# ---- block 1 ----
Block 1, logic cells by family:
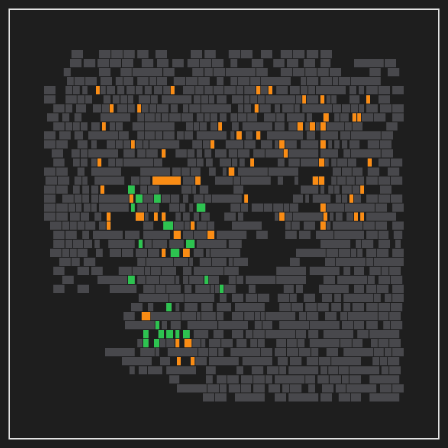
Block 1, cells colored by class:
The bar under the picture is 50 µm long.
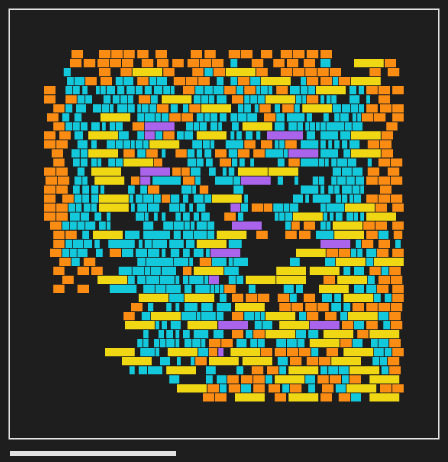
File: src/rtl/scale_sched_pkg.sv
// Shared types and constants for the reciprocal-scale request scheduler.
package scale_sched_pkg;

   localparam int unsigned NUM_REQ_DEFAULT        = 4;
   localparam int unsigned TIMEOUT_CYCLES_DEFAULT = 64;

   // Numerator of the reciprocal scale: 127 << 24.
   localparam logic [31:0] DIVIDEND = 32'd2130706432;

   typedef enum logic [1:0] {
      StIdle  = 2'd0,
      StIssue = 2'd1,
      StWait  = 2'd2,
      StResp  = 2'd3
   } state_e;

   // Index width that never collapses to zero bits.
   function automatic int unsigned idx_width(input int unsigned n);
      return (n > 1) ? $clog2(n) : 1;
   endfunction

endpackage

File: src/rtl/scale_scheduler_rr_arbiter.sv
// Combinational round-robin arbiter: first set request at or after rr_ptr_i, wrapping.
module rr_arbiter
   import scale_sched_pkg::*;
#(
   parameter int unsigned NUM_REQ = NUM_REQ_DEFAULT,
   parameter int unsigned IdxW    = idx_width(NUM_REQ)
) (
   input  logic [NUM_REQ-1:0] req_i,
   input  logic [IdxW-1:0]    rr_ptr_i,
   output logic [NUM_REQ-1:0] grant_o,
   output logic [IdxW-1:0]    grant_idx_o,
   output logic               valid_o
);

   // One extra bit so ptr + offset never overflows before the wrap.
   localparam int unsigned CandW = IdxW + 1;

   logic [CandW-1:0] cand;
   logic             found;

   // Scan offsets 0..NUM_REQ-1 from the pointer and keep the first hit.
   always_comb begin
      grant_o     = '0;
      grant_idx_o = '0;
      found       = 1'b0;
      cand        = '0;
      for (int unsigned k = 0; k < NUM_REQ; k++) begin
         cand = {1'b0, rr_ptr_i} + CandW'(k);
         if (cand >= CandW'(NUM_REQ)) begin
            cand = cand - CandW'(NUM_REQ);
         end
         if (!found && req_i[cand[IdxW-1:0]]) begin
            found                    = 1'b1;
            grant_idx_o              = cand[IdxW-1:0];
            grant_o[cand[IdxW-1:0]]  = 1'b1;
         end
      end
      valid_o = found;
   end

endmodule

File: src/rtl/scale_scheduler.sv
// Shares one external reciprocal-scale divider among NUM_REQ requesters.
// Optional per-requester result cache: define SCALE_SCHED_CACHE_EN.
module scale_scheduler
   import scale_sched_pkg::*;
#(
   parameter int unsigned NUM_REQ        = NUM_REQ_DEFAULT,
   parameter int unsigned TIMEOUT_CYCLES = TIMEOUT_CYCLES_DEFAULT
) (
   input  logic                  clk,
   input  logic                  reset,
   input  logic [NUM_REQ-1:0]    req,
   input  logic [NUM_REQ*32-1:0] req_max_abs,
   output logic [NUM_REQ-1:0]    resp_valid,
   output logic [31:0]           resp_scale,
   output logic                  resp_err,
   output logic                  div_start,
   output logic [31:0]           div_max_abs,
   input  logic                  div_ready,
   input  logic [31:0]           div_result,
   output logic                  busy
);

   localparam int unsigned IdxW = idx_width(NUM_REQ);
   localparam int unsigned CntW = idx_width(TIMEOUT_CYCLES);
   // Last WAIT cycle: the counter would reach TIMEOUT_CYCLES-1 on the next edge.
   localparam logic [CntW-1:0] CntLast = CntW'(TIMEOUT_CYCLES - 2);
   localparam logic [IdxW-1:0] IdxLast = IdxW'(NUM_REQ - 1);

   state_e            state_q, state_d;
   logic [IdxW-1:0]   grant_q, grant_d;
   logic [IdxW-1:0]   rr_ptr_q, rr_ptr_d;
   logic [31:0]       op_q, op_d;
   logic [31:0]       scale_q, scale_d;
   logic              err_q, err_d;
   logic [CntW-1:0]   cnt_q, cnt_d;

   logic [NUM_REQ-1:0] arb_grant;
   logic [IdxW-1:0]    arb_idx;
   logic               arb_valid;
   logic [31:0]        arb_op;

   logic               cache_hit;
   logic [31:0]        cache_scale;

   rr_arbiter #(
      .NUM_REQ (NUM_REQ),
      .IdxW    (IdxW)
   ) u_arb (
      .req_i       (req),
      .rr_ptr_i    (rr_ptr_q),
      .grant_o     (arb_grant),
      .grant_idx_o (arb_idx),
      .valid_o     (arb_valid)
   );

   // AND-OR mux of the granted requester's operand.
   always_comb begin
      arb_op = '0;
      for (int unsigned i = 0; i < NUM_REQ; i++) begin
         if (arb_grant[i]) begin
            arb_op = arb_op | req_max_abs[32*i +: 32];
         end
      end
   end

`ifdef SCALE_SCHED_CACHE_EN
   logic [NUM_REQ-1:0] cache_vld_q;
   logic [31:0]        cache_op_q    [NUM_REQ];
   logic [31:0]        cache_scale_q [NUM_REQ];
   logic               cache_fill;

   // Only a real divider answer refreshes an entry; timeouts never do.
   assign cache_fill = (state_q == StWait) && div_ready;

   // Valid bits are the only cache state that reset must clear.
   always_ff @(posedge clk or posedge reset) begin
      if (reset) begin
         cache_vld_q <= '0;
      end else if (cache_fill) begin
         cache_vld_q[grant_q] <= 1'b1;
      end
   end

   // Entry payload, qualified by the valid bits above.
   always_ff @(posedge clk) begin
      if (cache_fill) begin
         cache_op_q[grant_q]    <= op_q;
         cache_scale_q[grant_q] <= div_result;
      end
   end

   assign cache_hit   = cache_vld_q[arb_idx] && (cache_op_q[arb_idx] == arb_op);
   assign cache_scale = cache_scale_q[arb_idx];
`else
   assign cache_hit   = 1'b0;
   assign cache_scale = '0;
`endif

   // State and datapath registers.
   always_ff @(posedge clk or posedge reset) begin
      if (reset) begin
         state_q  <= StIdle;
         grant_q  <= '0;
         rr_ptr_q <= '0;
         op_q     <= '0;
         scale_q  <= '0;
         err_q    <= 1'b0;
         cnt_q    <= '0;
      end else begin
         state_q  <= state_d;
         grant_q  <= grant_d;
         rr_ptr_q <= rr_ptr_d;
         op_q     <= op_d;
         scale_q  <= scale_d;
         err_q    <= err_d;
         cnt_q    <= cnt_d;
      end
   end

   assign div_max_abs = op_q;

   // Next-state and output decode.
   always_comb begin
      state_d    = state_q;
      grant_d    = grant_q;
      rr_ptr_d   = rr_ptr_q;
      op_d       = op_q;
      scale_d    = scale_q;
      err_d      = err_q;
      cnt_d      = cnt_q;
      resp_valid = '0;
      resp_scale = '0;
      resp_err   = 1'b0;
      div_start  = 1'b0;
      busy       = (state_q != StIdle);

      unique case (state_q)
         StIdle: begin
            if (arb_valid) begin
               grant_d = arb_idx;
               op_d    = arb_op;
               if (cache_hit) begin
                  scale_d = cache_scale;
                  err_d   = 1'b0;
                  state_d = StResp;
               end else begin
                  state_d = StIssue;
               end
            end
         end
         StIssue: begin
            div_start = 1'b1;
            cnt_d     = '0;
            state_d   = StWait;
         end
         StWait: begin
            // div_ready is checked first so it wins over a coincident timeout.
            if (div_ready) begin
               scale_d = div_result;
               err_d   = 1'b0;
               state_d = StResp;
            end else if (cnt_q == CntLast) begin
               scale_d = '0;
               err_d   = 1'b1;
               state_d = StResp;
            end else begin
               cnt_d = cnt_q + 1'b1;
            end
         end
         StResp: begin
            resp_valid[grant_q] = 1'b1;
            resp_scale          = scale_q;
            resp_err            = err_q;
            rr_ptr_d            = (grant_q == IdxLast) ? '0 : grant_q + 1'b1;
            state_d             = StIdle;
         end
         default: begin
            state_d = StIdle;
         end
      endcase
   end

endmodule
File: config.mk
export PLATFORM = sky130hd
export DESIGN_NAME = scale_scheduler
export DESIGN_NICKNAME = d
export VERILOG_FILES = /design/src/rtl/scale_sched_pkg.sv /design/src/rtl/scale_scheduler_rr_arbiter.sv /design/src/rtl/scale_scheduler.sv
export SDC_FILE = /design/constraint.sdc
export NUM_CORES = 1
export LEC_CHECK = 0
export CORE_MARGIN = 10
export CORE_UTILIZATION = 47
export CTS_CLUSTER_SIZE = 40
export DETAILED_ROUTE_END_ITERATION = 6
export MAX_ROUTING_LAYER = met4
export PLACE_DENSITY = 0.95
export SLEW_MARGIN = 10
export SYNTH_ARGS = -nofsm -noshare
export SYNTH_HDL_FRONTEND = slang
export SYNTH_SLANG_ARGS = --single-unit
File: constraint.sdc
create_clock -name clk -period 5.35 [get_ports clk]
set_input_delay 0.535 -clock clk [delete_from_list [all_inputs] [get_ports clk]]
set_output_delay 0.535 -clock clk [all_outputs]
set_load 0.02 [all_outputs]
==> flow_summary.ini <==
; implementation run metrics
[clocking]
cts_resized = 0
cts_tree = yes
htree_levels = 3
post_cts_buffers = 0
numCtsBuffers = 9

[outcome]
outcome = finished with violations
violations = DRC

[setup_path]
critical_path_class = reg2reg
reg2reg_depth = 7
worstSetupStartpointType = register
setup.worst_path.end = grant_q[1]$_DFFE_PP0P_
cp_cell_sequence = inv_1, ha_1, mux4_2, or2_1, o31a_1, buf_4, mux2_1
ff2ff_setup_slack_ns = 1.24
crit_path_end_kind = register
crit_family = flip-flops
critPathMaxStageDelay_ns = 0.86
crit_start = rr_ptr_q[0]$_DFFE_PP0P_
crit_cells = 7
timing.rr.end = grant_q[1]$_DFFE_PP0P_
worstReg2RegStart = rr_ptr_q[0]$_DFFE_PP0P_

[final_timing]
clock_skew_ns = 0.00886
hold_viol = 0
setup_viol = 0
fmax_mhz = 243
setup_tns_ns = 0
final-max-slew-violation-count = 0
rsz0062_at_grt = no
hold_slack_ns = 0.499
fin_crit_sh = 0.769

[route]
met2WireLength_um = 11100
ant_nets = 0
drc = 1
met3_wirelength_um = 2080
first_pass_iters = 7
wl_per_cell_um = 24.0
drt_iter0_drc = 941

[min_path]
holdPathStages = 1
hold_path_end = scale_q[4]$_DFFE_PP0P_

[synthesis]
ys_seq_elements = 77
avgSynthCellArea_um2 = 8.96
edf_count = 0
simple_gate_area_frac = 0.156
synthXorXnorAreaFrac = 0.00472
ys_sh_adder = 0.0427
syn_area_um2 = 5570
ys_chip_area_um2 = 5570

[global_routing]
met1_usage = 0.314
busiest_layer = met2
grt.total_usage = 0.270

[floorplanning]
die_h_um = 129
io_pins = 238
tap_cells = 143
coreArea_um2 = 11500
rows = 39

[power]
seqPwrFrac = 0.218
p_clk_frac = 0.127
p_int_mw = 2.55
pg_clk_uw = 623
peakVddDrop_mv = 0.356

[cells_and_area]
diodes = 1
sh_seq_area = 0.235
final_util = 0.712
layout_top_cell = clkdlybuf4s50_1
nClkBuffers = 9
largest_class = combinational gates
n_all_buffers = 248

[placed_design]
dpl.hpwl_um = 16900
gp_congestion = 0.953

[flow_run]
tool_warnings = 41
About 'logic cells by family' of block 1:
| family | color | cells |
|---|---|---|
| NOR gates | orange | 61 |
| NAND gates | green | 21 |

About 'cells colored by class' of block 1:
| class | color | cells | share of their area |
|---|---|---|---|
| combinational and other logic | cyan | 480 | 42% |
| flops | yellow | 77 | 24% |
| clock drivers and dummy loads | purple | 15 | 3.7% |
| other buffers and delay cells | orange | 248 | 31% |


# ---- block 2 ----
Block 2, logic cells by family:
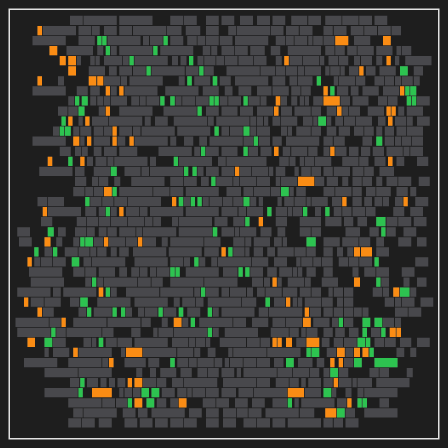
Block 2, cells colored by class:
The bar under the picture is 20 µm long.
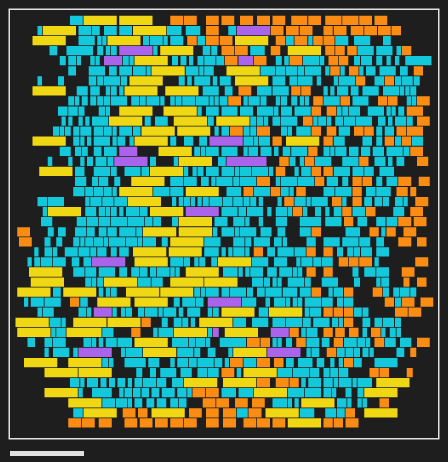
File: src/rtl/stack_pkg.sv
// Shared opcode constants, FSM state type and per-opcode decode helpers for stack_seq.
`default_nettype none

package stack_pkg;

  localparam int DEFAULT_WIDTH = 16;

  localparam logic [3:0] OP_NOP  = 4'h0;
  localparam logic [3:0] OP_LIT  = 4'h1;
  localparam logic [3:0] OP_DROP = 4'h2;
  localparam logic [3:0] OP_DUP  = 4'h3;
  localparam logic [3:0] OP_SWAP = 4'h4;
  localparam logic [3:0] OP_OVER = 4'h5;
  localparam logic [3:0] OP_ADD  = 4'h6;
  localparam logic [3:0] OP_SUB  = 4'h7;
  localparam logic [3:0] OP_AND  = 4'h8;
  localparam logic [3:0] OP_OR   = 4'h9;
  localparam logic [3:0] OP_XOR  = 4'hA;
  localparam logic [3:0] OP_NOT  = 4'hB;
  localparam logic [3:0] OP_SHL  = 4'hC;
  localparam logic [3:0] OP_MUL  = 4'hD;

  typedef enum logic [1:0] {
    S_IDLE = 2'd0,
    S_EXEC = 2'd1,
    S_MUL  = 2'd2
  } state_t;

  typedef struct packed {
    logic push;
    logic pop;
    logic w_tos;
    logic w_next;
  } strobe_t;

  function automatic logic [1:0] op_min_depth(input logic [3:0] op);
    logic [1:0] r;
    r = 2'd0;
    case (op)
      OP_DROP, OP_DUP, OP_NOT, OP_SHL:                 r = 2'd1;
      OP_SWAP, OP_OVER, OP_ADD, OP_SUB, OP_AND,
      OP_OR, OP_XOR, OP_MUL:                           r = 2'd2;
      default:                                         r = 2'd0;
    endcase
    return r;
  endfunction

  function automatic logic op_grows(input logic [3:0] op);
    return (op == OP_LIT) || (op == OP_DUP) || (op == OP_OVER);
  endfunction

  function automatic logic op_shrinks(input logic [3:0] op);
    logic r;
    r = 1'b0;
    case (op)
      OP_DROP, OP_ADD, OP_SUB, OP_AND, OP_OR, OP_XOR, OP_MUL: r = 1'b1;
      default:                                                r = 1'b0;
    endcase
    return r;
  endfunction

  function automatic strobe_t op_strobes(input logic [3:0] op);
    strobe_t s;
    s = '0;
    case (op)
      OP_LIT, OP_OVER:                   begin s.push = 1'b1; s.w_tos = 1'b1; end
      OP_DROP:                           s.pop = 1'b1;
      OP_DUP:                            s.push = 1'b1;
      OP_SWAP:                           begin s.w_tos = 1'b1; s.w_next = 1'b1; end
      OP_ADD, OP_SUB, OP_AND, OP_OR,
      OP_XOR, OP_MUL:                    begin s.pop = 1'b1; s.w_tos = 1'b1; end
      OP_NOT, OP_SHL:                    s.w_tos = 1'b1;
      default:                           s = '0;
    endcase
    return s;
  endfunction

endpackage

`default_nettype wire

File: src/rtl/stack_mul.sv
// Sequential shift-add multiplier: WIDTH iterations after start, low-half product.
`default_nettype none

module stack_mul #(
  parameter int WIDTH = 16
) (
  input  logic             clk,
  input  logic             rst,
  input  logic             start_i,
  input  logic [WIDTH-1:0] a_i,
  input  logic [WIDTH-1:0] b_i,
  output logic             done_o,
  output logic [WIDTH-1:0] result_o
);

  localparam int CW = $clog2(WIDTH + 1);
  localparam logic [CW-1:0] LAST = CW'(WIDTH - 1);

  logic [WIDTH-1:0] a_q, b_q, acc_q;
  logic [CW-1:0]    cnt_q;
  logic             busy_q;

  always_ff @(posedge clk or negedge rst) begin
    if (!rst) begin
      a_q    <= '0;
      b_q    <= '0;
      acc_q  <= '0;
      cnt_q  <= '0;
      busy_q <= 1'b0;
    end else if (start_i) begin
      a_q    <= a_i;
      b_q    <= b_i;
      acc_q  <= '0;
      cnt_q  <= '0;
      busy_q <= 1'b1;
    end else if (busy_q) begin
      acc_q <= acc_q + (b_q[0] ? a_q : '0);
      a_q   <= a_q << 1;
      b_q   <= b_q >> 1;
      cnt_q <= cnt_q + CW'(1);
      if (cnt_q == LAST) busy_q <= 1'b0;
    end
  end

  // done marks the final iteration; the full product lands in acc on that edge
  assign done_o   = busy_q && (cnt_q == LAST);
  assign result_o = acc_q;

endmodule

`default_nettype wire

File: src/rtl/stack_seq.sv
// Instruction sequencer driving the control side of a two-entry-visible hardware stack.
`default_nettype none

module stack_seq
  import stack_pkg::*;
#(
  parameter int WIDTH = DEFAULT_WIDTH,
  parameter int DEPTH = 16
) (
  input  logic                         clk,
  input  logic                         rst,
  input  logic                         instr_valid,
  output logic                         instr_ready,
  input  logic [3:0]                   opcode,
  input  logic [WIDTH-1:0]             imm,
  input  logic [WIDTH-1:0]             top_out,
  input  logic [WIDTH-1:0]             next_out,
  output logic [WIDTH-1:0]             top_in,
  output logic [WIDTH-1:0]             next_in,
  output logic                         push,
  output logic                         pop,
  output logic                         w_tos,
  output logic                         w_next,
  output logic [$clog2(DEPTH+1)-1:0]   depth,
  output logic                         ovf,
  output logic                         unf
);

  localparam int DW = $clog2(DEPTH + 1);

  state_t           state_q;
  logic [3:0]       op_q;
  logic [WIDTH-1:0] imm_q;
  logic             sup_q;
  logic [DW-1:0]    depth_q;
  logic             ovf_q, unf_q;
  strobe_t          strb_q;

  logic             w_hs, w_unf, w_ovf, w_sup, w_mul_start, w_mul_done;
  logic [WIDTH-1:0] w_mul_res;

  assign instr_ready = rst && (state_q == S_IDLE);
  assign w_hs        = instr_valid && instr_ready;
  assign w_unf       = depth_q < DW'(op_min_depth(opcode));
  assign w_ovf       = !w_unf && op_grows(opcode) && (depth_q == DW'(DEPTH));
  assign w_sup       = w_unf || w_ovf;
  assign w_mul_start = w_hs && (opcode == OP_MUL) && !w_sup;

  stack_mul #(.WIDTH(WIDTH)) u_mul (
    .clk      (clk),
    .rst      (rst),
    .start_i  (w_mul_start),
    .a_i      (next_out),
    .b_i      (top_out),
    .done_o   (w_mul_done),
    .result_o (w_mul_res)
  );

  always_ff @(posedge clk or negedge rst) begin
    if (!rst) begin
      state_q <= S_IDLE;
      op_q    <= OP_NOP;
      imm_q   <= '0;
      sup_q   <= 1'b0;
      depth_q <= '0;
      ovf_q   <= 1'b0;
      unf_q   <= 1'b0;
      strb_q  <= '0;
    end else begin
      case (state_q)
        S_IDLE: begin
          if (w_hs) begin
            op_q  <= opcode;
            imm_q <= imm;
            sup_q <= w_sup;
            if (w_unf) unf_q <= 1'b1;
            if (w_ovf) ovf_q <= 1'b1;
            if (w_mul_start) begin
              state_q <= S_MUL;
            end else begin
              state_q <= S_EXEC;
              strb_q  <= w_sup ? '0 : op_strobes(opcode);
            end
          end
        end
        S_MUL: begin
          if (w_mul_done) begin
            state_q <= S_EXEC;
            strb_q  <= op_strobes(OP_MUL);
          end
        end
        S_EXEC: begin
          state_q <= S_IDLE;
          strb_q  <= '0;
          if (!sup_q) begin
            if (op_grows(op_q))        depth_q <= depth_q + DW'(1);
            else if (op_shrinks(op_q)) depth_q <= depth_q - DW'(1);
          end
        end
        default: begin
          state_q <= S_IDLE;
          strb_q  <= '0;
        end
      endcase
    end
  end

  // Write data follows the live stack outputs during EXEC, so results use the pre-op entries
  always_comb begin
    top_in  = '0;
    next_in = '0;
    if (state_q == S_EXEC && !sup_q) begin
      case (op_q)
        OP_LIT:  top_in = imm_q;
        OP_SWAP: begin top_in = next_out; next_in = top_out; end
        OP_OVER: top_in = next_out;
        OP_ADD:  top_in = next_out + top_out;
        OP_SUB:  top_in = next_out - top_out;
        OP_AND:  top_in = next_out & top_out;
        OP_OR:   top_in = next_out | top_out;
        OP_XOR:  top_in = next_out ^ top_out;
        OP_NOT:  top_in = ~top_out;
        OP_SHL:  top_in = top_out << 1;
        OP_MUL:  top_in = w_mul_res;
        default: top_in = '0;
      endcase
    end
  end

  assign push   = strb_q.push;
  assign pop    = strb_q.pop;
  assign w_tos  = strb_q.w_tos;
  assign w_next = strb_q.w_next;
  assign depth  = depth_q;
  assign ovf    = ovf_q;
  assign unf    = unf_q;

endmodule

`default_nettype wire
File: config.mk
export PLATFORM = sky130hd
export DESIGN_NAME = stack_seq
export DESIGN_NICKNAME = d
export VERILOG_FILES = /design/src/rtl/stack_pkg.sv /design/src/rtl/stack_mul.sv /design/src/rtl/stack_seq.sv
export SDC_FILE = /design/constraint.sdc
export NUM_CORES = 1
export LEC_CHECK = 0
export CORE_UTILIZATION = 57
export DETAILED_ROUTE_END_ITERATION = 10
export GPL_ROUTABILITY_DRIVEN = 1
export PLACE_DENSITY = 0.82
export SLEW_MARGIN = 20
export SYNTH_ARGS = -nofsm -noshare
export SYNTH_HDL_FRONTEND = slang
export SYNTH_SLANG_ARGS = --single-unit
File: constraint.sdc
create_clock -name clk -period 4 [get_ports clk]
set_input_delay 0.4 -clock clk [delete_from_list [all_inputs] [get_ports clk]]
set_output_delay 0.4 -clock clk [all_outputs]
set_load 0.02 [all_outputs]
==> flow_summary.ini <==
; implementation run metrics
[synthesis]
syn_area_um2 = 7370
mux_area_frac = 0.0917
avgSynthCellArea_um2 = 8.67
simple_gate_area_frac = 0.171

[global_routing]
met1_usage = 0.476
busiest_layer = met2
grt_pass1_wl_um = 35300
grt_util_met2 = 0.545
antenna_found_initial = 0

[setup_path]
worstSetupStartpointType = primary input
worstPathRequired_ns = 3.60
cp_slowest_cell = clkdlybuf4s50_1

[cells_and_area]
lay_top_cells = buf_4, dfrtp_1, nand2_1
nClkBuffers = 13
n_all_inverters = 52
areaGrowthSynthToFinish_pct = 28.1
largest_class = combinational gates
layout_top_cell = buf_4

[placed_design]
port_buffers = 98

[power]
seq_power_mw = 1.69
leakagePower_nw = 4.32

[final_timing]
final-max-slew-violation-count = 0

[outcome]
outcome = finished, final reports clean

[floorplanning]
die_w_um = 116

[clocking]
clk_latency_ns = 0.35
Notes on 'logic cells by family' of block 2 above:
| family | color | cells | where |
|---|---|---|---|
| NAND gates | green | 116 | widely spread |
| NOR gates | orange | 88 | widely spread |

Notes on 'cells colored by class' of block 2 above:
| class | color | cells | share of their area |
|---|---|---|---|
| other buffers and delay cells | orange | 194 | 18% |
| flops | yellow | 88 | 24% |
| combinational and other logic | cyan | 717 | 54% |
| clock drivers and dummy loads | purple | 16 | 3.5% |


# ---- block 3 ----
==> config.mk <==
export PLATFORM = sky130hd
export DESIGN_NAME = yonga_can_tx_scheduler
export DESIGN_NICKNAME = d
export VERILOG_FILES = /design/src/rtl/yonga_can_tx_scheduler.sv
export SDC_FILE = /design/constraint.sdc
export NUM_CORES = 2
export LEC_CHECK = 0
export CORE_AREA = 2 2 224 270
export DETAILED_ROUTE_END_ITERATION = 10
export DIE_AREA = 0 0 226 272
export MAX_ROUTING_LAYER = met4
export PLACE_DENSITY = 0.77
export SYNTH_ARGS = -nofsm -noshare
export SYNTH_HDL_FRONTEND = slang
export SYNTH_SLANG_ARGS = --single-unit
==> constraint.sdc <==
create_clock -name clk -period 5.95 [get_ports clk]
set_input_delay 1.19 -clock clk [delete_from_list [all_inputs] [get_ports clk]]
set_output_delay 1.19 -clock clk [all_outputs]
set_load 0.02 [all_outputs]
==> src/rtl/yonga_can_tx_scheduler.sv <==
// Multi-mailbox CAN transmit scheduler: lowest-ID arbitration, retry and abort handling.
// Define CAN_SCHED_TIMEOUT_EN to add a WAIT watchdog that turns a silent core into a tx failure.
module yonga_can_tx_scheduler #(
    parameter int NUM_MB      = 4,
    parameter int MB_SEL_W    = 2,
    parameter int MAX_RETRY   = 3,
    parameter int TIMEOUT_CYC = 1048576
) (
    input  logic                clk,
    input  logic                rst,
    input  logic                mb_wr_en,
    input  logic [MB_SEL_W-1:0] mb_wr_sel,
    input  logic [1:0]          mb_wr_field,
    input  logic [31:0]         mb_wr_data,
    input  logic [NUM_MB-1:0]   mb_req_set,
    input  logic [NUM_MB-1:0]   mb_abort,
    input  logic [NUM_MB-1:0]   mb_flag_clr,
    output logic [NUM_MB-1:0]   mb_pending,
    output logic [NUM_MB-1:0]   mb_done,
    output logic [NUM_MB-1:0]   mb_fail,
    output logic                busy,
    output logic [MB_SEL_W-1:0] active_mb,
    output logic [31:0]         core_msg_id,
    output logic [31:0]         core_msg_cfg,
    output logic [31:0]         core_data1,
    output logic [31:0]         core_data2,
    output logic                core_send,
    input  logic [2:0]          core_sts_code
);
    localparam logic [2:0] S_IDLE   = 3'd0;
    localparam logic [2:0] S_SELECT = 3'd1;
    localparam logic [2:0] S_LOAD   = 3'd2;
    localparam logic [2:0] S_SEND   = 3'd3;
    localparam logic [2:0] S_WAIT   = 3'd4;
    localparam logic [2:0] S_UPDATE = 3'd5;

    logic [2:0]          state_q, state_d;
    logic [MB_SEL_W-1:0] active_q, active_d;
    logic [31:0]         id_q [NUM_MB];
    logic [31:0]         id_d [NUM_MB];
    logic [31:0]         cfg_q [NUM_MB];
    logic [31:0]         cfg_d [NUM_MB];
    logic [31:0]         d1_q [NUM_MB];
    logic [31:0]         d1_d [NUM_MB];
    logic [31:0]         d2_q [NUM_MB];
    logic [31:0]         d2_d [NUM_MB];
    logic [3:0]          retry_q [NUM_MB];
    logic [3:0]          retry_d [NUM_MB];
    logic [NUM_MB-1:0]   pend_q, pend_d;
    logic [NUM_MB-1:0]   done_q, done_d;
    logic [NUM_MB-1:0]   fail_q, fail_d;
    logic                abort_req_q, abort_req_d;
    logic [2:0]          sts_q, sts_d;
    logic [31:0]         sh_id_q, sh_id_d;
    logic [31:0]         sh_cfg_q, sh_cfg_d;
    logic [31:0]         sh_d1_q, sh_d1_d;
    logic [31:0]         sh_d2_q, sh_d2_d;
    logic                send_q, send_d;
    logic                busy_w;
    logic                tmo_hit;
    logic [MB_SEL_W-1:0] win_idx;
    logic                win_vld;
    logic [29:0]         win_id;

    assign busy_w = (state_q != S_IDLE);

    // Strict less-than keeps ties on the lowest index
    always_comb begin
        win_idx = '0;
        win_vld = 1'b0;
        win_id  = '0;
        for (int i = 0; i < NUM_MB; i++) begin
            if (pend_q[i] && (!win_vld || id_q[i][29:0] < win_id)) begin
                win_vld = 1'b1;
                win_idx = MB_SEL_W'(i);
                win_id  = id_q[i][29:0];
            end
        end
    end

`ifdef CAN_SCHED_TIMEOUT_EN
    localparam int TMO_W = $clog2(TIMEOUT_CYC + 1);
    logic [TMO_W-1:0] tmo_q, tmo_d;

    always_comb begin
        tmo_d   = (state_q == S_WAIT) ? tmo_q + 1'b1 : '0;
        tmo_hit = (state_q == S_WAIT) && (tmo_q == TMO_W'(TIMEOUT_CYC - 1));
    end

    always_ff @(posedge clk) begin
        if (rst) tmo_q <= '0;
        else     tmo_q <= tmo_d;
    end
`else
    assign tmo_hit = (TIMEOUT_CYC < 0);
`endif

    always_comb begin
        state_d     = state_q;
        active_d    = active_q;
        id_d        = id_q;
        cfg_d       = cfg_q;
        d1_d        = d1_q;
        d2_d        = d2_q;
        retry_d     = retry_q;
        pend_d      = pend_q;
        done_d      = done_q & ~mb_flag_clr;
        fail_d      = fail_q & ~mb_flag_clr;
        abort_req_d = abort_req_q;
        sts_d       = sts_q;
        sh_id_d     = sh_id_q;
        sh_cfg_d    = sh_cfg_q;
        sh_d1_d     = sh_d1_q;
        sh_d2_d     = sh_d2_q;
        send_d      = 1'b0;

        if (mb_wr_en && int'(mb_wr_sel) < NUM_MB
            && !(busy_w && mb_wr_sel == active_q)) begin
            unique case (mb_wr_field)
                2'd0: id_d[mb_wr_sel]  = mb_wr_data;
                2'd1: cfg_d[mb_wr_sel] = mb_wr_data;
                2'd2: d1_d[mb_wr_sel]  = mb_wr_data;
                2'd3: d2_d[mb_wr_sel]  = mb_wr_data;
                default: ;
            endcase
        end

        for (int i = 0; i < NUM_MB; i++) begin
            if (mb_abort[i]) begin
                if (busy_w && active_q == MB_SEL_W'(i)) begin
                    abort_req_d = 1'b1;
                end else begin
                    pend_d[i] = 1'b0;
                    fail_d[i] = 1'b1;
                end
            end else if (mb_req_set[i]
                         && !(busy_w && active_q == MB_SEL_W'(i))) begin
                pend_d[i]  = 1'b1;
                retry_d[i] = '0;
            end
        end

        unique case (state_q)
            S_IDLE: if (|pend_q) state_d = S_SELECT;
            S_SELECT: begin
                if (win_vld) begin
                    active_d = win_idx;
                    state_d  = S_LOAD;
                end else begin
                    state_d = S_IDLE;
                end
            end
            S_LOAD: begin
                sh_id_d  = id_q[active_q];
                sh_cfg_d = cfg_q[active_q];
                sh_d1_d  = d1_q[active_q];
                sh_d2_d  = d2_q[active_q];
                send_d   = 1'b1;
                state_d  = S_SEND;
            end
            S_SEND: state_d = S_WAIT;
            S_WAIT: begin
                if (core_sts_code != 3'd0) begin
                    sts_d   = core_sts_code;
                    state_d = S_UPDATE;
                end else if (tmo_hit) begin
                    sts_d   = 3'd7;
                    state_d = S_UPDATE;
                end
            end
            S_UPDATE: begin
                if (sts_q == 3'd1) begin
                    pend_d[active_q] = 1'b0;
                    done_d[active_q] = 1'b1;
                end else begin
                    if (sts_q != 3'd2) begin
                        retry_d[active_q] = retry_q[active_q] + 4'd1;
                        if (retry_d[active_q] >= 4'(MAX_RETRY)) begin
                            pend_d[active_q] = 1'b0;
                            fail_d[active_q] = 1'b1;
                        end
                    end
                    if (abort_req_q || mb_abort[active_q]) begin
                        pend_d[active_q] = 1'b0;
                        fail_d[active_q] = 1'b1;
                    end
                end
                abort_req_d = 1'b0;
                state_d     = S_IDLE;
            end
            default: state_d = S_IDLE;
        endcase
    end

    always_ff @(posedge clk) begin
        if (rst) begin
            state_q     <= S_IDLE;
            active_q    <= '0;
            pend_q      <= '0;
            done_q      <= '0;
            fail_q      <= '0;
            abort_req_q <= 1'b0;
            sts_q       <= '0;
            sh_id_q     <= '0;
            sh_cfg_q    <= '0;
            sh_d1_q     <= '0;
            sh_d2_q     <= '0;
            send_q      <= 1'b0;
            for (int i = 0; i < NUM_MB; i++) begin
                id_q[i]    <= '0;
                cfg_q[i]   <= '0;
                d1_q[i]    <= '0;
                d2_q[i]    <= '0;
                retry_q[i] <= '0;
            end
        end else begin
            state_q     <= state_d;
            active_q    <= active_d;
            pend_q      <= pend_d;
            done_q      <= done_d;
            fail_q      <= fail_d;
            abort_req_q <= abort_req_d;
            sts_q       <= sts_d;
            sh_id_q     <= sh_id_d;
            sh_cfg_q    <= sh_cfg_d;
            sh_d1_q     <= sh_d1_d;
            sh_d2_q     <= sh_d2_d;
            send_q      <= send_d;
            id_q        <= id_d;
            cfg_q       <= cfg_d;
            d1_q        <= d1_d;
            d2_q        <= d2_d;
            retry_q     <= retry_d;
        end
    end

    assign mb_pending   = pend_q;
    assign mb_done      = done_q;
    assign mb_fail      = fail_q;
    assign busy         = busy_w;
    assign active_mb    = active_q;
    assign core_msg_id  = sh_id_q;
    assign core_msg_cfg = sh_cfg_q;
    assign core_data1   = sh_d1_q;
    assign core_data2   = sh_d2_q;
    assign core_send    = send_q;
endmodule
Block 3, register map, names as in the netlist:
The bar under the picture is 50 µm long.
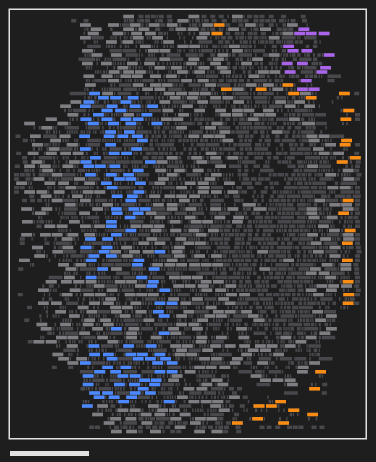
| netlist name | color | flops |
|---|---|---|
| `d2_q` | blue | 128 |
| `retry_q` | purple | 16 |
| `core_msg_id` | orange | 32 |
not colored: 502

==> flow_summary.ini <==
; implementation run metrics
[outcome]
outcome = finished with violations
violations = setup timing

[clocking]
htree_levels = 3
clockRootBuffer = clkbuf_16
numCtsBuffers = 69

[route]
ant_nets = 0
met3_wirelength_um = 6530
routed-via-count = 26900
top_layer = met4
m1WireLength_um = 35900

[power]
comb-power_uw = 907
pwr-share-comb = 0.090
p_sw_mw = 2.50
power_leader = sequential cells
pg_clk_mw = 4.55
peakVddDrop_mv = 0.177

[placed_design]
dpl.hpwl_um = 54800
post-place-ws_ns = -0.923

[cells_and_area]
sh_seq_area = 0.372
logic_gates = 2603
clock_cell_area_share = 0.0649
n_all_inverters = 49
stdcell_count = 4658
diodes = 3
post-route-cell-area_um2 = 36600

[global_routing]
met1_usage = 0.357
grt_pass1_wl_um = 139000
grt.total_usage = 0.294
gr-total-overflow = 0

[final_timing]
hold_viol = 0
setup_viol = 2
setup_slack_ns = -0.395
period_minus_slack_ns = 6.35
setup_tns_ns = -0.718
hold_slack_ns = 0.451

[setup_path]
critPathMaxStageDelay_ns = 0.47
crit_fanout = 8
crit_arrival_ns = 6.90
worstPathRequired_ns = 6.51
crit_family = AND-OR/OR-AND gates
setup.worst_path.end = active_mb[0]$_SDFFE_PP0P_

[floorplanning]
io_pins = 198
coreArea_um2 = 59000
die_area_um2 = 61500
rows = 98

[synthesis]
syn_inst = 3643
edf_count = 0
avgSynthCellArea_um2 = 8.16
ys_seq_share = 0.456
synthArstFlopShare = 0
simple_gate_area_frac = 0.199
top_logic_kind = simple AND/OR/NAND/NOR gates
synth_stat.cells = 3643

[min_path]
holdPathStages = 2
min_from = cfg_q[17]$_SDFFE_PP0P_
hp-class = reg2reg
hold_path_end = cfg_q[17]$_SDFFE_PP0P_

[flow_run]
tool_warnings = 40
Block 3, logic cells by family:
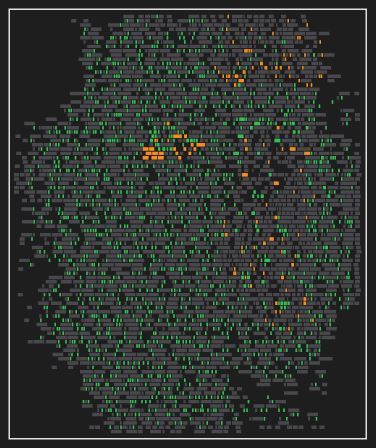
| family | color | cells |
|---|---|---|
| NAND gates | green | 1398 |
| NOR gates | orange | 115 |


# ---- block 4 ----
**config.mk**
```make
export PLATFORM = sky130hd
export DESIGN_NAME = map_path_writer
export DESIGN_NICKNAME = d
export VERILOG_FILES = /design/src/rtl/map_path_writer.sv
export SDC_FILE = /design/constraint.sdc
export NUM_CORES = 1
export LEC_CHECK = 0
export CAP_MARGIN = 20
export CORE_MARGIN = 2
export CORE_UTILIZATION = 39
export CTS_BUF_LIST = sky130_fd_sc_hd__clkbuf_8
export DETAILED_ROUTE_END_ITERATION = 6
export PLACE_DENSITY = 0.64
export SYNTH_ARGS = -nofsm -noshare
export SYNTH_HDL_FRONTEND = slang
export SYNTH_SLANG_ARGS = --single-unit
```
**constraint.sdc**
```tcl
create_clock -name clk -period 9.92 [get_ports clk]
set_clock_uncertainty 0.15 [all_clocks]
set_input_delay 1.488 -clock clk [delete_from_list [all_inputs] [get_ports clk]]
set_output_delay 1.488 -clock clk [all_outputs]
set_load 0.01 [all_outputs]
```
**src/rtl/map_path_writer.sv**
```systemverilog
// Map path writer: buffers robot location samples in a small FIFO and paints
// them into a 128x128x2-bit map RAM; also performs full-map clear sweeps.
//
// Ports:
//   clk, reset_n          clock, async active-low reset
//   loc_x, loc_y          sample column/row (0..127)
//   loc_color             map value to paint
//   loc_valid, loc_ready  sample handshake (ready from registered count)
//   clear_req             single-cycle full-map clear request
//   wr_addr, wr_data      map RAM write address ({row, col}) and data
//   wr_en                 map RAM write strobe
//   busy                  clear sweep in progress
//   overflow              sticky: sample offered while not ready
//   fifo_count            current FIFO occupancy
module map_path_writer #(
    parameter int         FIFO_DEPTH = 4,
    parameter logic [1:0] CLEAR_DATA = 2'b00
) (
    input  logic        clk,
    input  logic        reset_n,
    input  logic [6:0]  loc_x,
    input  logic [6:0]  loc_y,
    input  logic [1:0]  loc_color,
    input  logic        loc_valid,
    output logic        loc_ready,
    input  logic        clear_req,
    output logic [13:0] wr_addr,
    output logic [1:0]  wr_data,
    output logic        wr_en,
    output logic        busy,
    output logic        overflow,
    output logic [4:0]  fifo_count
);

    localparam int AW = (FIFO_DEPTH > 1) ? $clog2(FIFO_DEPTH) : 1;

    typedef enum logic [1:0] {
        IDLE,
        WRITE,
        CLEAR
    } state_t;

    state_t state_q, state_d;

    // FIFO entries are {y, x, colour}, so the top 14 bits are the RAM address.
    logic [15:0]   mem [FIFO_DEPTH];
    logic [AW-1:0] rd_ptr, wr_ptr;
    logic [4:0]    count;
    logic          push, pop;
    logic [15:0]   head;

    logic [13:0] wr_addr_q, wr_addr_d;
    logic [1:0]  wr_data_q, wr_data_d;
    logic        wr_en_q, wr_en_d;
    logic        busy_q, busy_d;
    logic        ovf_q;
    logic        pend_q, pend_clr;
    logic        clr_acc;
    logic [15:0] last_q, last_d;
    logic        last_vld_q, last_vld_d;
    logic        dispatch, dup;

    assign loc_ready  = (count < 5'(FIFO_DEPTH));
    assign push       = loc_valid & loc_ready;
    assign head       = mem[rd_ptr];
    assign dup        = last_vld_q && (head == last_q);
    assign clr_acc    = clear_req && (state_q != CLEAR);

    assign wr_addr    = wr_addr_q;
    assign wr_data    = wr_data_q;
    assign wr_en      = wr_en_q;
    assign busy       = busy_q;
    assign overflow   = ovf_q;
    assign fifo_count = count;

    always_ff @(posedge clk) begin
        if (push) mem[wr_ptr] <= {loc_y, loc_x, loc_color};
    end

    always_ff @(posedge clk or negedge reset_n) begin
        if (!reset_n) begin
            rd_ptr <= '0;
            wr_ptr <= '0;
            count  <= '0;
        end else begin
            if (push) wr_ptr <= wr_ptr + 1'b1;
            if (pop)  rd_ptr <= rd_ptr + 1'b1;
            unique case ({push, pop})
                2'b10:   count <= count + 5'd1;
                2'b01:   count <= count - 5'd1;
                default: count <= count;
            endcase
        end
    end

    // A new clear_req on the edge that launches a sweep merges into it.
    always_ff @(posedge clk or negedge reset_n) begin
        if (!reset_n) begin
            pend_q <= 1'b0;
            ovf_q  <= 1'b0;
        end else begin
            if (pend_clr)     pend_q <= 1'b0;
            else if (clr_acc) pend_q <= 1'b1;
            if (loc_valid && !loc_ready) ovf_q <= 1'b1;
            else if (clr_acc)            ovf_q <= 1'b0;
        end
    end

    always_ff @(posedge clk or negedge reset_n) begin
        if (!reset_n) begin
            state_q    <= IDLE;
            wr_addr_q  <= '0;
            wr_data_q  <= '0;
            wr_en_q    <= 1'b0;
            busy_q     <= 1'b0;
            last_q     <= '0;
            last_vld_q <= 1'b0;
        end else begin
            state_q    <= state_d;
            wr_addr_q  <= wr_addr_d;
            wr_data_q  <= wr_data_d;
            wr_en_q    <= wr_en_d;
            busy_q     <= busy_d;
            last_q     <= last_d;
            last_vld_q <= last_vld_d;
        end
    end

    // IDLE and WRITE share the dispatch decision; the last sweep edge also
    // dispatches so buffered samples follow the clear with no gap.
    always_comb begin
        state_d    = state_q;
        wr_addr_d  = wr_addr_q;
        wr_data_d  = wr_data_q;
        wr_en_d    = 1'b0;
        busy_d     = 1'b0;
        last_d     = last_q;
        last_vld_d = last_vld_q;
        pop        = 1'b0;
        pend_clr   = 1'b0;
        dispatch   = 1'b0;

        unique case (state_q)
            IDLE, WRITE: dispatch = 1'b1;
            CLEAR: begin
                if (wr_addr_q != 14'h3fff) begin
                    busy_d    = 1'b1;
                    wr_en_d   = 1'b1;
                    wr_data_d = CLEAR_DATA;
                    wr_addr_d = wr_addr_q + 14'd1;
                end else begin
                    state_d  = IDLE;
                    dispatch = 1'b1;
                end
            end
            default: state_d = IDLE;
        endcase

        if (dispatch) begin
            if (pend_q) begin
                state_d    = CLEAR;
                pend_clr   = 1'b1;
                busy_d     = 1'b1;
                wr_en_d    = 1'b1;
                wr_addr_d  = '0;
                wr_data_d  = CLEAR_DATA;
                last_vld_d = 1'b0;
            end else if (count != 5'd0) begin
                state_d = WRITE;
                pop     = 1'b1;
                if (!dup) begin
                    wr_en_d    = 1'b1;
                    wr_addr_d  = head[15:2];
                    wr_data_d  = head[1:0];
                    last_d     = head;
                    last_vld_d = 1'b1;
                end
            end else begin
                state_d = IDLE;
            end
        end
    end

endmodule
```
Block 4, routing congestion map:
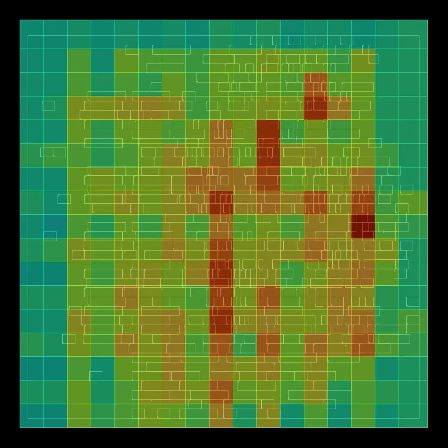
Most Crowded Layer GR: met2
routed len/inst: 16.3 µm
GRT met1 Usage: 0.205
met3 GRT Util: 0.0297
GRT met2 Usage: 0.217

==> flow_summary.ini <==
; implementation run metrics
[route]
wirelength_um = 9750
drc = 0

[cells_and_area]
n_all_buffers = 48
fill_cells = 1172
sh_comb_area = 0.307
largest_class = flip-flops and latches
areaGrowthSynthToFinish_pct = 15.6
mi_logic_area_um2 = 1830
nNetsFinal = 451
clock_cell_area_share = 0.0330
diodes = 0
seqCellArea_um2 = 3120
top_register = mem

[setup_path]
crit_path_end_kind = primary output
path_buffers = 2

[synthesis]
ys.flop_type = edfxtp_1
ys_seq_share = 0.607
aoi_share = 0.0835
synthArstFlopShare = 0.429
ys_chip_area_um2 = 5140
mux_area_frac = 0.117
synth_cell_types = 48
top_area_cell = edfxtp_1
ys_seq_elements = 112

[power]
pg_clk_uw = 267
power_leader = sequential cells
finalPower_mw = 1.03
p_clk_frac = 0.260
pwr-share-comb = 0.176

[clocking]
path_clk_slew_ns = 0.11
clock_path_buffers = 2

[min_path]
holdPathStages = 1
hp-class = reg2reg
hold_path_end = fifo_count[4]$_DFFE_PN0P_

[outcome]
outcome = finished, final reports clean

[final_timing]
hold_viol = 0

[global_routing]
gr-total-overflow = 0

[placed_design]
placed_area_um2 = 5750
dpl.hpwl_um = 6700

[floorplanning]
tap_cells = 172
rows = 41
die_h_um = 119
die_area_um2 = 14100
coreArea_um2 = 12700
io_pins = 45
Block 4, register map, names as in the netlist:
The bar under the picture is 20 µm long.
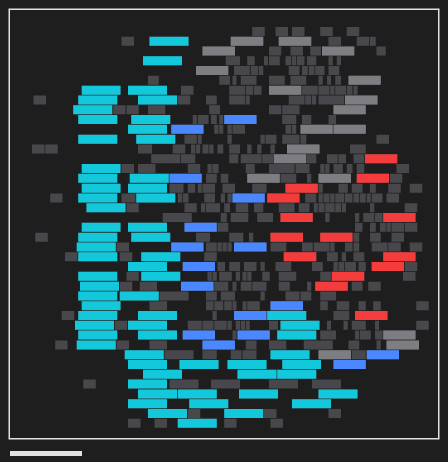
| netlist name | color | flops |
|---|---|---|
| `mem` | cyan | 64 |
| `wr_addr` | red | 14 |
| `last_q` | blue | 16 |
not colored: 18


# ---- block 5 ----
## config.mk

```make
export PLATFORM = sky130hd
export DESIGN_NAME = muldiv_unit
export DESIGN_NICKNAME = d
export VERILOG_FILES = /design/src/rtl/muldiv_unit.sv
export SDC_FILE = /design/constraint.sdc
export NUM_CORES = 1
export LEC_CHECK = 0
export CAP_MARGIN = 20
export CORE_UTILIZATION = 62
export DETAILED_ROUTE_END_ITERATION = 7
export PLACE_DENSITY = 0.83
export SLEW_MARGIN = 20
export SYNTH_ARGS = -nofsm -noshare
export SYNTH_HDL_FRONTEND = slang
export SYNTH_SLANG_ARGS = --single-unit
```

## constraint.sdc

```tcl
create_clock -name clk -period 7.45 [get_ports clk]
set_input_delay 2.235 -clock clk [delete_from_list [all_inputs] [get_ports clk]]
set_output_delay 2.235 -clock clk [all_outputs]
set_load 0.02 [all_outputs]
```

## src/rtl/muldiv_unit.sv

```systemverilog
// Multi-cycle RV32M multiply/divide unit: shift-add multiply and restoring divide,
// one bit per cycle, with valid/ready handshakes on issue and result.
//
// state | meaning
// IDLE  | waiting for a request, in_ready=1
// BUSY  | iterating, one bit per clock
// DONE  | result held, out_valid=1 until consumed
module muldiv_unit #(
  parameter  int XLEN  = 32,
  localparam int CNT_W = $clog2(XLEN) + 1
) (
  input  logic            clk,
  input  logic            rst_n,
  input  logic            flush,
  input  logic            in_valid,
  output logic            in_ready,
  input  logic [2:0]      op,
  input  logic [XLEN-1:0] in_a,
  input  logic [XLEN-1:0] in_b,
  output logic            out_valid,
  input  logic            out_ready,
  output logic [XLEN-1:0] result,
  output logic            zero
);

  typedef enum logic [1:0] {IDLE, BUSY, DONE} state_t;

  localparam logic [XLEN-1:0] MIN_NEG = {1'b1, {(XLEN-1){1'b0}}};

  state_t            state;
  logic [2:0]        op_q;
  logic              neg_q;
  logic [XLEN-1:0]   b_q;
  logic [2*XLEN-1:0] acc;
  logic [CNT_W-1:0]  cnt;

  logic              a_signed, b_signed, a_neg, b_neg, neg_in;
  logic [XLEN-1:0]   a_mag, b_mag;
  logic              div_zero, div_ovf, fast;
  logic [XLEN-1:0]   fast_res;

  assign a_signed = (op == 3'b001) || (op == 3'b010) || (op == 3'b100) || (op == 3'b110);
  assign b_signed = (op == 3'b001) || (op == 3'b100) || (op == 3'b110);
  assign a_neg    = a_signed & in_a[XLEN-1];
  assign b_neg    = b_signed & in_b[XLEN-1];
  assign a_mag    = a_neg ? -in_a : in_a;
  assign b_mag    = b_neg ? -in_b : in_b;
  // Remainder takes the dividend's sign; everything else the XOR of both signs.
  assign neg_in   = (op[2] && op[1]) ? a_neg : (a_neg ^ b_neg);

  assign div_zero = op[2] && (in_b == '0);
  assign div_ovf  = op[2] && !op[0] && (in_a == MIN_NEG) && (in_b == '1);
  assign fast     = div_zero || div_ovf;
  assign fast_res = div_zero ? (op[1] ? in_a : '1) : (op[1] ? '0 : in_a);

  logic [XLEN:0]     mul_hi, div_shift, div_trial;
  logic [2*XLEN-1:0] mul_next, div_next, step_next, prod_fix;
  logic [XLEN-1:0]   quo_fix, rem_fix, fin_res;
  logic              cnt_last;

  // acc holds {partial product, multiplier} or {remainder, dividend/quotient}.
  assign mul_hi    = {1'b0, acc[2*XLEN-1:XLEN]} + (acc[0] ? {1'b0, b_q} : '0);
  assign mul_next  = {mul_hi, acc[XLEN-1:1]};
  assign div_shift = {acc[2*XLEN-1:XLEN], acc[XLEN-1]};
  assign div_trial = div_shift - {1'b0, b_q};
  assign div_next  = div_trial[XLEN] ? {div_shift[XLEN-1:0], acc[XLEN-2:0], 1'b0}
                                     : {div_trial[XLEN-1:0], acc[XLEN-2:0], 1'b1};
  assign step_next = op_q[2] ? div_next : mul_next;

  assign prod_fix  = neg_q ? -step_next : step_next;
  assign quo_fix   = neg_q ? -step_next[XLEN-1:0] : step_next[XLEN-1:0];
  assign rem_fix   = neg_q ? -step_next[2*XLEN-1:XLEN] : step_next[2*XLEN-1:XLEN];
  assign cnt_last  = (cnt == CNT_W'(XLEN - 1));

  always_comb begin
    fin_res = '0;
    case (op_q)
      3'b000:                 fin_res = prod_fix[XLEN-1:0];
      3'b001, 3'b010, 3'b011: fin_res = prod_fix[2*XLEN-1:XLEN];
      3'b100, 3'b101:         fin_res = quo_fix;
      default:                fin_res = rem_fix;
    endcase
  end

  always_ff @(posedge clk or negedge rst_n) begin
    if (!rst_n) begin
      state     <= IDLE;
      in_ready  <= 1'b1;
      out_valid <= 1'b0;
      result    <= '0;
      zero      <= 1'b1;
      op_q      <= '0;
      neg_q     <= 1'b0;
      b_q       <= '0;
      acc       <= '0;
      cnt       <= '0;
    end else if (flush) begin
      state     <= IDLE;
      in_ready  <= 1'b1;
      out_valid <= 1'b0;
    end else begin
      case (state)
        IDLE: begin
          if (in_valid) begin
            op_q     <= op;
            neg_q    <= neg_in;
            b_q      <= b_mag;
            acc      <= {{XLEN{1'b0}}, a_mag};
            cnt      <= '0;
            in_ready <= 1'b0;
            if (fast) begin
              result    <= fast_res;
              zero      <= (fast_res == '0);
              out_valid <= 1'b1;
              state     <= DONE;
            end else begin
              state <= BUSY;
            end
          end
        end
        BUSY: begin
          acc <= step_next;
          cnt <= cnt + CNT_W'(1);
          if (cnt_last) begin
            result    <= fin_res;
            zero      <= (fin_res == '0);
            out_valid <= 1'b1;
            state     <= DONE;
          end
        end
        DONE: begin
          if (out_ready) begin
            out_valid <= 1'b0;
            in_ready  <= 1'b1;
            state     <= IDLE;
          end
        end
        default: begin
          state     <= IDLE;
          in_ready  <= 1'b1;
          out_valid <= 1'b0;
        end
      endcase
    end
  end

endmodule

```

Block 5, cells colored by class:
The bar under the picture is 50 µm long.
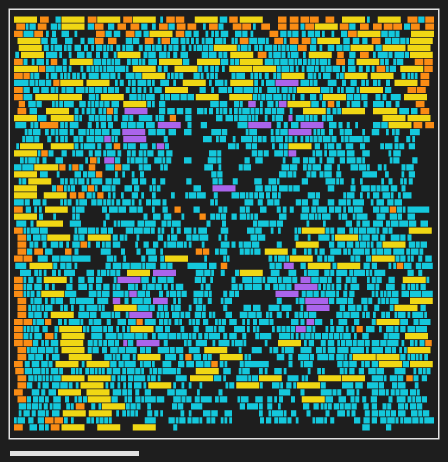
| class | color | cells | share of their area |
|---|---|---|---|
| combinational and other logic | cyan | 1963 | 69% |
| other buffers and delay cells | orange | 145 | 7.6% |
| clock drivers and dummy loads | purple | 32 | 3.2% |
| flops | yellow | 143 | 20% |

==> flow_summary.ini <==
; implementation run metrics
[power]
power_leader = combinational logic
pg_clk_uw = 885
netSwitchingFraction = 0.561
finalPower_mw = 7.34
seq_power_mw = 1.23

[synthesis]
synthArstFlopShare = 1.00
ys_seq_share = 0.216
avgSynthCellArea_um2 = 7.36
syn_inst = 2256
topCellsByArea = dfrtp_1, a21oi_1, nor2_1, nand2_1, ha_1
ys_seq_elements = 143
synthXorXnorAreaFrac = 0.0750
aoi_share = 0.292
syn_nets = 2400
synth_cell_types = 98
synth_stat.cells = 2256
synthMostInstantiatedCell = nor2_1

[cells_and_area]
ff_count = 143
largest_class = combinational gates
seqCellArea_um2 = 3590
final_util = 0.702
post-route-cell-area_um2 = 18300
areaGrowthSynthToFinish_pct = 10.6
lay_top_cells = nand2_1, nor2_1, a21oi_1
nClkBuffers = 17
clock_cell_area_share = 0.0308
n_all_buffers = 145
nNetsFinal = 2414
largest_reg_flops = 64

[route]
ant_nets = 0
wl_per_cell_um = 23.7
met3_wirelength_um = 8190
vias_per_cell = 7.10
first_pass_iters = 8
drc = 11
met2WireLength_um = 26400

[global_routing]
grt.total_usage = 0.456
grt_util_met2 = 0.675
grt_use_met3 = 0.129

[setup_path]
worstReg2RegStart = b_q[17]$_DFFE_PN0P_
crit_cells = 25
critPathMaxStageDelay_ns = 0.59
path_buffers = 2
crit_path_end_kind = register
crit_fanout = 10
ff2ff_setup_slack_ns = 0.48
crit_start = b_q[17]$_DFFE_PN0P_
cp_slowest_cell = nor4bb_1

[clocking]
post_cts_buffers = 0
cts_tree = yes
cts_resized = 0
htree_levels = 4
clock_path_buffers = 2

[final_timing]
hold_viol = 0
relSlewSlack = 0.270
worstMarginPinSlew_ns = 1.10
final-max-slew-violation-count = 0
setup_slack_ns = 0.481
hold_slack_ns = 0.485

[placed_design]
post-place-ws_ns = 0.833
dpl.cell_count = 2586
dpl.hpwl_um = 46600

[min_path]
holdPathStages = 1
hold_path_end = out_valid$_DFFE_PN0P_
min_from = out_valid$_DFFE_PN0P_

[outcome]
violations = DRC
outcome = finished with violations

[floorplanning]
io_pins = 107

[flow_run]
tool_warnings = 28

# ---- block 6 ----
## config.mk

```make
export PLATFORM = sky130hd
export DESIGN_NAME = byte_serializer
export DESIGN_NICKNAME = d
export VERILOG_FILES = /design/src/rtl/byte_serializer.sv
export SDC_FILE = /design/constraint.sdc
export NUM_CORES = 1
export LEC_CHECK = 0
export ABC_CLOCK_PERIOD_IN_PS = 2140
export CAP_MARGIN = 10
export CORE_UTILIZATION = 45
export DETAILED_ROUTE_END_ITERATION = 10
export GPL_TIMING_DRIVEN = 0
export PLACE_DENSITY = 0.74
export SETUP_SLACK_MARGIN = 0.15
export SKIP_LAST_GASP = 1
export SLEW_MARGIN = 20
export SYNTH_ARGS = -nofsm -noshare
export SYNTH_HDL_FRONTEND = slang
export SYNTH_SLANG_ARGS = --single-unit
```

## constraint.sdc

```tcl
create_clock -name clk -period 2.14 [get_ports clk]
set_input_delay 0.535 -clock clk [delete_from_list [all_inputs] [get_ports clk]]
set_output_delay 0.535 -clock clk [all_outputs]
set_load 0.02 [all_outputs]
```

## src/rtl/byte_serializer.sv

```systemverilog
// Parallel-to-serial stage: accepts a WIDTH-bit word over valid/ready and shifts it
// out one bit per downstream handshake, optionally idling GAP cycles after each word.
module byte_serializer #(
  parameter int WIDTH     = 8,
  parameter bit LSB_FIRST = 1'b1,
  parameter int GAP       = 0,
  parameter int CNT_W     = 16
) (
  input  logic             clk,
  input  logic             rst,
  input  logic [WIDTH-1:0] in_data,
  input  logic             in_valid,
  output logic             in_ready,
  output logic             ser_out,
  output logic             ser_valid,
  input  logic             ser_ready,
  output logic             ser_last,
  output logic             busy,
  output logic [CNT_W-1:0] word_cnt
);

  localparam int              BC_W     = $clog2(WIDTH);
  localparam logic [BC_W-1:0] LAST_BIT = BC_W'(WIDTH - 1);
  localparam logic [3:0]      GAP_LOAD = (GAP > 0) ? 4'(GAP - 1) : 4'd0;

  typedef enum logic [1:0] {
    S_IDLE,
    S_SHIFT,
    S_GAP
  } state_t;

  state_t           r_state;
  state_t           w_state_nxt;
  logic [WIDTH-1:0] r_shreg;
  logic [WIDTH-1:0] w_shreg_nxt;
  logic [BC_W-1:0]  r_bit_cnt;
  logic [BC_W-1:0]  w_bit_cnt_nxt;
  logic [3:0]       r_gap_cnt;
  logic [3:0]       w_gap_cnt_nxt;
  logic [CNT_W-1:0] r_word_cnt;
  logic [CNT_W-1:0] w_word_cnt_nxt;
  logic             w_in_ready;
  logic             w_ser_valid;
  logic             w_tap;
  logic             w_last;

  // The tap is always the bit about to leave; the register shifts toward it.
  assign w_tap  = LSB_FIRST ? r_shreg[0] : r_shreg[WIDTH-1];
  assign w_last = (r_state == S_SHIFT) && (r_bit_cnt == LAST_BIT);

  // NOTE: every signal assigned in always_comb gets a default first, so no path
  // leaves it unassigned and no latch is inferred.
  always_comb begin
    w_state_nxt    = r_state;
    w_shreg_nxt    = r_shreg;
    w_bit_cnt_nxt  = r_bit_cnt;
    w_gap_cnt_nxt  = r_gap_cnt;
    w_word_cnt_nxt = r_word_cnt;
    w_in_ready     = 1'b0;
    w_ser_valid    = 1'b0;

    case (r_state)
      S_IDLE: begin
        w_in_ready = 1'b1;
        if (in_valid) begin
          w_shreg_nxt   = in_data;
          w_bit_cnt_nxt = '0;
          w_state_nxt   = S_SHIFT;
        end
      end

      S_SHIFT: begin
        w_ser_valid = 1'b1;
        if (ser_ready) begin
          w_shreg_nxt = LSB_FIRST ? {1'b0, r_shreg[WIDTH-1:1]}
                                  : {r_shreg[WIDTH-2:0], 1'b0};
          if (w_last) begin
            w_bit_cnt_nxt  = '0;
            w_word_cnt_nxt = r_word_cnt + CNT_W'(1);
            w_gap_cnt_nxt  = GAP_LOAD;
            w_state_nxt    = (GAP > 0) ? S_GAP : S_IDLE;
          end else begin
            w_bit_cnt_nxt = r_bit_cnt + BC_W'(1);
          end
        end
      end

      S_GAP: begin
        if (r_gap_cnt == 4'd0) begin
          w_state_nxt = S_IDLE;
        end else begin
          w_gap_cnt_nxt = r_gap_cnt - 4'd1;
        end
      end

      default: w_state_nxt = S_IDLE;
    endcase
  end

  // NOTE: sequential state uses non-blocking assignments so every register
  // samples the pre-edge values regardless of statement order.
  always_ff @(posedge clk) begin
    if (rst) begin
      r_state    <= S_IDLE;
      r_shreg    <= '0;
      r_bit_cnt  <= '0;
      r_gap_cnt  <= '0;
      r_word_cnt <= '0;
    end else begin
      r_state    <= w_state_nxt;
      r_shreg    <= w_shreg_nxt;
      r_bit_cnt  <= w_bit_cnt_nxt;
      r_gap_cnt  <= w_gap_cnt_nxt;
      r_word_cnt <= w_word_cnt_nxt;
    end
  end

  assign in_ready  = w_in_ready;
  assign ser_valid = w_ser_valid;
  assign ser_out   = w_ser_valid & w_tap;
  assign ser_last  = w_last;
  assign busy      = (r_state != S_IDLE);
  assign word_cnt  = r_word_cnt;

endmodule

```

Block 6, logic cells by family:
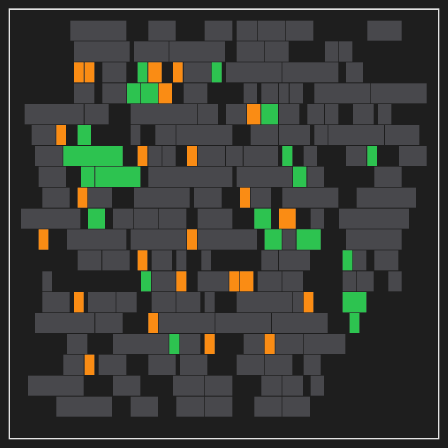
| family | color | cells |
|---|---|---|
| NOR gates | orange | 24 |
| NAND gates | green | 21 |

==> flow_summary.ini <==
; implementation run metrics
[route]
drc = 0
wirelength_um = 2970
wl_per_cell_um = 14.0
routed-via-count = 1172
drt_iter0_drc = 34
first_pass_iters = 4

[floorplanning]
die_area_um2 = 3100
die_w_um = 55.7
floorplanUtilization = 0.475
tap_cells = 31
io_pins = 33

[clocking]
ctsHoldBuffers = 0
numCtsBuffers = 3
clockRootBuffer = clkbuf_4
clk_latency_ns = 0.34

[cells_and_area]
post-route-cell-area_um2 = 1760
largest_reg_flops = 16
fill_cells = 241
lay_top_cells = clkdlybuf4s50_1, dfxtp_1, nor2_1
ff_count = 28
seqCellArea_um2 = 572
areaGrowthSynthToFinish_pct = 35.8
layout_top_cell = clkdlybuf4s50_1
nNetsFinal = 197
diodes = 0

[global_routing]
busiest_layer = met2
met1_usage = 0.255
grt_pass1_vias = 1127
grt_pass1_wl_um = 5000
grt.total_usage = 0.199

[final_timing]
setup_tns_ns = 0
setup_viol = 0
relSlewSlack = 0.686
setup_slack_ns = 0.211
clock_skew_ns = 0.0182
worstMarginPinSlew_ns = 0.470

[synthesis]
simple_gate_area_frac = 0.250
syn_nets = 158
top_cell_area_share = 0.432
ys_chip_area_um2 = 1300
ys_seq_share = 0.432
edf_count = 0
mux_area_frac = 0.0780
common_cells = dfxtp_1, nor2_1, a21oi_1, mux2i_1, nand2_1
ys_warn_count = 0

[min_path]
hp-class = reg2reg

[outcome]
outcome = finished, final reports clean

[power]
leakagePower_nw = 0.725
seqPwrFrac = 0.545
comb-power_uw = 107

[placed_design]
dpl.hpwl_um = 2110
gp_congestion = 0.800

[setup_path]
cp_cell_sequence = buf_4, clkdlybuf4s50_1
crit_fanout = 3
cp_slowest_cell = clkdlybuf4s50_1
worstSetupStartpointType = register
critPathMaxStageDelay_ns = 0.58
crit_cells = 2
worstPathRequired_ns = 1.60
ff2ff_setup_slack_ns = 0.28

[flow_run]
tool_warnings = 28

# ---- block 7 ----
Block 7, routing congestion map:
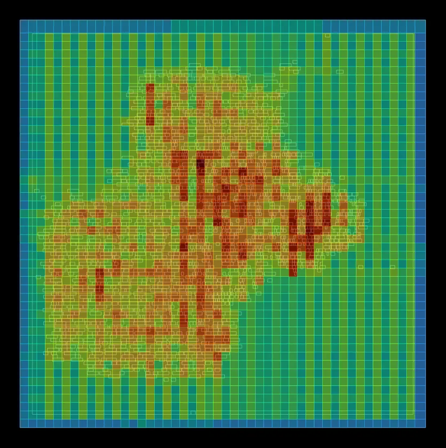
Block 7, metal layers overlaid:
The bar under the picture is 100 µm long. Only two layers are drawn.
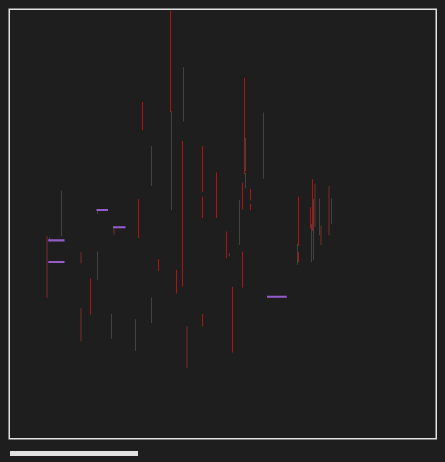
Block 7, register map, names as in the netlist:
The bar under the picture is 100 µm long.
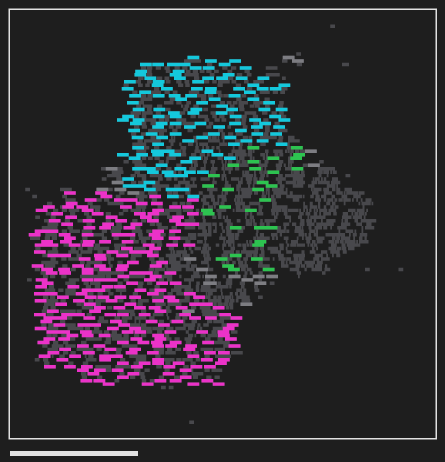
File: config.mk
export PLATFORM = sky130hd
export DESIGN_NAME = trash_cpu
export DESIGN_NICKNAME = d
export VERILOG_FILES = /design/src/rtl/trash_cpu.sv
export SDC_FILE = /design/constraint.sdc
export NUM_CORES = 1
export LEC_CHECK = 0
export CAP_MARGIN = 10
export CORE_AREA = 10 10 323 325
export DETAILED_ROUTE_END_ITERATION = 12
export DIE_AREA = 0 0 333 335
export SYNTH_ARGS = -nofsm -noshare
export SYNTH_HDL_FRONTEND = slang
export SYNTH_SLANG_ARGS = --single-unit
export TNS_END_PERCENT = 30
File: constraint.sdc
create_clock -name clk -period 11.4 [get_ports clk]
set_input_delay 2.28 -clock clk [delete_from_list [all_inputs] [get_ports clk]]
set_output_delay 2.28 -clock clk [all_outputs]
set_load 0.05 [all_outputs]
File: src/rtl/trash_cpu.sv
// trash_cpu: single-issue processor core for the trash tile.
// Fetches 16-bit instructions from an internal program store, runs one
// instruction per clock in RUN, and reports results through OUT.
//
// Ports:
//   clk        single clock, all state updates on the rising edge
//   rst_n      asynchronous active-low reset (clears all state and storage)
//   prog_we    write prog_data at the load pointer (IDLE/HALTED only)
//   prog_data  instruction word to load
//   start      begin execution at pc 0 (IDLE/HALTED only)
//   out_data   last value emitted by OUT
//   out_valid  one-cycle strobe per executed OUT
//   busy       core is in RUN
//   halted     core is in HALTED
//   pc         current program counter
//
// Instruction: [15:12] op, [11:8] A, [7:4] B, [3:0] C, [7:0] imm.
// Register indices are taken modulo NUM_REGS, addresses modulo depth.
module trash_cpu #(
  parameter int unsigned DATA_W     = 8,
  parameter int unsigned NUM_REGS   = 4,
  parameter int unsigned PROG_DEPTH = 16,
  parameter int unsigned MEM_DEPTH  = 16
) (
  input  logic                          clk,
  input  logic                          rst_n,
  input  logic                          prog_we,
  input  logic [15:0]                   prog_data,
  input  logic                          start,
  output logic [DATA_W-1:0]             out_data,
  output logic                          out_valid,
  output logic                          busy,
  output logic                          halted,
  output logic [$clog2(PROG_DEPTH)-1:0] pc
);

  localparam int unsigned PW = $clog2(PROG_DEPTH);
  localparam int unsigned RW = $clog2(NUM_REGS);
  localparam int unsigned MW = $clog2(MEM_DEPTH);

  typedef enum logic [1:0] {
    S_IDLE,
    S_RUN,
    S_HALTED
  } state_t;

  typedef enum logic [3:0] {
    OP_NOP  = 4'h0,
    OP_LDI  = 4'h1,
    OP_ALU  = 4'h2,
    OP_ST   = 4'h3,
    OP_LD   = 4'h4,
    OP_JMP  = 4'h5,
    OP_JZ   = 4'h6,
    OP_OUT  = 4'h7,
    OP_HALT = 4'h8
  } op_t;

  state_t              state;
  logic [15:0]         prog [PROG_DEPTH];
  logic [DATA_W-1:0]   regs [NUM_REGS];
  logic [DATA_W-1:0]   mem  [MEM_DEPTH];
  logic [PW-1:0]       ldptr;

  // Decode of the instruction at pc
  logic [15:0]         instr;
  logic [3:0]          op;
  logic [3:0]          fn;
  logic [RW-1:0]       a_idx;
  logic [RW-1:0]       b_idx;
  logic [RW-1:0]       c_idx;
  logic [7:0]          imm;
  logic [PW-1:0]       jaddr;
  logic [MW-1:0]       maddr;
  logic [DATA_W-1:0]   imm_ext;
  logic [DATA_W-1:0]   a_val;
  logic [DATA_W-1:0]   d_val;
  logic [DATA_W-1:0]   s_val;
  logic [DATA_W-1:0]   alu_res;
  logic [PW-1:0]       pc_inc;

  // Field bits above the configured index/address widths are ignored.
  logic                unused_instr;

  always_comb begin
    instr   = prog[pc];
    op      = instr[15:12];
    fn      = instr[11:8];
    a_idx   = instr[8 +: RW];
    b_idx   = instr[4 +: RW];
    c_idx   = instr[0 +: RW];
    imm     = instr[7:0];
    jaddr   = imm[PW-1:0];
    maddr   = imm[MW-1:0];
    imm_ext = DATA_W'(imm);
    a_val   = regs[a_idx];
    d_val   = regs[b_idx];
    s_val   = regs[c_idx];
    pc_inc  = pc + 1'b1;
  end

  assign unused_instr = ^instr;

  // ALU: destination register B is the left operand, C the source.
  always_comb begin
    alu_res = d_val;
    case (fn)
      4'h0: alu_res = d_val + s_val;
      4'h1: alu_res = d_val - s_val;
      4'h2: alu_res = d_val & s_val;
      4'h3: alu_res = d_val | s_val;
      4'h4: alu_res = d_val ^ s_val;
      4'h5: alu_res = ~s_val;
      4'h6: alu_res = s_val;
      4'h7: alu_res = {d_val[DATA_W-2:0], 1'b0};
      4'h8: alu_res = {1'b0, d_val[DATA_W-1:1]};
      4'h9: alu_res = d_val + 1'b1;
      4'hA: alu_res = d_val - 1'b1;
      4'hB: alu_res = d_val * s_val;
      4'hC: alu_res = DATA_W'(d_val == s_val);
      4'hD: alu_res = DATA_W'(d_val < s_val);
      default: alu_res = d_val;
    endcase
  end

  always_ff @(posedge clk or negedge rst_n) begin
    if (!rst_n) begin
      state     <= S_IDLE;
      pc        <= '0;
      ldptr     <= '0;
      out_data  <= '0;
      out_valid <= 1'b0;
      busy      <= 1'b0;
      halted    <= 1'b0;
      for (int unsigned i = 0; i < PROG_DEPTH; i++) prog[i] <= '0;
      for (int unsigned i = 0; i < NUM_REGS; i++)   regs[i] <= '0;
      for (int unsigned i = 0; i < MEM_DEPTH; i++)  mem[i]  <= '0;
    end else begin
      out_valid <= 1'b0;
      case (state)
        S_IDLE, S_HALTED: begin
          if (prog_we) begin
            prog[ldptr] <= prog_data;
            ldptr       <= ldptr + 1'b1;
          end
          // A same-cycle load still commits at the old pointer; the
          // pointer clear below overrides its increment.
          if (start) begin
            state  <= S_RUN;
            busy   <= 1'b1;
            halted <= 1'b0;
            pc     <= '0;
            ldptr  <= '0;
          end
        end

        S_RUN: begin
          pc <= pc_inc;
          case (op)
            OP_LDI: regs[a_idx] <= imm_ext;
            OP_ALU: regs[b_idx] <= alu_res;
            OP_ST:  mem[maddr]  <= a_val;
            OP_LD:  regs[a_idx] <= mem[maddr];
            OP_JMP: pc <= jaddr;
            OP_JZ: begin
              if (a_val == '0) pc <= jaddr;
            end
            OP_OUT: begin
              out_data  <= a_val;
              out_valid <= 1'b1;
            end
            OP_HALT: begin
              pc     <= pc;
              state  <= S_HALTED;
              busy   <= 1'b0;
              halted <= 1'b1;
            end
            default: ;
          endcase
        end

        default: begin
          state  <= S_IDLE;
          busy   <= 1'b0;
          halted <= 1'b0;
        end
      endcase
    end
  end

endmodule

==> flow_summary.ini <==
; implementation run metrics
[setup_path]
crit_cells = 22
critical_path_class = reg2reg
ff2ff_setup_slack_ns = 3.54
cp_slowest_cell = clkinv_1
path_buffers = 5
cp_cell_sequence = buf_4, clkinv_1, mux2i_4, a21oi_4, mux4_2, inv_1, nor2_1, fa_1, inv_1, fa_1, fa_1, fa_1, inv_1, ha_1, a21oi_1, xnor2_1, xnor2_1, xnor3_1, xnor2_1, o21ai_0, o211a_1, a221o_1

[clocking]
numCtsBuffers = 47

[cells_and_area]
diodes = 0
n_all_inverters = 66
clock_cell_area_share = 0.0579

[synthesis]
topCellsByArea = dfrtp_1, mux2_2, mux4_2, mux2i_1, ha_1
syn_area_um2 = 24300
ys_seq_elements = 436

[route]
wirelength_um = 66700

[outcome]
outcome = finished, final reports clean

[final_timing]
setup_viol = 0
period_minus_slack_ns = 7.86

[floorplanning]
floorplanUtilization = 0.248
## Picture notes: 'routing congestion map' of block 7
met3 GRT Util: 0.0262
GRT met2 Usage: 0.178
GRT met1 Usage: 0.161
routed len/inst: 20.2 µm

## Picture notes: 'metal layers overlaid' of block 7
| layer | color | wire length |
|---|---|---|
| metal 4 | red | 1460 µm |
| metal 5 | purple | 51.5 µm |

## Picture notes: 'register map, names as in the netlist' of block 7
| netlist name | color | flops |
|---|---|---|
| `prog` | magenta | 256 |
| `mem` | cyan | 128 |
| `regs` | green | 32 |
not colored: 20


# ---- block 8 ----
**config.mk**
```make
export PLATFORM = sky130hd
export DESIGN_NAME = riscv_v_shift_seq_flat
export DESIGN_NICKNAME = d
export VERILOG_FILES = /design/src/rtl/riscv_v_shift_seq_if.sv /design/src/rtl/riscv_v_shift_seq.sv /design/src/flat_wrapper.sv
export SDC_FILE = /design/constraint.sdc
export NUM_CORES = 1
export LEC_CHECK = 0
export CORE_AREA = 10 10 328 330
export DETAILED_ROUTE_END_ITERATION = 10
export DIE_AREA = 0 0 338 340
export SETUP_SLACK_MARGIN = 0.05
export SLEW_MARGIN = 10
export SYNTH_ARGS = -nofsm -noshare
export SYNTH_HDL_FRONTEND = slang
export SYNTH_SLANG_ARGS = --single-unit
```
**constraint.sdc**
```tcl
create_clock -name clk -period 2.7 [get_ports clk]
set_input_delay 0.54 -clock clk [delete_from_list [all_inputs] [get_ports clk]]
set_output_delay 0.54 -clock clk [all_outputs]
set_load 0.05 [all_outputs]
```
**src/rtl/riscv_v_shift_seq_if.sv**
```systemverilog
// Bundle between the vector shift sequencer and its neighbours:
// micro-op issue, VRF read port, shifter drive and writeback.
interface riscv_v_shift_seq_if #(
    parameter int DATA_WIDTH = 128,
    parameter int NUM_BYTES  = DATA_WIDTH / 8,
    parameter int NUM_OSIZES = 5
);
    logic                  in_valid;
    logic                  in_ready;
    logic                  in_is_left;
    logic                  in_is_arith;
    logic [NUM_OSIZES-1:0] in_osize_vector;
    logic [1:0]            in_lmul_log2;
    logic [4:0]            in_vd;
    logic [4:0]            in_vs2;
    logic [4:0]            in_vs1;
    logic                  in_use_scalar;
    logic [7:0]            in_scalar;

    logic                  rf_rd_en;
    logic [4:0]            rf_rd_addr_a;
    logic [4:0]            rf_rd_addr_b;
    logic [DATA_WIDTH-1:0] rf_rd_data_a;
    logic [DATA_WIDTH-1:0] rf_rd_data_b;

    logic                  shf_is_shift;
    logic                  shf_is_left;
    logic                  shf_is_arith;
    logic [NUM_OSIZES-1:0] shf_osize_vector;
    logic [NUM_OSIZES-1:0] shf_is_greater_osize_vector;
    logic [DATA_WIDTH-1:0] shf_data_a;
    logic [DATA_WIDTH-1:0] shf_data_b;
    logic [NUM_BYTES-1:0]  shf_merge;
    logic [DATA_WIDTH-1:0] shf_result;

    logic                  wb_valid;
    logic                  wb_ready;
    logic [4:0]            wb_addr;
    logic [DATA_WIDTH-1:0] wb_data;
    logic                  wb_last;

    modport master (
        input  in_valid, in_is_left, in_is_arith, in_osize_vector,
        input  in_lmul_log2, in_vd, in_vs2, in_vs1,
        input  in_use_scalar, in_scalar,
        output in_ready,
        output rf_rd_en, rf_rd_addr_a, rf_rd_addr_b,
        input  rf_rd_data_a, rf_rd_data_b,
        output shf_is_shift, shf_is_left, shf_is_arith,
        output shf_osize_vector, shf_is_greater_osize_vector,
        output shf_data_a, shf_data_b, shf_merge,
        input  shf_result,
        output wb_valid, wb_addr, wb_data, wb_last,
        input  wb_ready
    );

    modport slave (
        output in_valid, in_is_left, in_is_arith, in_osize_vector,
        output in_lmul_log2, in_vd, in_vs2, in_vs1,
        output in_use_scalar, in_scalar,
        input  in_ready,
        input  rf_rd_en, rf_rd_addr_a, rf_rd_addr_b,
        output rf_rd_data_a, rf_rd_data_b,
        input  shf_is_shift, shf_is_left, shf_is_arith,
        input  shf_osize_vector, shf_is_greater_osize_vector,
        input  shf_data_a, shf_data_b, shf_merge,
        output shf_result,
        input  wb_valid, wb_addr, wb_data, wb_last,
        output wb_ready
    );
endinterface

```
**src/rtl/riscv_v_shift_seq.sv**
```systemverilog
// Vector shift sequencer: walks an LMUL group through VRF read, shift, writeback.
// Optional RISCV_V_SHIFT_SCALAR_EN: shift amount broadcast from in_scalar.
module riscv_v_shift_seq #(
    parameter int DATA_WIDTH = 128
) (
    input logic                 clk,
    input logic                 rst,
    riscv_v_shift_seq_if.master bus
);
    localparam int NUM_BYTES     = DATA_WIDTH / 8;
    localparam int NUM_OSIZES    = 5;
    localparam int MAX_LMUL_LOG2 = 3;

    typedef enum logic [1:0] {
        IDLE,
        READ,
        EXEC,
        WB
    } state_t;

    state_t                   state_q, state_d;
    logic [MAX_LMUL_LOG2-1:0] g_q, g_d;
    logic [MAX_LMUL_LOG2-1:0] last_idx;
    logic [1:0]               lmul_q;
    logic [4:0]               vd_q, vs1_q, vs2_q;
    logic                     is_left_q, is_arith_q;
    logic [2:0]               k_q, k_in;
    logic [NUM_OSIZES-1:0]    osize_q, greater_q;
    logic [NUM_BYTES-1:0]     merge_q;
    logic [DATA_WIDTH-1:0]    wb_data_q;
    logic [DATA_WIDTH-1:0]    amt_src;
    logic                     accept, wb_fire, is_last;

    function automatic logic [2:0] osize_index(input logic [NUM_OSIZES-1:0] v);
        case (v)
            5'b00001: osize_index = 3'd0;
            5'b00010: osize_index = 3'd1;
            5'b00100: osize_index = 3'd2;
            5'b01000: osize_index = 3'd3;
            5'b10000: osize_index = 3'd4;
            default:  osize_index = 3'd0;
        endcase
    endfunction

    function automatic logic [NUM_BYTES-1:0] merge_of(input logic [2:0] k);
        int mask;
        mask = (1 << k) - 1;
        for (int i = 0; i < NUM_BYTES; i++) begin
            merge_of[i] = (((i + 1) & mask) != 0);
        end
    endfunction

    function automatic logic [NUM_OSIZES-1:0] greater_of(input logic [2:0] k);
        for (int j = 0; j < NUM_OSIZES; j++) begin
            greater_of[j] = (int'(k) >= j);
        end
    endfunction

    assign k_in     = osize_index(bus.in_osize_vector);
    assign accept   = (state_q == IDLE) && bus.in_valid;
    assign last_idx = MAX_LMUL_LOG2'((4'd1 << lmul_q) - 4'd1);
    assign is_last  = (g_q == last_idx);
    assign wb_fire  = (state_q == WB) && bus.wb_ready;

`ifdef RISCV_V_SHIFT_SCALAR_EN
    logic                  use_scalar_q;
    logic [7:0]            scalar_q;
    logic [DATA_WIDTH-1:0] scalar_vec;

    always_ff @(posedge clk) begin
        if (rst) begin
            use_scalar_q <= 1'b0;
            scalar_q     <= 8'h00;
        end else if (accept) begin
            use_scalar_q <= bus.in_use_scalar;
            scalar_q     <= bus.in_scalar;
        end
    end

    // Scalar amount lands in the lowest byte of each element.
    always_comb begin
        scalar_vec = '0;
        for (int i = 0; i < NUM_BYTES; i++) begin
            if ((i & ((1 << k_q) - 1)) == 0) begin
                scalar_vec[i*8 +: 8] = scalar_q;
            end
        end
    end

    assign amt_src = use_scalar_q ? scalar_vec : bus.rf_rd_data_a;
`else
    logic unused_scalar;
    assign unused_scalar = ^{bus.in_use_scalar, bus.in_scalar};
    assign amt_src       = bus.rf_rd_data_a;
`endif

    always_comb begin
        state_d = state_q;
        g_d     = g_q;
        unique case (state_q)
            IDLE: begin
                if (accept) begin
                    state_d = READ;
                    g_d     = '0;
                end
            end
            READ: state_d = EXEC;
            EXEC: state_d = WB;
            WB: begin
                if (wb_fire) begin
                    if (is_last) begin
                        state_d = IDLE;
                    end else begin
                        state_d = READ;
                        g_d     = g_q + 1'b1;
                    end
                end
            end
            default: state_d = IDLE;
        endcase
    end

    always_ff @(posedge clk) begin
        if (rst) begin
            state_q    <= IDLE;
            g_q        <= '0;
            lmul_q     <= 2'd0;
            vd_q       <= 5'd0;
            vs1_q      <= 5'd0;
            vs2_q      <= 5'd0;
            is_left_q  <= 1'b0;
            is_arith_q <= 1'b0;
            k_q        <= 3'd0;
            osize_q    <= '0;
            greater_q  <= '0;
            merge_q    <= '0;
            wb_data_q  <= '0;
        end else begin
            state_q <= state_d;
            g_q     <= g_d;
            if (accept) begin
                lmul_q     <= bus.in_lmul_log2;
                vd_q       <= bus.in_vd;
                vs1_q      <= bus.in_vs1;
                vs2_q      <= bus.in_vs2;
                is_left_q  <= bus.in_is_left;
                is_arith_q <= bus.in_is_arith;
                k_q        <= k_in;
                osize_q    <= NUM_OSIZES'(1) << k_in;
                greater_q  <= greater_of(k_in);
                merge_q    <= merge_of(k_in);
            end
            if (state_q == EXEC) begin
                wb_data_q <= bus.shf_result;
            end
        end
    end

    assign bus.in_ready     = (state_q == IDLE);
    assign bus.rf_rd_en     = (state_q == READ);
    assign bus.rf_rd_addr_a = vs1_q + 5'(g_q);
    assign bus.rf_rd_addr_b = vs2_q + 5'(g_q);

    assign bus.shf_is_shift                = (state_q == EXEC);
    assign bus.shf_is_left                 = is_left_q;
    assign bus.shf_is_arith                = is_arith_q;
    assign bus.shf_osize_vector            = osize_q;
    assign bus.shf_is_greater_osize_vector = greater_q;
    assign bus.shf_merge                   = merge_q;
    assign bus.shf_data_a = (state_q == EXEC) ? amt_src : '0;
    assign bus.shf_data_b = (state_q == EXEC) ? bus.rf_rd_data_b : '0;

    assign bus.wb_valid = (state_q == WB);
    assign bus.wb_addr  = vd_q + 5'(g_q);
    assign bus.wb_data  = wb_data_q;
    assign bus.wb_last  = (state_q == WB) && is_last;
endmodule

```
**src/flat_wrapper.sv**
```systemverilog
// flat-port wrapper written by rule: the top's interface ports become plain ports
module riscv_v_shift_seq_flat 
#(
    parameter int DATA_WIDTH = 128
)
  (clk, rst, bus_in_valid, bus_in_is_left, bus_in_is_arith, bus_in_osize_vector, bus_in_lmul_log2, bus_in_vd, bus_in_vs2, bus_in_vs1, bus_in_use_scalar, bus_in_scalar, bus_in_ready, bus_rf_rd_en, bus_rf_rd_addr_a, bus_rf_rd_addr_b, bus_rf_rd_data_a, bus_rf_rd_data_b, bus_shf_is_shift, bus_shf_is_left, bus_shf_is_arith, bus_shf_osize_vector, bus_shf_is_greater_osize_vector, bus_shf_data_a, bus_shf_data_b, bus_shf_merge, bus_shf_result, bus_wb_valid, bus_wb_addr, bus_wb_data, bus_wb_last, bus_wb_ready);
  riscv_v_shift_seq_if #(.DATA_WIDTH(DATA_WIDTH)) bus_i ();
  input logic clk;
  input logic rst;
  input wire logic [$bits(bus_i.in_valid)-1:0] bus_in_valid;
  input wire logic [$bits(bus_i.in_is_left)-1:0] bus_in_is_left;
  input wire logic [$bits(bus_i.in_is_arith)-1:0] bus_in_is_arith;
  input wire logic [$bits(bus_i.in_osize_vector)-1:0] bus_in_osize_vector;
  input wire logic [$bits(bus_i.in_lmul_log2)-1:0] bus_in_lmul_log2;
  input wire logic [$bits(bus_i.in_vd)-1:0] bus_in_vd;
  input wire logic [$bits(bus_i.in_vs2)-1:0] bus_in_vs2;
  input wire logic [$bits(bus_i.in_vs1)-1:0] bus_in_vs1;
  input wire logic [$bits(bus_i.in_use_scalar)-1:0] bus_in_use_scalar;
  input wire logic [$bits(bus_i.in_scalar)-1:0] bus_in_scalar;
  output wire logic [$bits(bus_i.in_ready)-1:0] bus_in_ready;
  output wire logic [$bits(bus_i.rf_rd_en)-1:0] bus_rf_rd_en;
  output wire logic [$bits(bus_i.rf_rd_addr_a)-1:0] bus_rf_rd_addr_a;
  output wire logic [$bits(bus_i.rf_rd_addr_b)-1:0] bus_rf_rd_addr_b;
  input wire logic [$bits(bus_i.rf_rd_data_a)-1:0] bus_rf_rd_data_a;
  input wire logic [$bits(bus_i.rf_rd_data_b)-1:0] bus_rf_rd_data_b;
  output wire logic [$bits(bus_i.shf_is_shift)-1:0] bus_shf_is_shift;
  output wire logic [$bits(bus_i.shf_is_left)-1:0] bus_shf_is_left;
  output wire logic [$bits(bus_i.shf_is_arith)-1:0] bus_shf_is_arith;
  output wire logic [$bits(bus_i.shf_osize_vector)-1:0] bus_shf_osize_vector;
  output wire logic [$bits(bus_i.shf_is_greater_osize_vector)-1:0] bus_shf_is_greater_osize_vector;
  output wire logic [$bits(bus_i.shf_data_a)-1:0] bus_shf_data_a;
  output wire logic [$bits(bus_i.shf_data_b)-1:0] bus_shf_data_b;
  output wire logic [$bits(bus_i.shf_merge)-1:0] bus_shf_merge;
  input wire logic [$bits(bus_i.shf_result)-1:0] bus_shf_result;
  output wire logic [$bits(bus_i.wb_valid)-1:0] bus_wb_valid;
  output wire logic [$bits(bus_i.wb_addr)-1:0] bus_wb_addr;
  output wire logic [$bits(bus_i.wb_data)-1:0] bus_wb_data;
  output wire logic [$bits(bus_i.wb_last)-1:0] bus_wb_last;
  input wire logic [$bits(bus_i.wb_ready)-1:0] bus_wb_ready;
  assign bus_i.in_valid = bus_in_valid;
  assign bus_i.in_is_left = bus_in_is_left;
  assign bus_i.in_is_arith = bus_in_is_arith;
  assign bus_i.in_osize_vector = bus_in_osize_vector;
  assign bus_i.in_lmul_log2 = bus_in_lmul_log2;
  assign bus_i.in_vd = bus_in_vd;
  assign bus_i.in_vs2 = bus_in_vs2;
  assign bus_i.in_vs1 = bus_in_vs1;
  assign bus_i.in_use_scalar = bus_in_use_scalar;
  assign bus_i.in_scalar = bus_in_scalar;
  assign bus_in_ready = bus_i.in_ready;
  assign bus_rf_rd_en = bus_i.rf_rd_en;
  assign bus_rf_rd_addr_a = bus_i.rf_rd_addr_a;
  assign bus_rf_rd_addr_b = bus_i.rf_rd_addr_b;
  assign bus_i.rf_rd_data_a = bus_rf_rd_data_a;
  assign bus_i.rf_rd_data_b = bus_rf_rd_data_b;
  assign bus_shf_is_shift = bus_i.shf_is_shift;
  assign bus_shf_is_left = bus_i.shf_is_left;
  assign bus_shf_is_arith = bus_i.shf_is_arith;
  assign bus_shf_osize_vector = bus_i.shf_osize_vector;
  assign bus_shf_is_greater_osize_vector = bus_i.shf_is_greater_osize_vector;
  assign bus_shf_data_a = bus_i.shf_data_a;
  assign bus_shf_data_b = bus_i.shf_data_b;
  assign bus_shf_merge = bus_i.shf_merge;
  assign bus_i.shf_result = bus_shf_result;
  assign bus_wb_valid = bus_i.wb_valid;
  assign bus_wb_addr = bus_i.wb_addr;
  assign bus_wb_data = bus_i.wb_data;
  assign bus_wb_last = bus_i.wb_last;
  assign bus_i.wb_ready = bus_wb_ready;
  riscv_v_shift_seq #(.DATA_WIDTH(DATA_WIDTH)) u_core (.clk(clk), .rst(rst), .bus(bus_i));
endmodule
```
Block 8, cells colored by class:
The bar under the picture is 100 µm long.
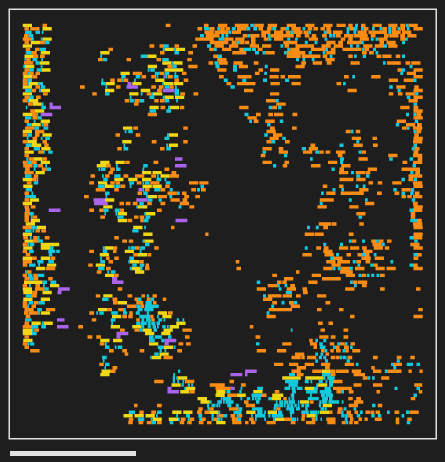
| class | color | cells | share of their area |
|---|---|---|---|
| clock drivers and dummy loads | purple | 31 | 2.9% |
| flops | yellow | 177 | 18% |
| other buffers and delay cells | orange | 876 | 55% |
| combinational and other logic | cyan | 739 | 25% |

==> flow_summary.ini <==
; implementation run metrics
[cells_and_area]
logic_gates = 725
layout_top_cell = clkdlybuf4s50_1
drive_gt1_frac = 0.256
lay_top_cells = clkdlybuf4s50_1, buf_12, dfxtp_1
clock_cell_area_share = 0.0263
ff_count = 177
fill_cells = 11000

[final_timing]
rsz0062_at_grt = yes
hold_viol = 0
setup_viol = 1
setup_tns_ns = -0.0158
fin_crit_sh = 1.01
setup_slack_ns = -0.0158
clock_skew_ns = 0.0150
period_minus_slack_ns = 2.72

[power]
finalPower_mw = 18.0
leakagePower_nw = 8.16
p_clk_frac = 0.140
power_density_nw_per_um2 = 820

[flow_run]
tool_warnings = 41

[route]
vias_per_cell = 3.26
wl_per_cell_um = 27.2
wirelength_um = 87400
drt_iter0_drc = 373
first_pass_iters = 4
ant_nets = 0
met3_wirelength_um = 12400

[global_routing]
grt.total_usage = 0.145
grt_util_met2 = 0.247
grt_pass1_vias = 10500

[clocking]
cts_resized = 27

[setup_path]
worstPathRequired_ns = 2.16
cp_slowest_cell = dfxtp_1
crit_family = adder cells
path_buffers = 2
crit_cells = 7
crit_start = u_core.vd_q[0]$_SDFFE_PP0P_

[synthesis]
topCellsByArea = dfxtp_1, and2_1, mux2i_1, nor2_1, clkbuf_1
synthXorXnorAreaFrac = 0.0122
simple_gate_area_frac = 0.306
ys_seq_share = 0.411
syn_nets = 1432
ys_chip_area_um2 = 8630
synth_stat.cells = 992
ys_sh_adder = 0.0302

[outcome]
violations = setup timing
outcome = finished with violations

[floorplanning]
die_area_um2 = 115000
floorplanUtilization = 0.0853
tap_cells = 1368

[placed_design]
gp_congestion = 0.857

[min_path]
hp-class = reg2reg

# ---- block 9 ----
<file path="config.mk">
export PLATFORM = sky130hd
export DESIGN_NAME = display_spi_master
export DESIGN_NICKNAME = d
export VERILOG_FILES = /design/src/rtl/display_pkg.sv /design/src/rtl/display_cmd_fifo.sv /design/src/rtl/display_spi_master.sv
export SDC_FILE = /design/constraint.sdc
export NUM_CORES = 1
export LEC_CHECK = 0
export CAP_MARGIN = 25
export CORE_ASPECT_RATIO = 0.6
export CORE_MARGIN = 1
export CORE_UTILIZATION = 50
export CTS_CLUSTER_SIZE = 28
export DETAILED_ROUTE_END_ITERATION = 8
export PLACE_DENSITY_LB_ADDON = 0.05
export SYNTH_ARGS = -nofsm -noshare
export SYNTH_HDL_FRONTEND = slang
export SYNTH_HIERARCHICAL = 1
export SYNTH_SLANG_ARGS = --single-unit
</file>
<file path="constraint.sdc">
create_clock -name block_clk_i -period 2.7 [get_ports block_clk_i]
set_input_delay 0.405 -clock block_clk_i [delete_from_list [all_inputs] [get_ports block_clk_i]]
set_output_delay 0.405 -clock block_clk_i [all_outputs]
set_load 0.03 [all_outputs]
</file>
<file path="src/rtl/display_pkg.sv">
// Shared constants, FSM encoding and frame builder for the 7-segment display SPI link.
package display_pkg;

    localparam logic [3:0] DISPLAY_CMD_WRITE = 4'b0001;
    localparam int         BYTE_WIDTH        = 8;
    localparam int         FRAME_BITS        = 16;
    localparam int         ENTRY_WIDTH       = 4 + BYTE_WIDTH;

    localparam logic [3:0] ENABLE_REG        = 4'd0;
    localparam logic [3:0] DIGIT_REG_FIRST   = 4'd1;
    localparam logic [3:0] DIGIT_REG_LAST    = 4'd8;
    localparam logic [3:0] RADIX_REG         = 4'd9;

    typedef enum logic [2:0] {
        ST_IDLE  = 3'd0,
        ST_SETUP = 3'd1,
        ST_LOW   = 3'd2,
        ST_HIGH  = 3'd3,
        ST_HOLD  = 3'd4,
        ST_GAP   = 3'd5
    } spi_state_e;

    function automatic logic [FRAME_BITS-1:0] build_frame(input logic [3:0] addr,
                                                          input logic [BYTE_WIDTH-1:0] value);
        return {DISPLAY_CMD_WRITE, addr, value};
    endfunction

endpackage

</file>
<file path="src/rtl/display_cmd_fifo.sv">
// Small register-based request FIFO; read data is valid in the same cycle as pop.
module display_cmd_fifo
    import display_pkg::*;
#(
    parameter int DEPTH = 4,
    parameter int WIDTH = ENTRY_WIDTH
) (
    input  logic                     block_clk_i,
    input  logic                     rst_low_i,
    input  logic                     push,
    input  logic [WIDTH-1:0]         push_data,
    input  logic                     pop,
    output logic [WIDTH-1:0]         pop_data,
    output logic                     full,
    output logic                     empty,
    output logic [$clog2(DEPTH):0]   level
);

    localparam int PTR_W = $clog2(DEPTH);

    logic [PTR_W-1:0] wr_ptr_reg;
    logic [PTR_W-1:0] rd_ptr_reg;
    logic [PTR_W:0]   level_reg;
    logic [WIDTH-1:0] entries [DEPTH];
    logic             do_push;
    logic             do_pop;

    assign full    = (level_reg == (PTR_W+1)'(DEPTH));
    assign empty   = (level_reg == '0);
    assign level   = level_reg;
    assign do_push = push && !full;
    assign do_pop  = pop && !empty;

    // Each entry owns its own storage register, written only when the write pointer selects it.
    generate
        for (genvar gi = 0; gi < DEPTH; gi++) begin : g_entry
            logic [WIDTH-1:0] data_reg;
            always_ff @(posedge block_clk_i) begin
                if (do_push && (wr_ptr_reg == PTR_W'(gi))) begin
                    data_reg <= push_data;
                end
            end
            assign entries[gi] = data_reg;
        end
    endgenerate

    assign pop_data = entries[rd_ptr_reg];

    always_ff @(posedge block_clk_i or negedge rst_low_i) begin
        if (!rst_low_i) begin
            wr_ptr_reg <= '0;
            rd_ptr_reg <= '0;
            level_reg  <= '0;
        end else begin
            if (do_push) wr_ptr_reg <= wr_ptr_reg + PTR_W'(1);
            if (do_pop)  rd_ptr_reg <= rd_ptr_reg + PTR_W'(1);
            case ({do_push, do_pop})
                2'b10:   level_reg <= level_reg + (PTR_W+1)'(1);
                2'b01:   level_reg <= level_reg - (PTR_W+1)'(1);
                default: level_reg <= level_reg;
            endcase
        end
    end

endmodule

</file>
<file path="src/rtl/display_spi_master.sv">
// SPI master feeding the 7-segment display slave: queues register writes and sends
// each as a 16-bit MSB-first frame with sclk idle high and a guaranteed ss-high gap.
module display_spi_master
    import display_pkg::*;
#(
    parameter int CLK_DIV    = 4,
    parameter int FIFO_DEPTH = 4,
    parameter int GAP_CYCLES = 8
) (
    input  logic                  block_clk_i,
    input  logic                  rst_low_i,
    input  logic                  wr_valid_i,
    output logic                  wr_ready_o,
    input  logic [3:0]            wr_addr_i,
    input  logic [BYTE_WIDTH-1:0] wr_data_i,
    output logic                  busy_o,
    output logic                  spi_sclk_o,
    output logic                  spi_ss_o,
    output logic                  spi_mosi_o
);

    localparam int PHASE_MAX = (CLK_DIV > GAP_CYCLES) ? CLK_DIV : GAP_CYCLES;
    localparam int PHASE_W   = $clog2(PHASE_MAX);
    localparam logic [PHASE_W-1:0] DIV_LOAD = PHASE_W'(CLK_DIV - 1);
    localparam logic [PHASE_W-1:0] GAP_LOAD = PHASE_W'(GAP_CYCLES - 1);

    spi_state_e            state_reg,   state_next;
    logic [PHASE_W-1:0]    phase_reg,   phase_next;
    logic [3:0]            bit_idx_reg, bit_idx_next;
    logic [FRAME_BITS-1:0] shifter_reg, shifter_next;
    logic                  sclk_reg,    sclk_next;
    logic                  ss_reg,      ss_next;
    logic                  mosi_reg,    mosi_next;

    logic                         fifo_pop;
    logic                         fifo_full;
    logic                         fifo_empty;
    logic [$clog2(FIFO_DEPTH):0]  fifo_level;
    logic [ENTRY_WIDTH-1:0]       fifo_dout;
    logic                         phase_done;

    display_cmd_fifo #(
        .DEPTH (FIFO_DEPTH),
        .WIDTH (ENTRY_WIDTH)
    ) u_fifo (
        .block_clk_i (block_clk_i),
        .rst_low_i   (rst_low_i),
        .push        (wr_valid_i),
        .push_data   ({wr_addr_i, wr_data_i}),
        .pop         (fifo_pop),
        .pop_data    (fifo_dout),
        .full        (fifo_full),
        .empty       (fifo_empty),
        .level       (fifo_level)
    );

    assign wr_ready_o = !fifo_full;
    assign busy_o     = (state_reg != ST_IDLE) || (fifo_level != '0);
    assign phase_done = (phase_reg == '0);
    assign spi_sclk_o = sclk_reg;
    assign spi_ss_o   = ss_reg;
    assign spi_mosi_o = mosi_reg;

    always_ff @(posedge block_clk_i or negedge rst_low_i) begin
        if (!rst_low_i) begin
            state_reg   <= ST_IDLE;
            phase_reg   <= '0;
            bit_idx_reg <= '0;
            shifter_reg <= '1;
            sclk_reg    <= 1'b1;
            ss_reg      <= 1'b1;
            mosi_reg    <= 1'b1;
        end else begin
            state_reg   <= state_next;
            phase_reg   <= phase_next;
            bit_idx_reg <= bit_idx_next;
            shifter_reg <= shifter_next;
            sclk_reg    <= sclk_next;
            ss_reg      <= ss_next;
            mosi_reg    <= mosi_next;
        end
    end

    // Phase counter reloads on every state entry and counts down to zero.
    always_comb begin
        state_next   = state_reg;
        phase_next   = phase_reg;
        bit_idx_next = bit_idx_reg;
        shifter_next = shifter_reg;
        fifo_pop     = 1'b0;
        case (state_reg)
            ST_IDLE: begin
                if (!fifo_empty) begin
                    fifo_pop     = 1'b1;
                    shifter_next = build_frame(fifo_dout[ENTRY_WIDTH-1 -: 4],
                                               fifo_dout[BYTE_WIDTH-1:0]);
                    bit_idx_next = 4'(FRAME_BITS - 1);
                    phase_next   = DIV_LOAD;
                    state_next   = ST_SETUP;
                end
            end
            ST_SETUP, ST_LOW: begin
                if (phase_done) begin
                    phase_next = DIV_LOAD;
                    state_next = (state_reg == ST_SETUP) ? ST_LOW : ST_HIGH;
                end else begin
                    phase_next = phase_reg - PHASE_W'(1);
                end
            end
            ST_HIGH: begin
                if (phase_done) begin
                    phase_next = DIV_LOAD;
                    if (bit_idx_reg == 4'd0) begin
                        state_next = ST_HOLD;
                    end else begin
                        bit_idx_next = bit_idx_reg - 4'd1;
                        shifter_next = {shifter_reg[FRAME_BITS-2:0], 1'b1};
                        state_next   = ST_LOW;
                    end
                end else begin
                    phase_next = phase_reg - PHASE_W'(1);
                end
            end
            ST_HOLD: begin
                if (phase_done) begin
                    phase_next = GAP_LOAD;
                    state_next = ST_GAP;
                end else begin
                    phase_next = phase_reg - PHASE_W'(1);
                end
            end
            ST_GAP: begin
                if (phase_done) begin
                    phase_next = '0;
                    state_next = ST_IDLE;
                end else begin
                    phase_next = phase_reg - PHASE_W'(1);
                end
            end
            default: state_next = ST_IDLE;
        endcase
    end

    // Pins follow the state one cycle later, so mosi and the sclk fall move together.
    always_comb begin
        ss_next   = (state_reg == ST_IDLE) || (state_reg == ST_GAP);
        sclk_next = (state_reg != ST_LOW);
        mosi_next = ss_next | shifter_reg[FRAME_BITS-1];
    end

endmodule

</file>
==> flow_summary.ini <==
; implementation run metrics
[power]
power_density_nw_per_um2 = 1070
seq_power_mw = 2.09
finalPower_mw = 4.65
peakVddDrop_mv = 0.498
comb-power_mw = 1.39
pg_clk_mw = 1.17
leakagePower_nw = 1.57
netSwitchingFraction = 0.305

[setup_path]
crit_family = simple AND/OR/NAND/NOR gates
critPathMaxStageDelay_ns = 0.46
cpMostUsedCell = xor2_1
path_buffers = 2
critical_path_class = reg2reg
timing.rr.end = u_fifo/level[2]$_DFFE_PN0P_
crit_path_end_kind = register
crit_arrival_ns = 2.76
worstSetupStartpointType = register

[cells_and_area]
diodes = 0
n_all_inverters = 14
largest_class = flip-flops and latches
n_all_buffers = 30
areaGrowthSynthToFinish_pct = 15.8
stdcell_count = 375
sh_seq_area = 0.546
logic_gates = 127
mi_logic_area_um2 = 1210
final_util = 0.599

[final_timing]
fmax_mhz = 400
fin_crit_sh = 0.926
hold_slack_ns = 0.158
rsz0062_at_grt = no
setup_viol = 0
setup_tns_ns = 0

[global_routing]
grt_use_met3 = 0.0668
grt_pass1_wl_um = 10500
grt_pass1_vias = 1975
antenna_found_initial = 0
gr-total-overflow = 0

[placed_design]
gp_congestion = 0.690
post-place-ws_ns = 0.228
port_buffers = 19

[floorplanning]
die_h_um = 69
die_w_um = 114
coreArea_um2 = 7240
io_pins = 20

[synthesis]
synth_stat.cells = 238
ys_sh_adder = 0.0288
ys_warn_count = 6
syn_inst = 238
top_cell_area_share = 0.385
ys_seq_share = 0.632
syn_area_um2 = 3740
synthMostInstantiatedCell = edfxtp_1
mux_area_frac = 0.0916
syn_nets = 261
ys_chip_area_um2 = 3740
avgSynthCellArea_um2 = 15.7

[clocking]
ctsHoldBuffers = 0
cts_resized = 0
cts_tree = yes
post_cts_buffers = 0

[route]
m1WireLength_um = 3290
wl_per_cell_um = 16.8
drc = 0

[outcome]
outcome = finished, final reports clean

[flow_run]
cap_violations = 0

[min_path]
hp-class = in2async
Block 9, register map, names as in the netlist:
The bar under the picture is 20 µm long.
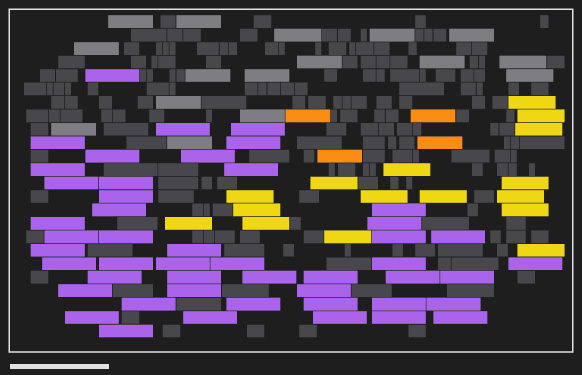
| netlist name | color | flops |
|---|---|---|
| `u_fifo/g_entry.data_reg` | purple | 48 |
| `shifter_reg` | yellow | 16 |
| `bit_idx_reg` | orange | 4 |

Block 9, cells colored by class:
The bar under the picture is 20 µm long.
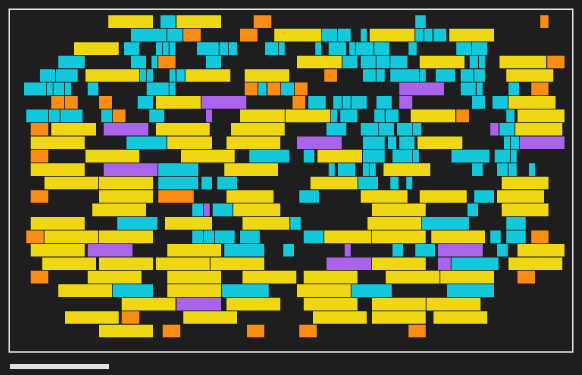
| class | color | cells | share of their area |
|---|---|---|---|
| other buffers and delay cells | orange | 30 | 6.7% |
| flops | yellow | 84 | 56% |
| clock drivers and dummy loads | purple | 16 | 6.8% |
| combinational and other logic | cyan | 141 | 30% |


# ---- block 10 ----
Block 10, routing congestion map:
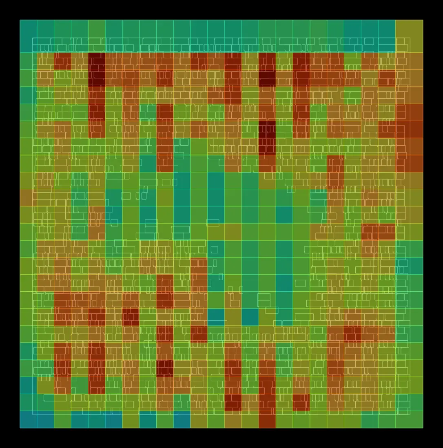
Block 10, metal layers overlaid:
The bar under the picture is 50 µm long. Only two layers are drawn.
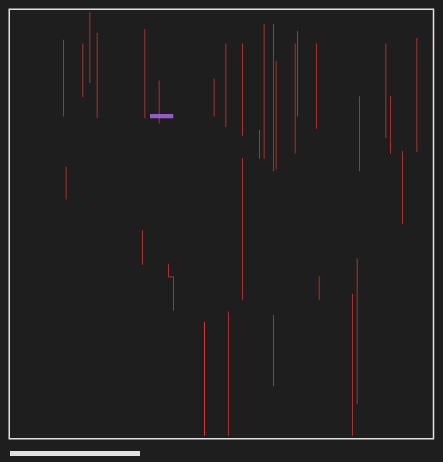
`src/rtl/puf_eval_controller_if.sv`:
```
// ----------------------------------------------------------------------------
// puf_eval_controller_if
// Host-side bus of the PUF evaluation controller: the request handshake
// (start / busy / done), the challenge and PDL configuration to evaluate,
// and the voted result.
//   master : host side   - drives start, challenge_in, pdl_config_in
//   slave  : controller  - drives busy, done, response, xor_response,
//                          unstable_mask
// ----------------------------------------------------------------------------
interface puf_eval_controller_if #(
    parameter int CHALLENGE_WIDTH  = 64,
    parameter int PDL_CONFIG_WIDTH = 128,
    parameter int RESPONSE_WIDTH   = 6
);
    logic                        start;
    logic [CHALLENGE_WIDTH-1:0]  challenge_in;
    logic [PDL_CONFIG_WIDTH-1:0] pdl_config_in;
    logic                        busy;
    logic                        done;
    logic [RESPONSE_WIDTH-1:0]   response;
    logic                        xor_response;
    logic [RESPONSE_WIDTH-1:0]   unstable_mask;

    modport master (
        output start, challenge_in, pdl_config_in,
        input  busy, done, response, xor_response, unstable_mask
    );

    modport slave (
        input  start, challenge_in, pdl_config_in,
        output busy, done, response, xor_response, unstable_mask
    );
endinterface

```
`src/rtl/puf_eval_controller.sv`:
```
// ----------------------------------------------------------------------------
// puf_eval_controller
// Drives an arbiter PUF through EVAL_COUNT reset/launch/sample evaluations
// for one challenge and majority-votes each response bit.
// Ports:
//   clk, reset      : clock and synchronous active-high reset
//   host            : slave modport of puf_eval_controller_if (request/result)
//   raw_response    : raw PUF response bits, sampled once per evaluation
//   puf_challenge   : latched challenge to the PUF
//   puf_pdl_config  : latched PDL configuration to the PUF
//   puf_reset       : arbiter reset (high while idle and in the reset phase)
//   puf_trigger     : launch edge (high during the settle phase)
// All outputs are registered; they are computed from the next state.
// ----------------------------------------------------------------------------
module puf_eval_controller #(
    parameter int CHALLENGE_WIDTH  = 64,
    parameter int PDL_CONFIG_WIDTH = 128,
    parameter int RESPONSE_WIDTH   = 6,
    parameter int RST_CYCLES       = 2,
    parameter int SETTLE_CYCLES    = 8,
    parameter int EVAL_COUNT       = 5
) (
    input  logic                        clk,
    input  logic                        reset,
    puf_eval_controller_if.slave        host,
    input  logic [RESPONSE_WIDTH-1:0]   raw_response,
    output logic [CHALLENGE_WIDTH-1:0]  puf_challenge,
    output logic [PDL_CONFIG_WIDTH-1:0] puf_pdl_config,
    output logic                        puf_reset,
    output logic                        puf_trigger
);
    localparam logic [2:0] IDLE   = 3'd0;
    localparam logic [2:0] PRST   = 3'd1;
    localparam logic [2:0] SETTLE = 3'd2;
    localparam logic [2:0] SAMPLE = 3'd3;
    localparam logic [2:0] DONE   = 3'd4;

    // Phase counter only needs to reach max(RST_CYCLES, SETTLE_CYCLES)-1.
    localparam int CNT_MAX = (RST_CYCLES > SETTLE_CYCLES) ? RST_CYCLES : SETTLE_CYCLES;
    localparam int CW      = (CNT_MAX > 1) ? $clog2(CNT_MAX) : 1;

    logic [2:0]                         state_q, state_d;
    logic [CW-1:0]                      cyc_q, cyc_d;
    logic [3:0]                         eval_q, eval_d;
    logic [RESPONSE_WIDTH-1:0][3:0]     ones_q, ones_d;
    logic [CHALLENGE_WIDTH-1:0]         chal_q, chal_d;
    logic [PDL_CONFIG_WIDTH-1:0]        pdl_q, pdl_d;
    logic [RESPONSE_WIDTH-1:0]          resp_q, resp_d;
    logic [RESPONSE_WIDTH-1:0]          mask_q, mask_d;
    logic                               xor_q, xor_d;
    logic                               busy_q, busy_d;
    logic                               done_q, done_d;
    logic                               prst_q, prst_d;
    logic                               trig_q, trig_d;

    // Next-state, counter and result computation.
    always_comb begin
        state_d = state_q;
        cyc_d   = cyc_q;
        eval_d  = eval_q;
        ones_d  = ones_q;
        chal_d  = chal_q;
        pdl_d   = pdl_q;
        resp_d  = resp_q;
        mask_d  = mask_q;
        xor_d   = xor_q;
        case (state_q)
            IDLE: begin
                if (host.start) begin
                    chal_d  = host.challenge_in;
                    pdl_d   = host.pdl_config_in;
                    eval_d  = 4'd0;
                    ones_d  = '0;
                    cyc_d   = '0;
                    state_d = PRST;
                end else begin
                    state_d = IDLE;
                end
            end
            PRST: begin
                if (cyc_q == CW'(RST_CYCLES - 1)) begin
                    cyc_d   = '0;
                    state_d = SETTLE;
                end else begin
                    cyc_d   = cyc_q + CW'(1);
                end
            end
            SETTLE: begin
                if (cyc_q == CW'(SETTLE_CYCLES - 1)) begin
                    cyc_d   = '0;
                    state_d = SAMPLE;
                end else begin
                    cyc_d   = cyc_q + CW'(1);
                end
            end
            SAMPLE: begin
                for (int i = 0; i < RESPONSE_WIDTH; i++) begin
                    ones_d[i] = ones_q[i] + {3'b000, raw_response[i]};
                end
                if (eval_q == 4'(EVAL_COUNT - 1)) begin
                    // Vote on the counts including this last sample so the
                    // result is already registered when done rises.
                    for (int i = 0; i < RESPONSE_WIDTH; i++) begin
                        resp_d[i] = (ones_d[i] > 4'(EVAL_COUNT / 2));
                        mask_d[i] = (ones_d[i] != 4'd0) && (ones_d[i] != 4'(EVAL_COUNT));
                    end
                    xor_d   = ^resp_d;
                    state_d = DONE;
                end else begin
                    eval_d  = eval_q + 4'd1;
                    state_d = PRST;
                end
            end
            DONE: begin
                state_d = IDLE;
            end
            default: begin
                state_d = IDLE;
            end
        endcase
        busy_d = (state_d != IDLE);
        done_d = (state_d == DONE);
        // Arbiter is held in reset while idle as well as in the reset phase.
        prst_d = (state_d == PRST) || (state_d == IDLE);
        trig_d = (state_d == SETTLE);
    end

    // State and registered outputs; reset aborts any run without a done.
    always_ff @(posedge clk) begin
        if (reset) begin
            state_q <= IDLE;
            cyc_q   <= '0;
            eval_q  <= 4'd0;
            ones_q  <= '0;
            chal_q  <= '0;
            pdl_q   <= '0;
            resp_q  <= '0;
            mask_q  <= '0;
            xor_q   <= 1'b0;
            busy_q  <= 1'b0;
            done_q  <= 1'b0;
            prst_q  <= 1'b1;
            trig_q  <= 1'b0;
        end else begin
            state_q <= state_d;
            cyc_q   <= cyc_d;
            eval_q  <= eval_d;
            ones_q  <= ones_d;
            chal_q  <= chal_d;
            pdl_q   <= pdl_d;
            resp_q  <= resp_d;
            mask_q  <= mask_d;
            xor_q   <= xor_d;
            busy_q  <= busy_d;
            done_q  <= done_d;
            prst_q  <= prst_d;
            trig_q  <= trig_d;
        end
    end

    assign host.busy          = busy_q;
    assign host.done          = done_q;
    assign host.response      = resp_q;
    assign host.xor_response  = xor_q;
    assign host.unstable_mask = mask_q;
    assign puf_challenge      = chal_q;
    assign puf_pdl_config     = pdl_q;
    assign puf_reset          = prst_q;
    assign puf_trigger        = trig_q;
endmodule

```
`src/flat_wrapper.sv`:
```
// flat-port wrapper written by rule: the top's interface ports become plain ports
module puf_eval_controller_flat 
#(
    parameter int CHALLENGE_WIDTH  = 64,
    parameter int PDL_CONFIG_WIDTH = 128,
    parameter int RESPONSE_WIDTH   = 6,
    parameter int RST_CYCLES       = 2,
    parameter int SETTLE_CYCLES    = 8,
    parameter int EVAL_COUNT       = 5
)
  (clk, reset, raw_response, puf_challenge, puf_pdl_config, puf_reset, puf_trigger, host_start, host_challenge_in, host_pdl_config_in, host_busy, host_done, host_response, host_xor_response, host_unstable_mask);
  puf_eval_controller_if #(.CHALLENGE_WIDTH(CHALLENGE_WIDTH), .PDL_CONFIG_WIDTH(PDL_CONFIG_WIDTH), .RESPONSE_WIDTH(RESPONSE_WIDTH)) host_i ();
  input  logic clk;
  input  logic reset;
  input  logic [RESPONSE_WIDTH-1:0] raw_response;
  output logic [CHALLENGE_WIDTH-1:0] puf_challenge;
  output logic [PDL_CONFIG_WIDTH-1:0] puf_pdl_config;
  output logic puf_reset;
  output logic puf_trigger;
  input wire logic [$bits(host_i.start)-1:0] host_start;
  input wire logic [$bits(host_i.challenge_in)-1:0] host_challenge_in;
  input wire logic [$bits(host_i.pdl_config_in)-1:0] host_pdl_config_in;
  output wire logic [$bits(host_i.busy)-1:0] host_busy;
  output wire logic [$bits(host_i.done)-1:0] host_done;
  output wire logic [$bits(host_i.response)-1:0] host_response;
  output wire logic [$bits(host_i.xor_response)-1:0] host_xor_response;
  output wire logic [$bits(host_i.unstable_mask)-1:0] host_unstable_mask;
  assign host_i.start = host_start;
  assign host_i.challenge_in = host_challenge_in;
  assign host_i.pdl_config_in = host_pdl_config_in;
  assign host_busy = host_i.busy;
  assign host_done = host_i.done;
  assign host_response = host_i.response;
  assign host_xor_response = host_i.xor_response;
  assign host_unstable_mask = host_i.unstable_mask;
  puf_eval_controller #(.CHALLENGE_WIDTH(CHALLENGE_WIDTH), .PDL_CONFIG_WIDTH(PDL_CONFIG_WIDTH), .RESPONSE_WIDTH(RESPONSE_WIDTH), .RST_CYCLES(RST_CYCLES), .SETTLE_CYCLES(SETTLE_CYCLES), .EVAL_COUNT(EVAL_COUNT)) u_core (.clk(clk), .reset(reset), .host(host_i), .raw_response(raw_response), .puf_challenge(puf_challenge), .puf_pdl_config(puf_pdl_config), .puf_reset(puf_reset), .puf_trigger(puf_trigger));
endmodule
```
`config.mk`:
```
export PLATFORM = sky130hd
export DESIGN_NAME = puf_eval_controller_flat
export DESIGN_NICKNAME = d
export VERILOG_FILES = /design/src/rtl/puf_eval_controller_if.sv /design/src/rtl/puf_eval_controller.sv /design/src/flat_wrapper.sv
export SDC_FILE = /design/constraint.sdc
export NUM_CORES = 1
export LEC_CHECK = 0
export ABC_AREA = 1
export CORE_AREA = 5 5 158 160
export CTS_BUF_LIST = sky130_fd_sc_hd__clkbuf_2 sky130_fd_sc_hd__clkbuf_4 sky130_fd_sc_hd__clkbuf_8
export CTS_CLUSTER_DIAMETER = 60
export DETAILED_ROUTE_END_ITERATION = 6
export DIE_AREA = 0 0 163 165
export GPL_TIMING_DRIVEN = 0
export PLACE_DENSITY = 0.76
export SLEW_MARGIN = 20
export SYNTH_ARGS = -nofsm -noshare
export SYNTH_HDL_FRONTEND = slang
export SYNTH_SLANG_ARGS = --single-unit
```
`constraint.sdc`:
```
create_clock -name clk -period 1.75 [get_ports clk]
set_input_delay 0.2625 -clock clk [delete_from_list [all_inputs] [get_ports clk]]
set_output_delay 0.2625 -clock clk [all_outputs]
set_load 0.02 [all_outputs]
```
==> flow_summary.ini <==
; implementation run metrics
[cells_and_area]
largest_reg_flops = 128
sh_comb_area = 0.273
final_util = 0.631
largest_class = flip-flops and latches
mi_logic_area_um2 = 4010
ff_count = 243

[synthesis]
syn_inst = 1219
top_logic_kind = simple AND/OR/NAND/NOR gates
synth_cell_types = 27
edf_count = 0
mux_area_frac = 0
synthMostInstantiatedCell = nand2_1
simple_gate_area_frac = 0.238
top_area_cell = dfxtp_1
avgSynthCellArea_um2 = 7.62

[setup_path]
crit_family = simple AND/OR/NAND/NOR gates
worstSetupStartpointType = register
worstReg2RegStart = u_core.ones_q[16]$_SDFFE_PP0P_
critical_path_class = reg2reg

[global_routing]
gr-total-overflow = 0
grt_pass1_wl_um = 50400

[power]
comb-power_mw = 2.58
leakagePower_nw = 6.91
seq_power_mw = 6.06
netSwitchingFraction = 0.280
seqPwrFrac = 0.443

[final_timing]
fmax_mhz = 605
setup_tns_ns = 0
relSlewSlack = 0.544
period_minus_slack_ns = 1.65

[clocking]
htree_levels = 2
cts_resized = 193
cts_sinks = 243

[placed_design]
dpl.cell_count = 1947

[floorplanning]
tap_cells = 319

[route]
first_pass_iters = 7
wirelength_um = 34100
top_layer = met5

[flow_run]
tool_warnings = 29

[outcome]
outcome = finished, final reports clean
About 'routing congestion map' of block 10:
Most Crowded Layer GR: met2
routed len/inst: 16.9 µm
overall routing resource usage: 0.236

About 'metal layers overlaid' of block 10:
| layer | color | wire length |
|---|---|---|
| metal 5 | purple | 7.40 µm |
| metal 4 | red | 1000 µm |


# ---- block 11 ----
Block 11, cells colored by class:
The bar under the picture is 50 µm long.
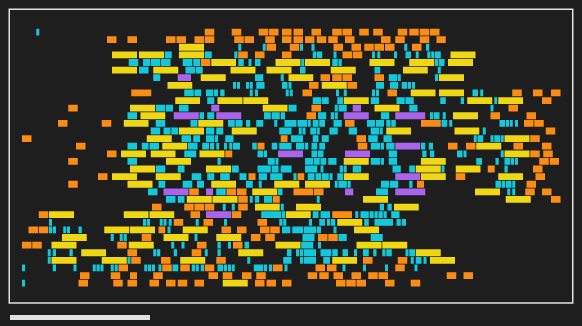
Block 11, metal layers overlaid:
The bar under the picture is 50 µm long. Only two layers are drawn.
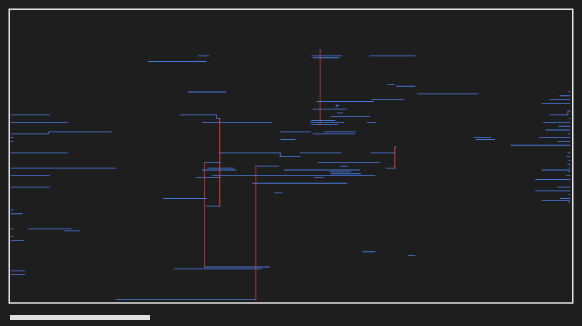
File: src/rtl/lsu_pkg.sv
// Shared types and constants for the load/store unit.
// Pure declarations: no logic, no latency, no flow control.
package lsu_pkg;

    typedef enum logic [1:0] {
        ST_IDLE,
        ST_RD,
        ST_WR,
        ST_RESP
    } lsu_state_e;

    localparam int MEM_BYTES = 1024;
    localparam int LANE_W    = 2;

endpackage

File: src/rtl/byte_lane_unit.sv
// Byte-lane extract (sign/zero extend) and byte merge for a little-endian word.
// Purely combinational, zero latency, no flow control.
module byte_lane_unit
    import lsu_pkg::*;
(
    input  logic [31:0]       i_word,
    input  logic [LANE_W-1:0] i_lane,
    input  logic              i_signed,
    input  logic [7:0]        i_byte,
    output logic [31:0]       o_ext_dat,
    output logic [31:0]       o_merge_dat
);

    function automatic logic [31:0] lane_extract(input logic [31:0]       word,
                                                 input logic [LANE_W-1:0] lane,
                                                 input logic              sgn);
        logic [7:0] b;
        b = word[{lane, 3'b000} +: 8];
        return {{24{sgn & b[7]}}, b};
    endfunction

    function automatic logic [31:0] lane_merge(input logic [31:0]       word,
                                               input logic [LANE_W-1:0] lane,
                                               input logic [7:0]        b);
        logic [31:0] w;
        w = word;
        w[{lane, 3'b000} +: 8] = b;
        return w;
    endfunction

    assign o_ext_dat   = lane_extract(i_word, i_lane, i_signed);
    assign o_merge_dat = lane_merge(i_word, i_lane, i_byte);

endmodule

File: src/rtl/load_store_unit.sv
// Load/store sequencer to word memory with byte extract and byte-store RMW; one request in flight.
// Response after 1 (error), 2 (word store), L+1 (load), L+2 (byte store) cycles; holds response until i_resp_ready.
module load_store_unit
    import lsu_pkg::*;
#(
    parameter int MEM_LATENCY   = 1,
    parameter int MAX_WORD_ADDR = MEM_BYTES - 4
) (
    input  logic        i_clk,
    input  logic        i_rst_n,
    input  logic        i_req_valid,
    output logic        o_req_ready,
    input  logic        i_req_write,
    input  logic        i_req_byte,
    input  logic        i_req_signed,
    input  logic [17:0] i_req_addr,
    input  logic [31:0] i_req_wdata,
    output logic        o_resp_valid,
    input  logic        i_resp_ready,
    output logic [31:0] o_resp_rdata,
    output logic        o_resp_error,
    output logic [17:0] o_mem_address,
    output logic [31:0] o_mem_write_data,
    output logic        o_mem_read,
    output logic        o_mem_write,
    output logic        o_mem_byte,
    input  logic [31:0] i_mem_read_data
);

    localparam logic [3:0]  LAT_INIT = 4'(MEM_LATENCY - 1);
    localparam logic [17:0] MAX_ADDR = 18'(MAX_WORD_ADDR);

    lsu_state_e        r_state;
    lsu_state_e        w_state_nxt;
    logic [3:0]        r_lat_cnt;
    logic              r_write;
    logic              r_byte;
    logic              r_signed;
    logic [LANE_W-1:0] r_lane;
    logic [7:0]        r_wbyte;
    logic [17:0]       r_mem_addr;
    logic [31:0]       r_mem_wdata;
    logic [31:0]       r_resp_rdata;
    logic              r_resp_error;

    logic              w_accept;
    logic              w_err;
    logic              w_rd_done;
    logic [31:0]       w_ext_dat;
    logic [31:0]       w_merge_dat;

    assign w_accept  = (r_state == ST_IDLE) && i_req_valid;
    assign w_err     = ((i_req_addr[1:0] != 2'b00) && !i_req_byte) ||
                       ({i_req_addr[17:2], 2'b00} > MAX_ADDR);
    assign w_rd_done = (r_state == ST_RD) && (r_lat_cnt == 4'd0);

    byte_lane_unit u_lane (
        .i_word      (i_mem_read_data),
        .i_lane      (r_lane),
        .i_signed    (r_signed),
        .i_byte      (r_wbyte),
        .o_ext_dat   (w_ext_dat),
        .o_merge_dat (w_merge_dat)
    );

    always_ff @(posedge i_clk or negedge i_rst_n) begin
        if (!i_rst_n) begin
            r_state <= ST_IDLE;
        end else begin
            r_state <= w_state_nxt;
        end
    end

    always_comb begin
        w_state_nxt = r_state;
        unique case (r_state)
            ST_IDLE: begin
                if (i_req_valid) begin
                    if (w_err)                         w_state_nxt = ST_RESP;
                    else if (!i_req_write || i_req_byte) w_state_nxt = ST_RD;
                    else                               w_state_nxt = ST_WR;
                end
            end
            // Only byte stores pass through RD with r_write set.
            ST_RD:   if (w_rd_done) w_state_nxt = r_write ? ST_WR : ST_RESP;
            ST_WR:   w_state_nxt = ST_RESP;
            ST_RESP: if (i_resp_ready) w_state_nxt = ST_IDLE;
            default: w_state_nxt = ST_IDLE;
        endcase
    end

    always_ff @(posedge i_clk or negedge i_rst_n) begin
        if (!i_rst_n) begin
            r_lat_cnt    <= '0;
            r_write      <= 1'b0;
            r_byte       <= 1'b0;
            r_signed     <= 1'b0;
            r_lane       <= '0;
            r_wbyte      <= '0;
            r_mem_addr   <= '0;
            r_mem_wdata  <= '0;
            r_resp_rdata <= '0;
            r_resp_error <= 1'b0;
        end else begin
            if (w_accept) begin
                r_lat_cnt    <= LAT_INIT;
                r_write      <= i_req_write;
                r_byte       <= i_req_byte;
                r_signed     <= i_req_signed;
                r_lane       <= i_req_addr[1:0];
                r_wbyte      <= i_req_wdata[7:0];
                r_mem_addr   <= {i_req_addr[17:2], 2'b00};
                r_mem_wdata  <= i_req_wdata;
                r_resp_rdata <= '0;
                r_resp_error <= w_err;
            end
            if (r_state == ST_RD) begin
                r_lat_cnt <= r_lat_cnt - 4'd1;
                if (r_lat_cnt == 4'd0) begin
                    if (r_write) r_mem_wdata  <= w_merge_dat;
                    else         r_resp_rdata <= r_byte ? w_ext_dat : i_mem_read_data;
                end
            end
        end
    end

    // Strobes decode straight from state so an async reset drops them at once.
    assign o_mem_read       = (r_state == ST_RD);
    assign o_mem_write      = (r_state == ST_WR);
    assign o_mem_byte       = 1'b0;
    assign o_mem_address    = r_mem_addr;
    assign o_mem_write_data = r_mem_wdata;
    assign o_req_ready      = (r_state == ST_IDLE);
    assign o_resp_valid     = (r_state == ST_RESP);
    assign o_resp_rdata     = r_resp_rdata;
    assign o_resp_error     = r_resp_error;

endmodule

File: config.mk
export PLATFORM = sky130hd
export DESIGN_NAME = load_store_unit
export DESIGN_NICKNAME = d
export VERILOG_FILES = /design/src/rtl/lsu_pkg.sv /design/src/rtl/byte_lane_unit.sv /design/src/rtl/load_store_unit.sv
export SDC_FILE = /design/constraint.sdc
export NUM_CORES = 1
export LEC_CHECK = 0
export CAP_MARGIN = 20
export CELL_PAD_IN_SITES_DETAIL_PLACEMENT = 0
export CELL_PAD_IN_SITES_GLOBAL_PLACEMENT = 2
export CORE_ASPECT_RATIO = 0.5
export CORE_MARGIN = 4
export CORE_UTILIZATION = 27
export DETAILED_ROUTE_END_ITERATION = 10
export PLACE_DENSITY = 0.89
export SYNTH_ARGS = -nofsm -noshare
export SYNTH_HDL_FRONTEND = slang
export SYNTH_SLANG_ARGS = --single-unit
File: constraint.sdc
create_clock -name i_clk -period 2.4 [get_ports i_clk]
set_input_delay 0.24 -clock i_clk [delete_from_list [all_inputs] [get_ports i_clk]]
set_output_delay 0.24 -clock i_clk [all_outputs]
set_load 0.03 [all_outputs]
==> flow_summary.ini <==
; implementation run metrics
[setup_path]
reg2reg_depth = 7
crit_family = AND-OR/OR-AND gates
worstSetupStartpointType = register
ff2ff_setup_slack_ns = 0.18
path_buffers = 2
cp_cell_sequence = inv_1, ha_1, nor2_1, and4_1, a221oi_1, buf_4, a31oi_1
critical_path_class = reg2reg
timing.rr.end = o_mem_write_data[23]$_DFF_PN0_

[clocking]
clockRootBuffer = clkbuf_16
cts_tree = yes
post_cts_buffers = 0
path_clk_slew_ns = 0.07
htree_levels = 3

[route]
routed-via-count = 4716
top_layer = met4
drc = 0
m1WireLength_um = 8770

[floorplanning]
die_w_um = 201
floorplanUtilization = 0.282
rows = 34
die_area_um2 = 21000

[final_timing]
hold_viol = 0
fmax_mhz = 450
hold_slack_ns = 0.419
period_minus_slack_ns = 2.22
relSlewSlack = 0.409
setup_tns_ns = 0

[cells_and_area]
lay_top_cells = clkdlybuf4s50_1, nand2_1, dfrtp_1
logic_gates = 367
n_all_buffers = 187
layout.nonclk_buf_frac = 0.257
seqCellArea_um2 = 2500
sh_comb_area = 0.309
n_all_inverters = 14
drive_gt1_frac = 0.0629
post-route-cell-area_um2 = 7330
ff_count = 100
final_util = 0.411
mi_logic_area_um2 = 2260
nNetsFinal = 780
clock_cell_area_share = 0.0454
areaGrowthSynthToFinish_pct = 46.0

[synthesis]
avgSynthCellArea_um2 = 9.66
synthArstFlopShare = 1.00
synthMostInstantiatedCell = nand2_1
synth_cell_types = 46
ys_seq_elements = 100
ys_warn_count = 0
ys.flop_type = dfrtp_1

[global_routing]
antenna_found_initial = 1
busiest_layer = met2

[power]
seq_power_mw = 3.07
leakagePower_nw = 3.13
pg_clk_mw = 1.63

[flow_run]
cap_violations = 0

[outcome]
outcome = finished, final reports clean

[min_path]
min_from = i_req_addr[6]

[placed_design]
post-place-ws_ns = 0.130
## Picture notes: 'cells colored by class' of block 11
| class | color | cells | share of their area |
|---|---|---|---|
| clock drivers and dummy loads | purple | 16 | 4.7% |
| combinational and other logic | cyan | 381 | 33% |
| flops | yellow | 100 | 36% |
| other buffers and delay cells | orange | 187 | 27% |

## Picture notes: 'metal layers overlaid' of block 11
| layer | color | wire length |
|---|---|---|
| metal 3 | blue | 1030 µm |
| metal 4 | red | 150 µm |



==> layout pictures side by side <==
Register map, names as in the netlist.
Plate I
The bar under the picture is 50 µm long.
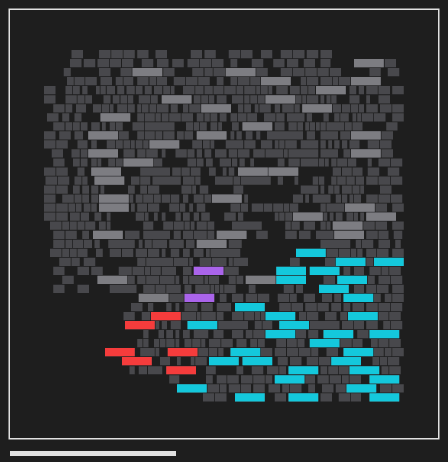
Plate II
The bar under the picture is 20 µm long.
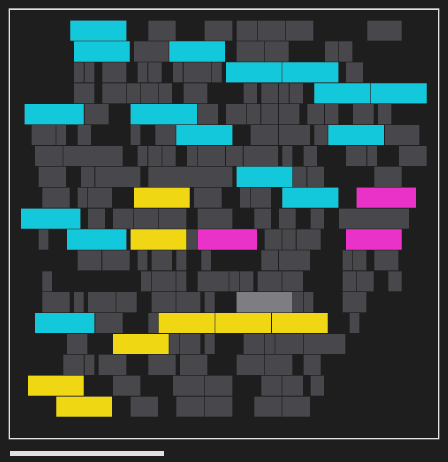
Plate III
The bar under the picture is 100 µm long.
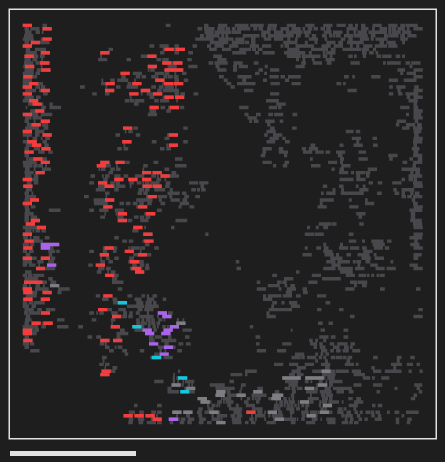
Plate IV
The bar under the picture is 50 µm long.
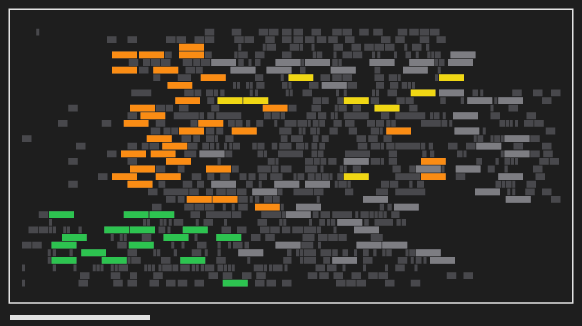
Plate V
The bar under the picture is 50 µm long.
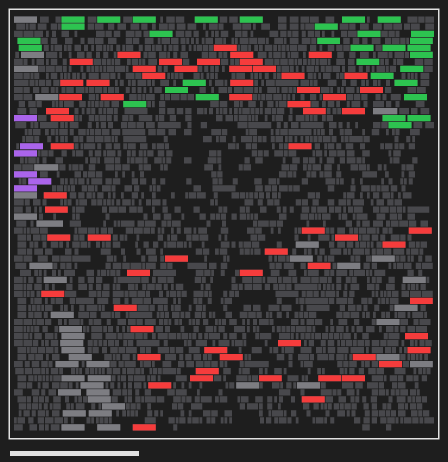
Plate VI
The bar under the picture is 50 µm long.
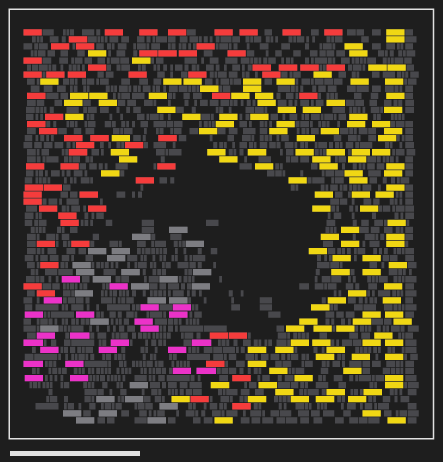
Plate IV comes from block 11.
Plate III comes from block 8.
Plate II comes from block 6.
Plate V comes from block 5.
Plate I comes from block 1.
Plate VI comes from block 10.

Key to Plate II:
| netlist name | color | flops |
|---|---|---|
| `word_cnt` | cyan | 16 |
| `r_bit_cnt` | magenta | 3 |
| `r_shreg` | yellow | 8 |
not colored: 1


==> gallery <==
Metal layers overlaid.
shot_01.png
The bar under the picture is 20 µm long. Only two layers are drawn.
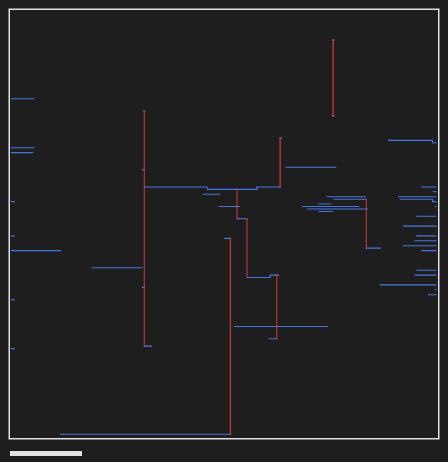
shot_02.png
The bar under the picture is 100 µm long. Only two layers are drawn.
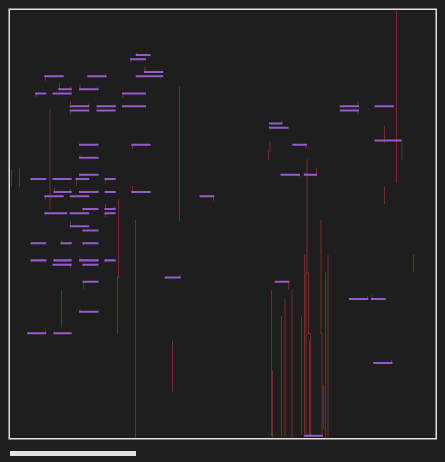
shot_03.png
The bar under the picture is 50 µm long. Only two layers are drawn.
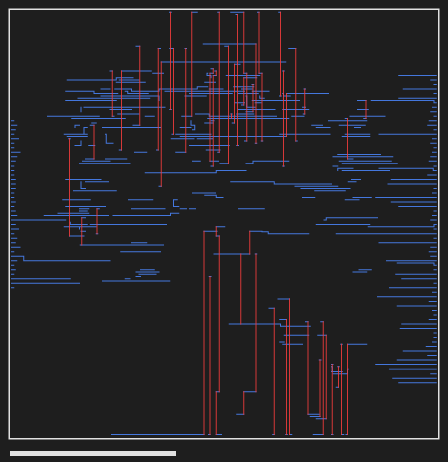
shot_04.png
The bar under the picture is 20 µm long. Only two layers are drawn.
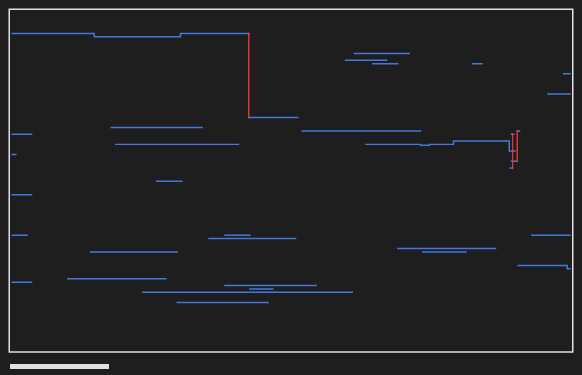
shot_05.png
The bar under the picture is 20 µm long. Only two layers are drawn.
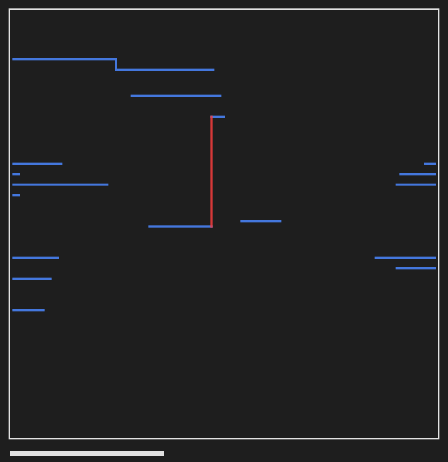
shot_06.png
The bar under the picture is 20 µm long. Only two layers are drawn.
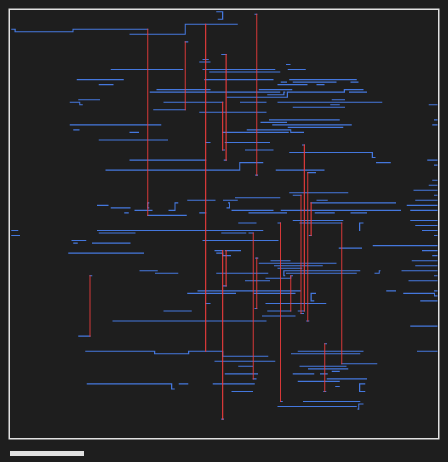
- largest die: shot_02.png
- shot_05.png = block 6
- shot_04.png = block 9
- shot_03.png = block 1
- shot_06.png = block 2
- shot_02.png = block 8
- shot_01.png = block 4

Key to shot_02.png:
| layer | color | wire length |
|---|---|---|
| metal 5 | purple | 822 µm |
| metal 4 | red | 2570 µm |

Power figures rest on the tool's default switching activity, not on a simulated workload.
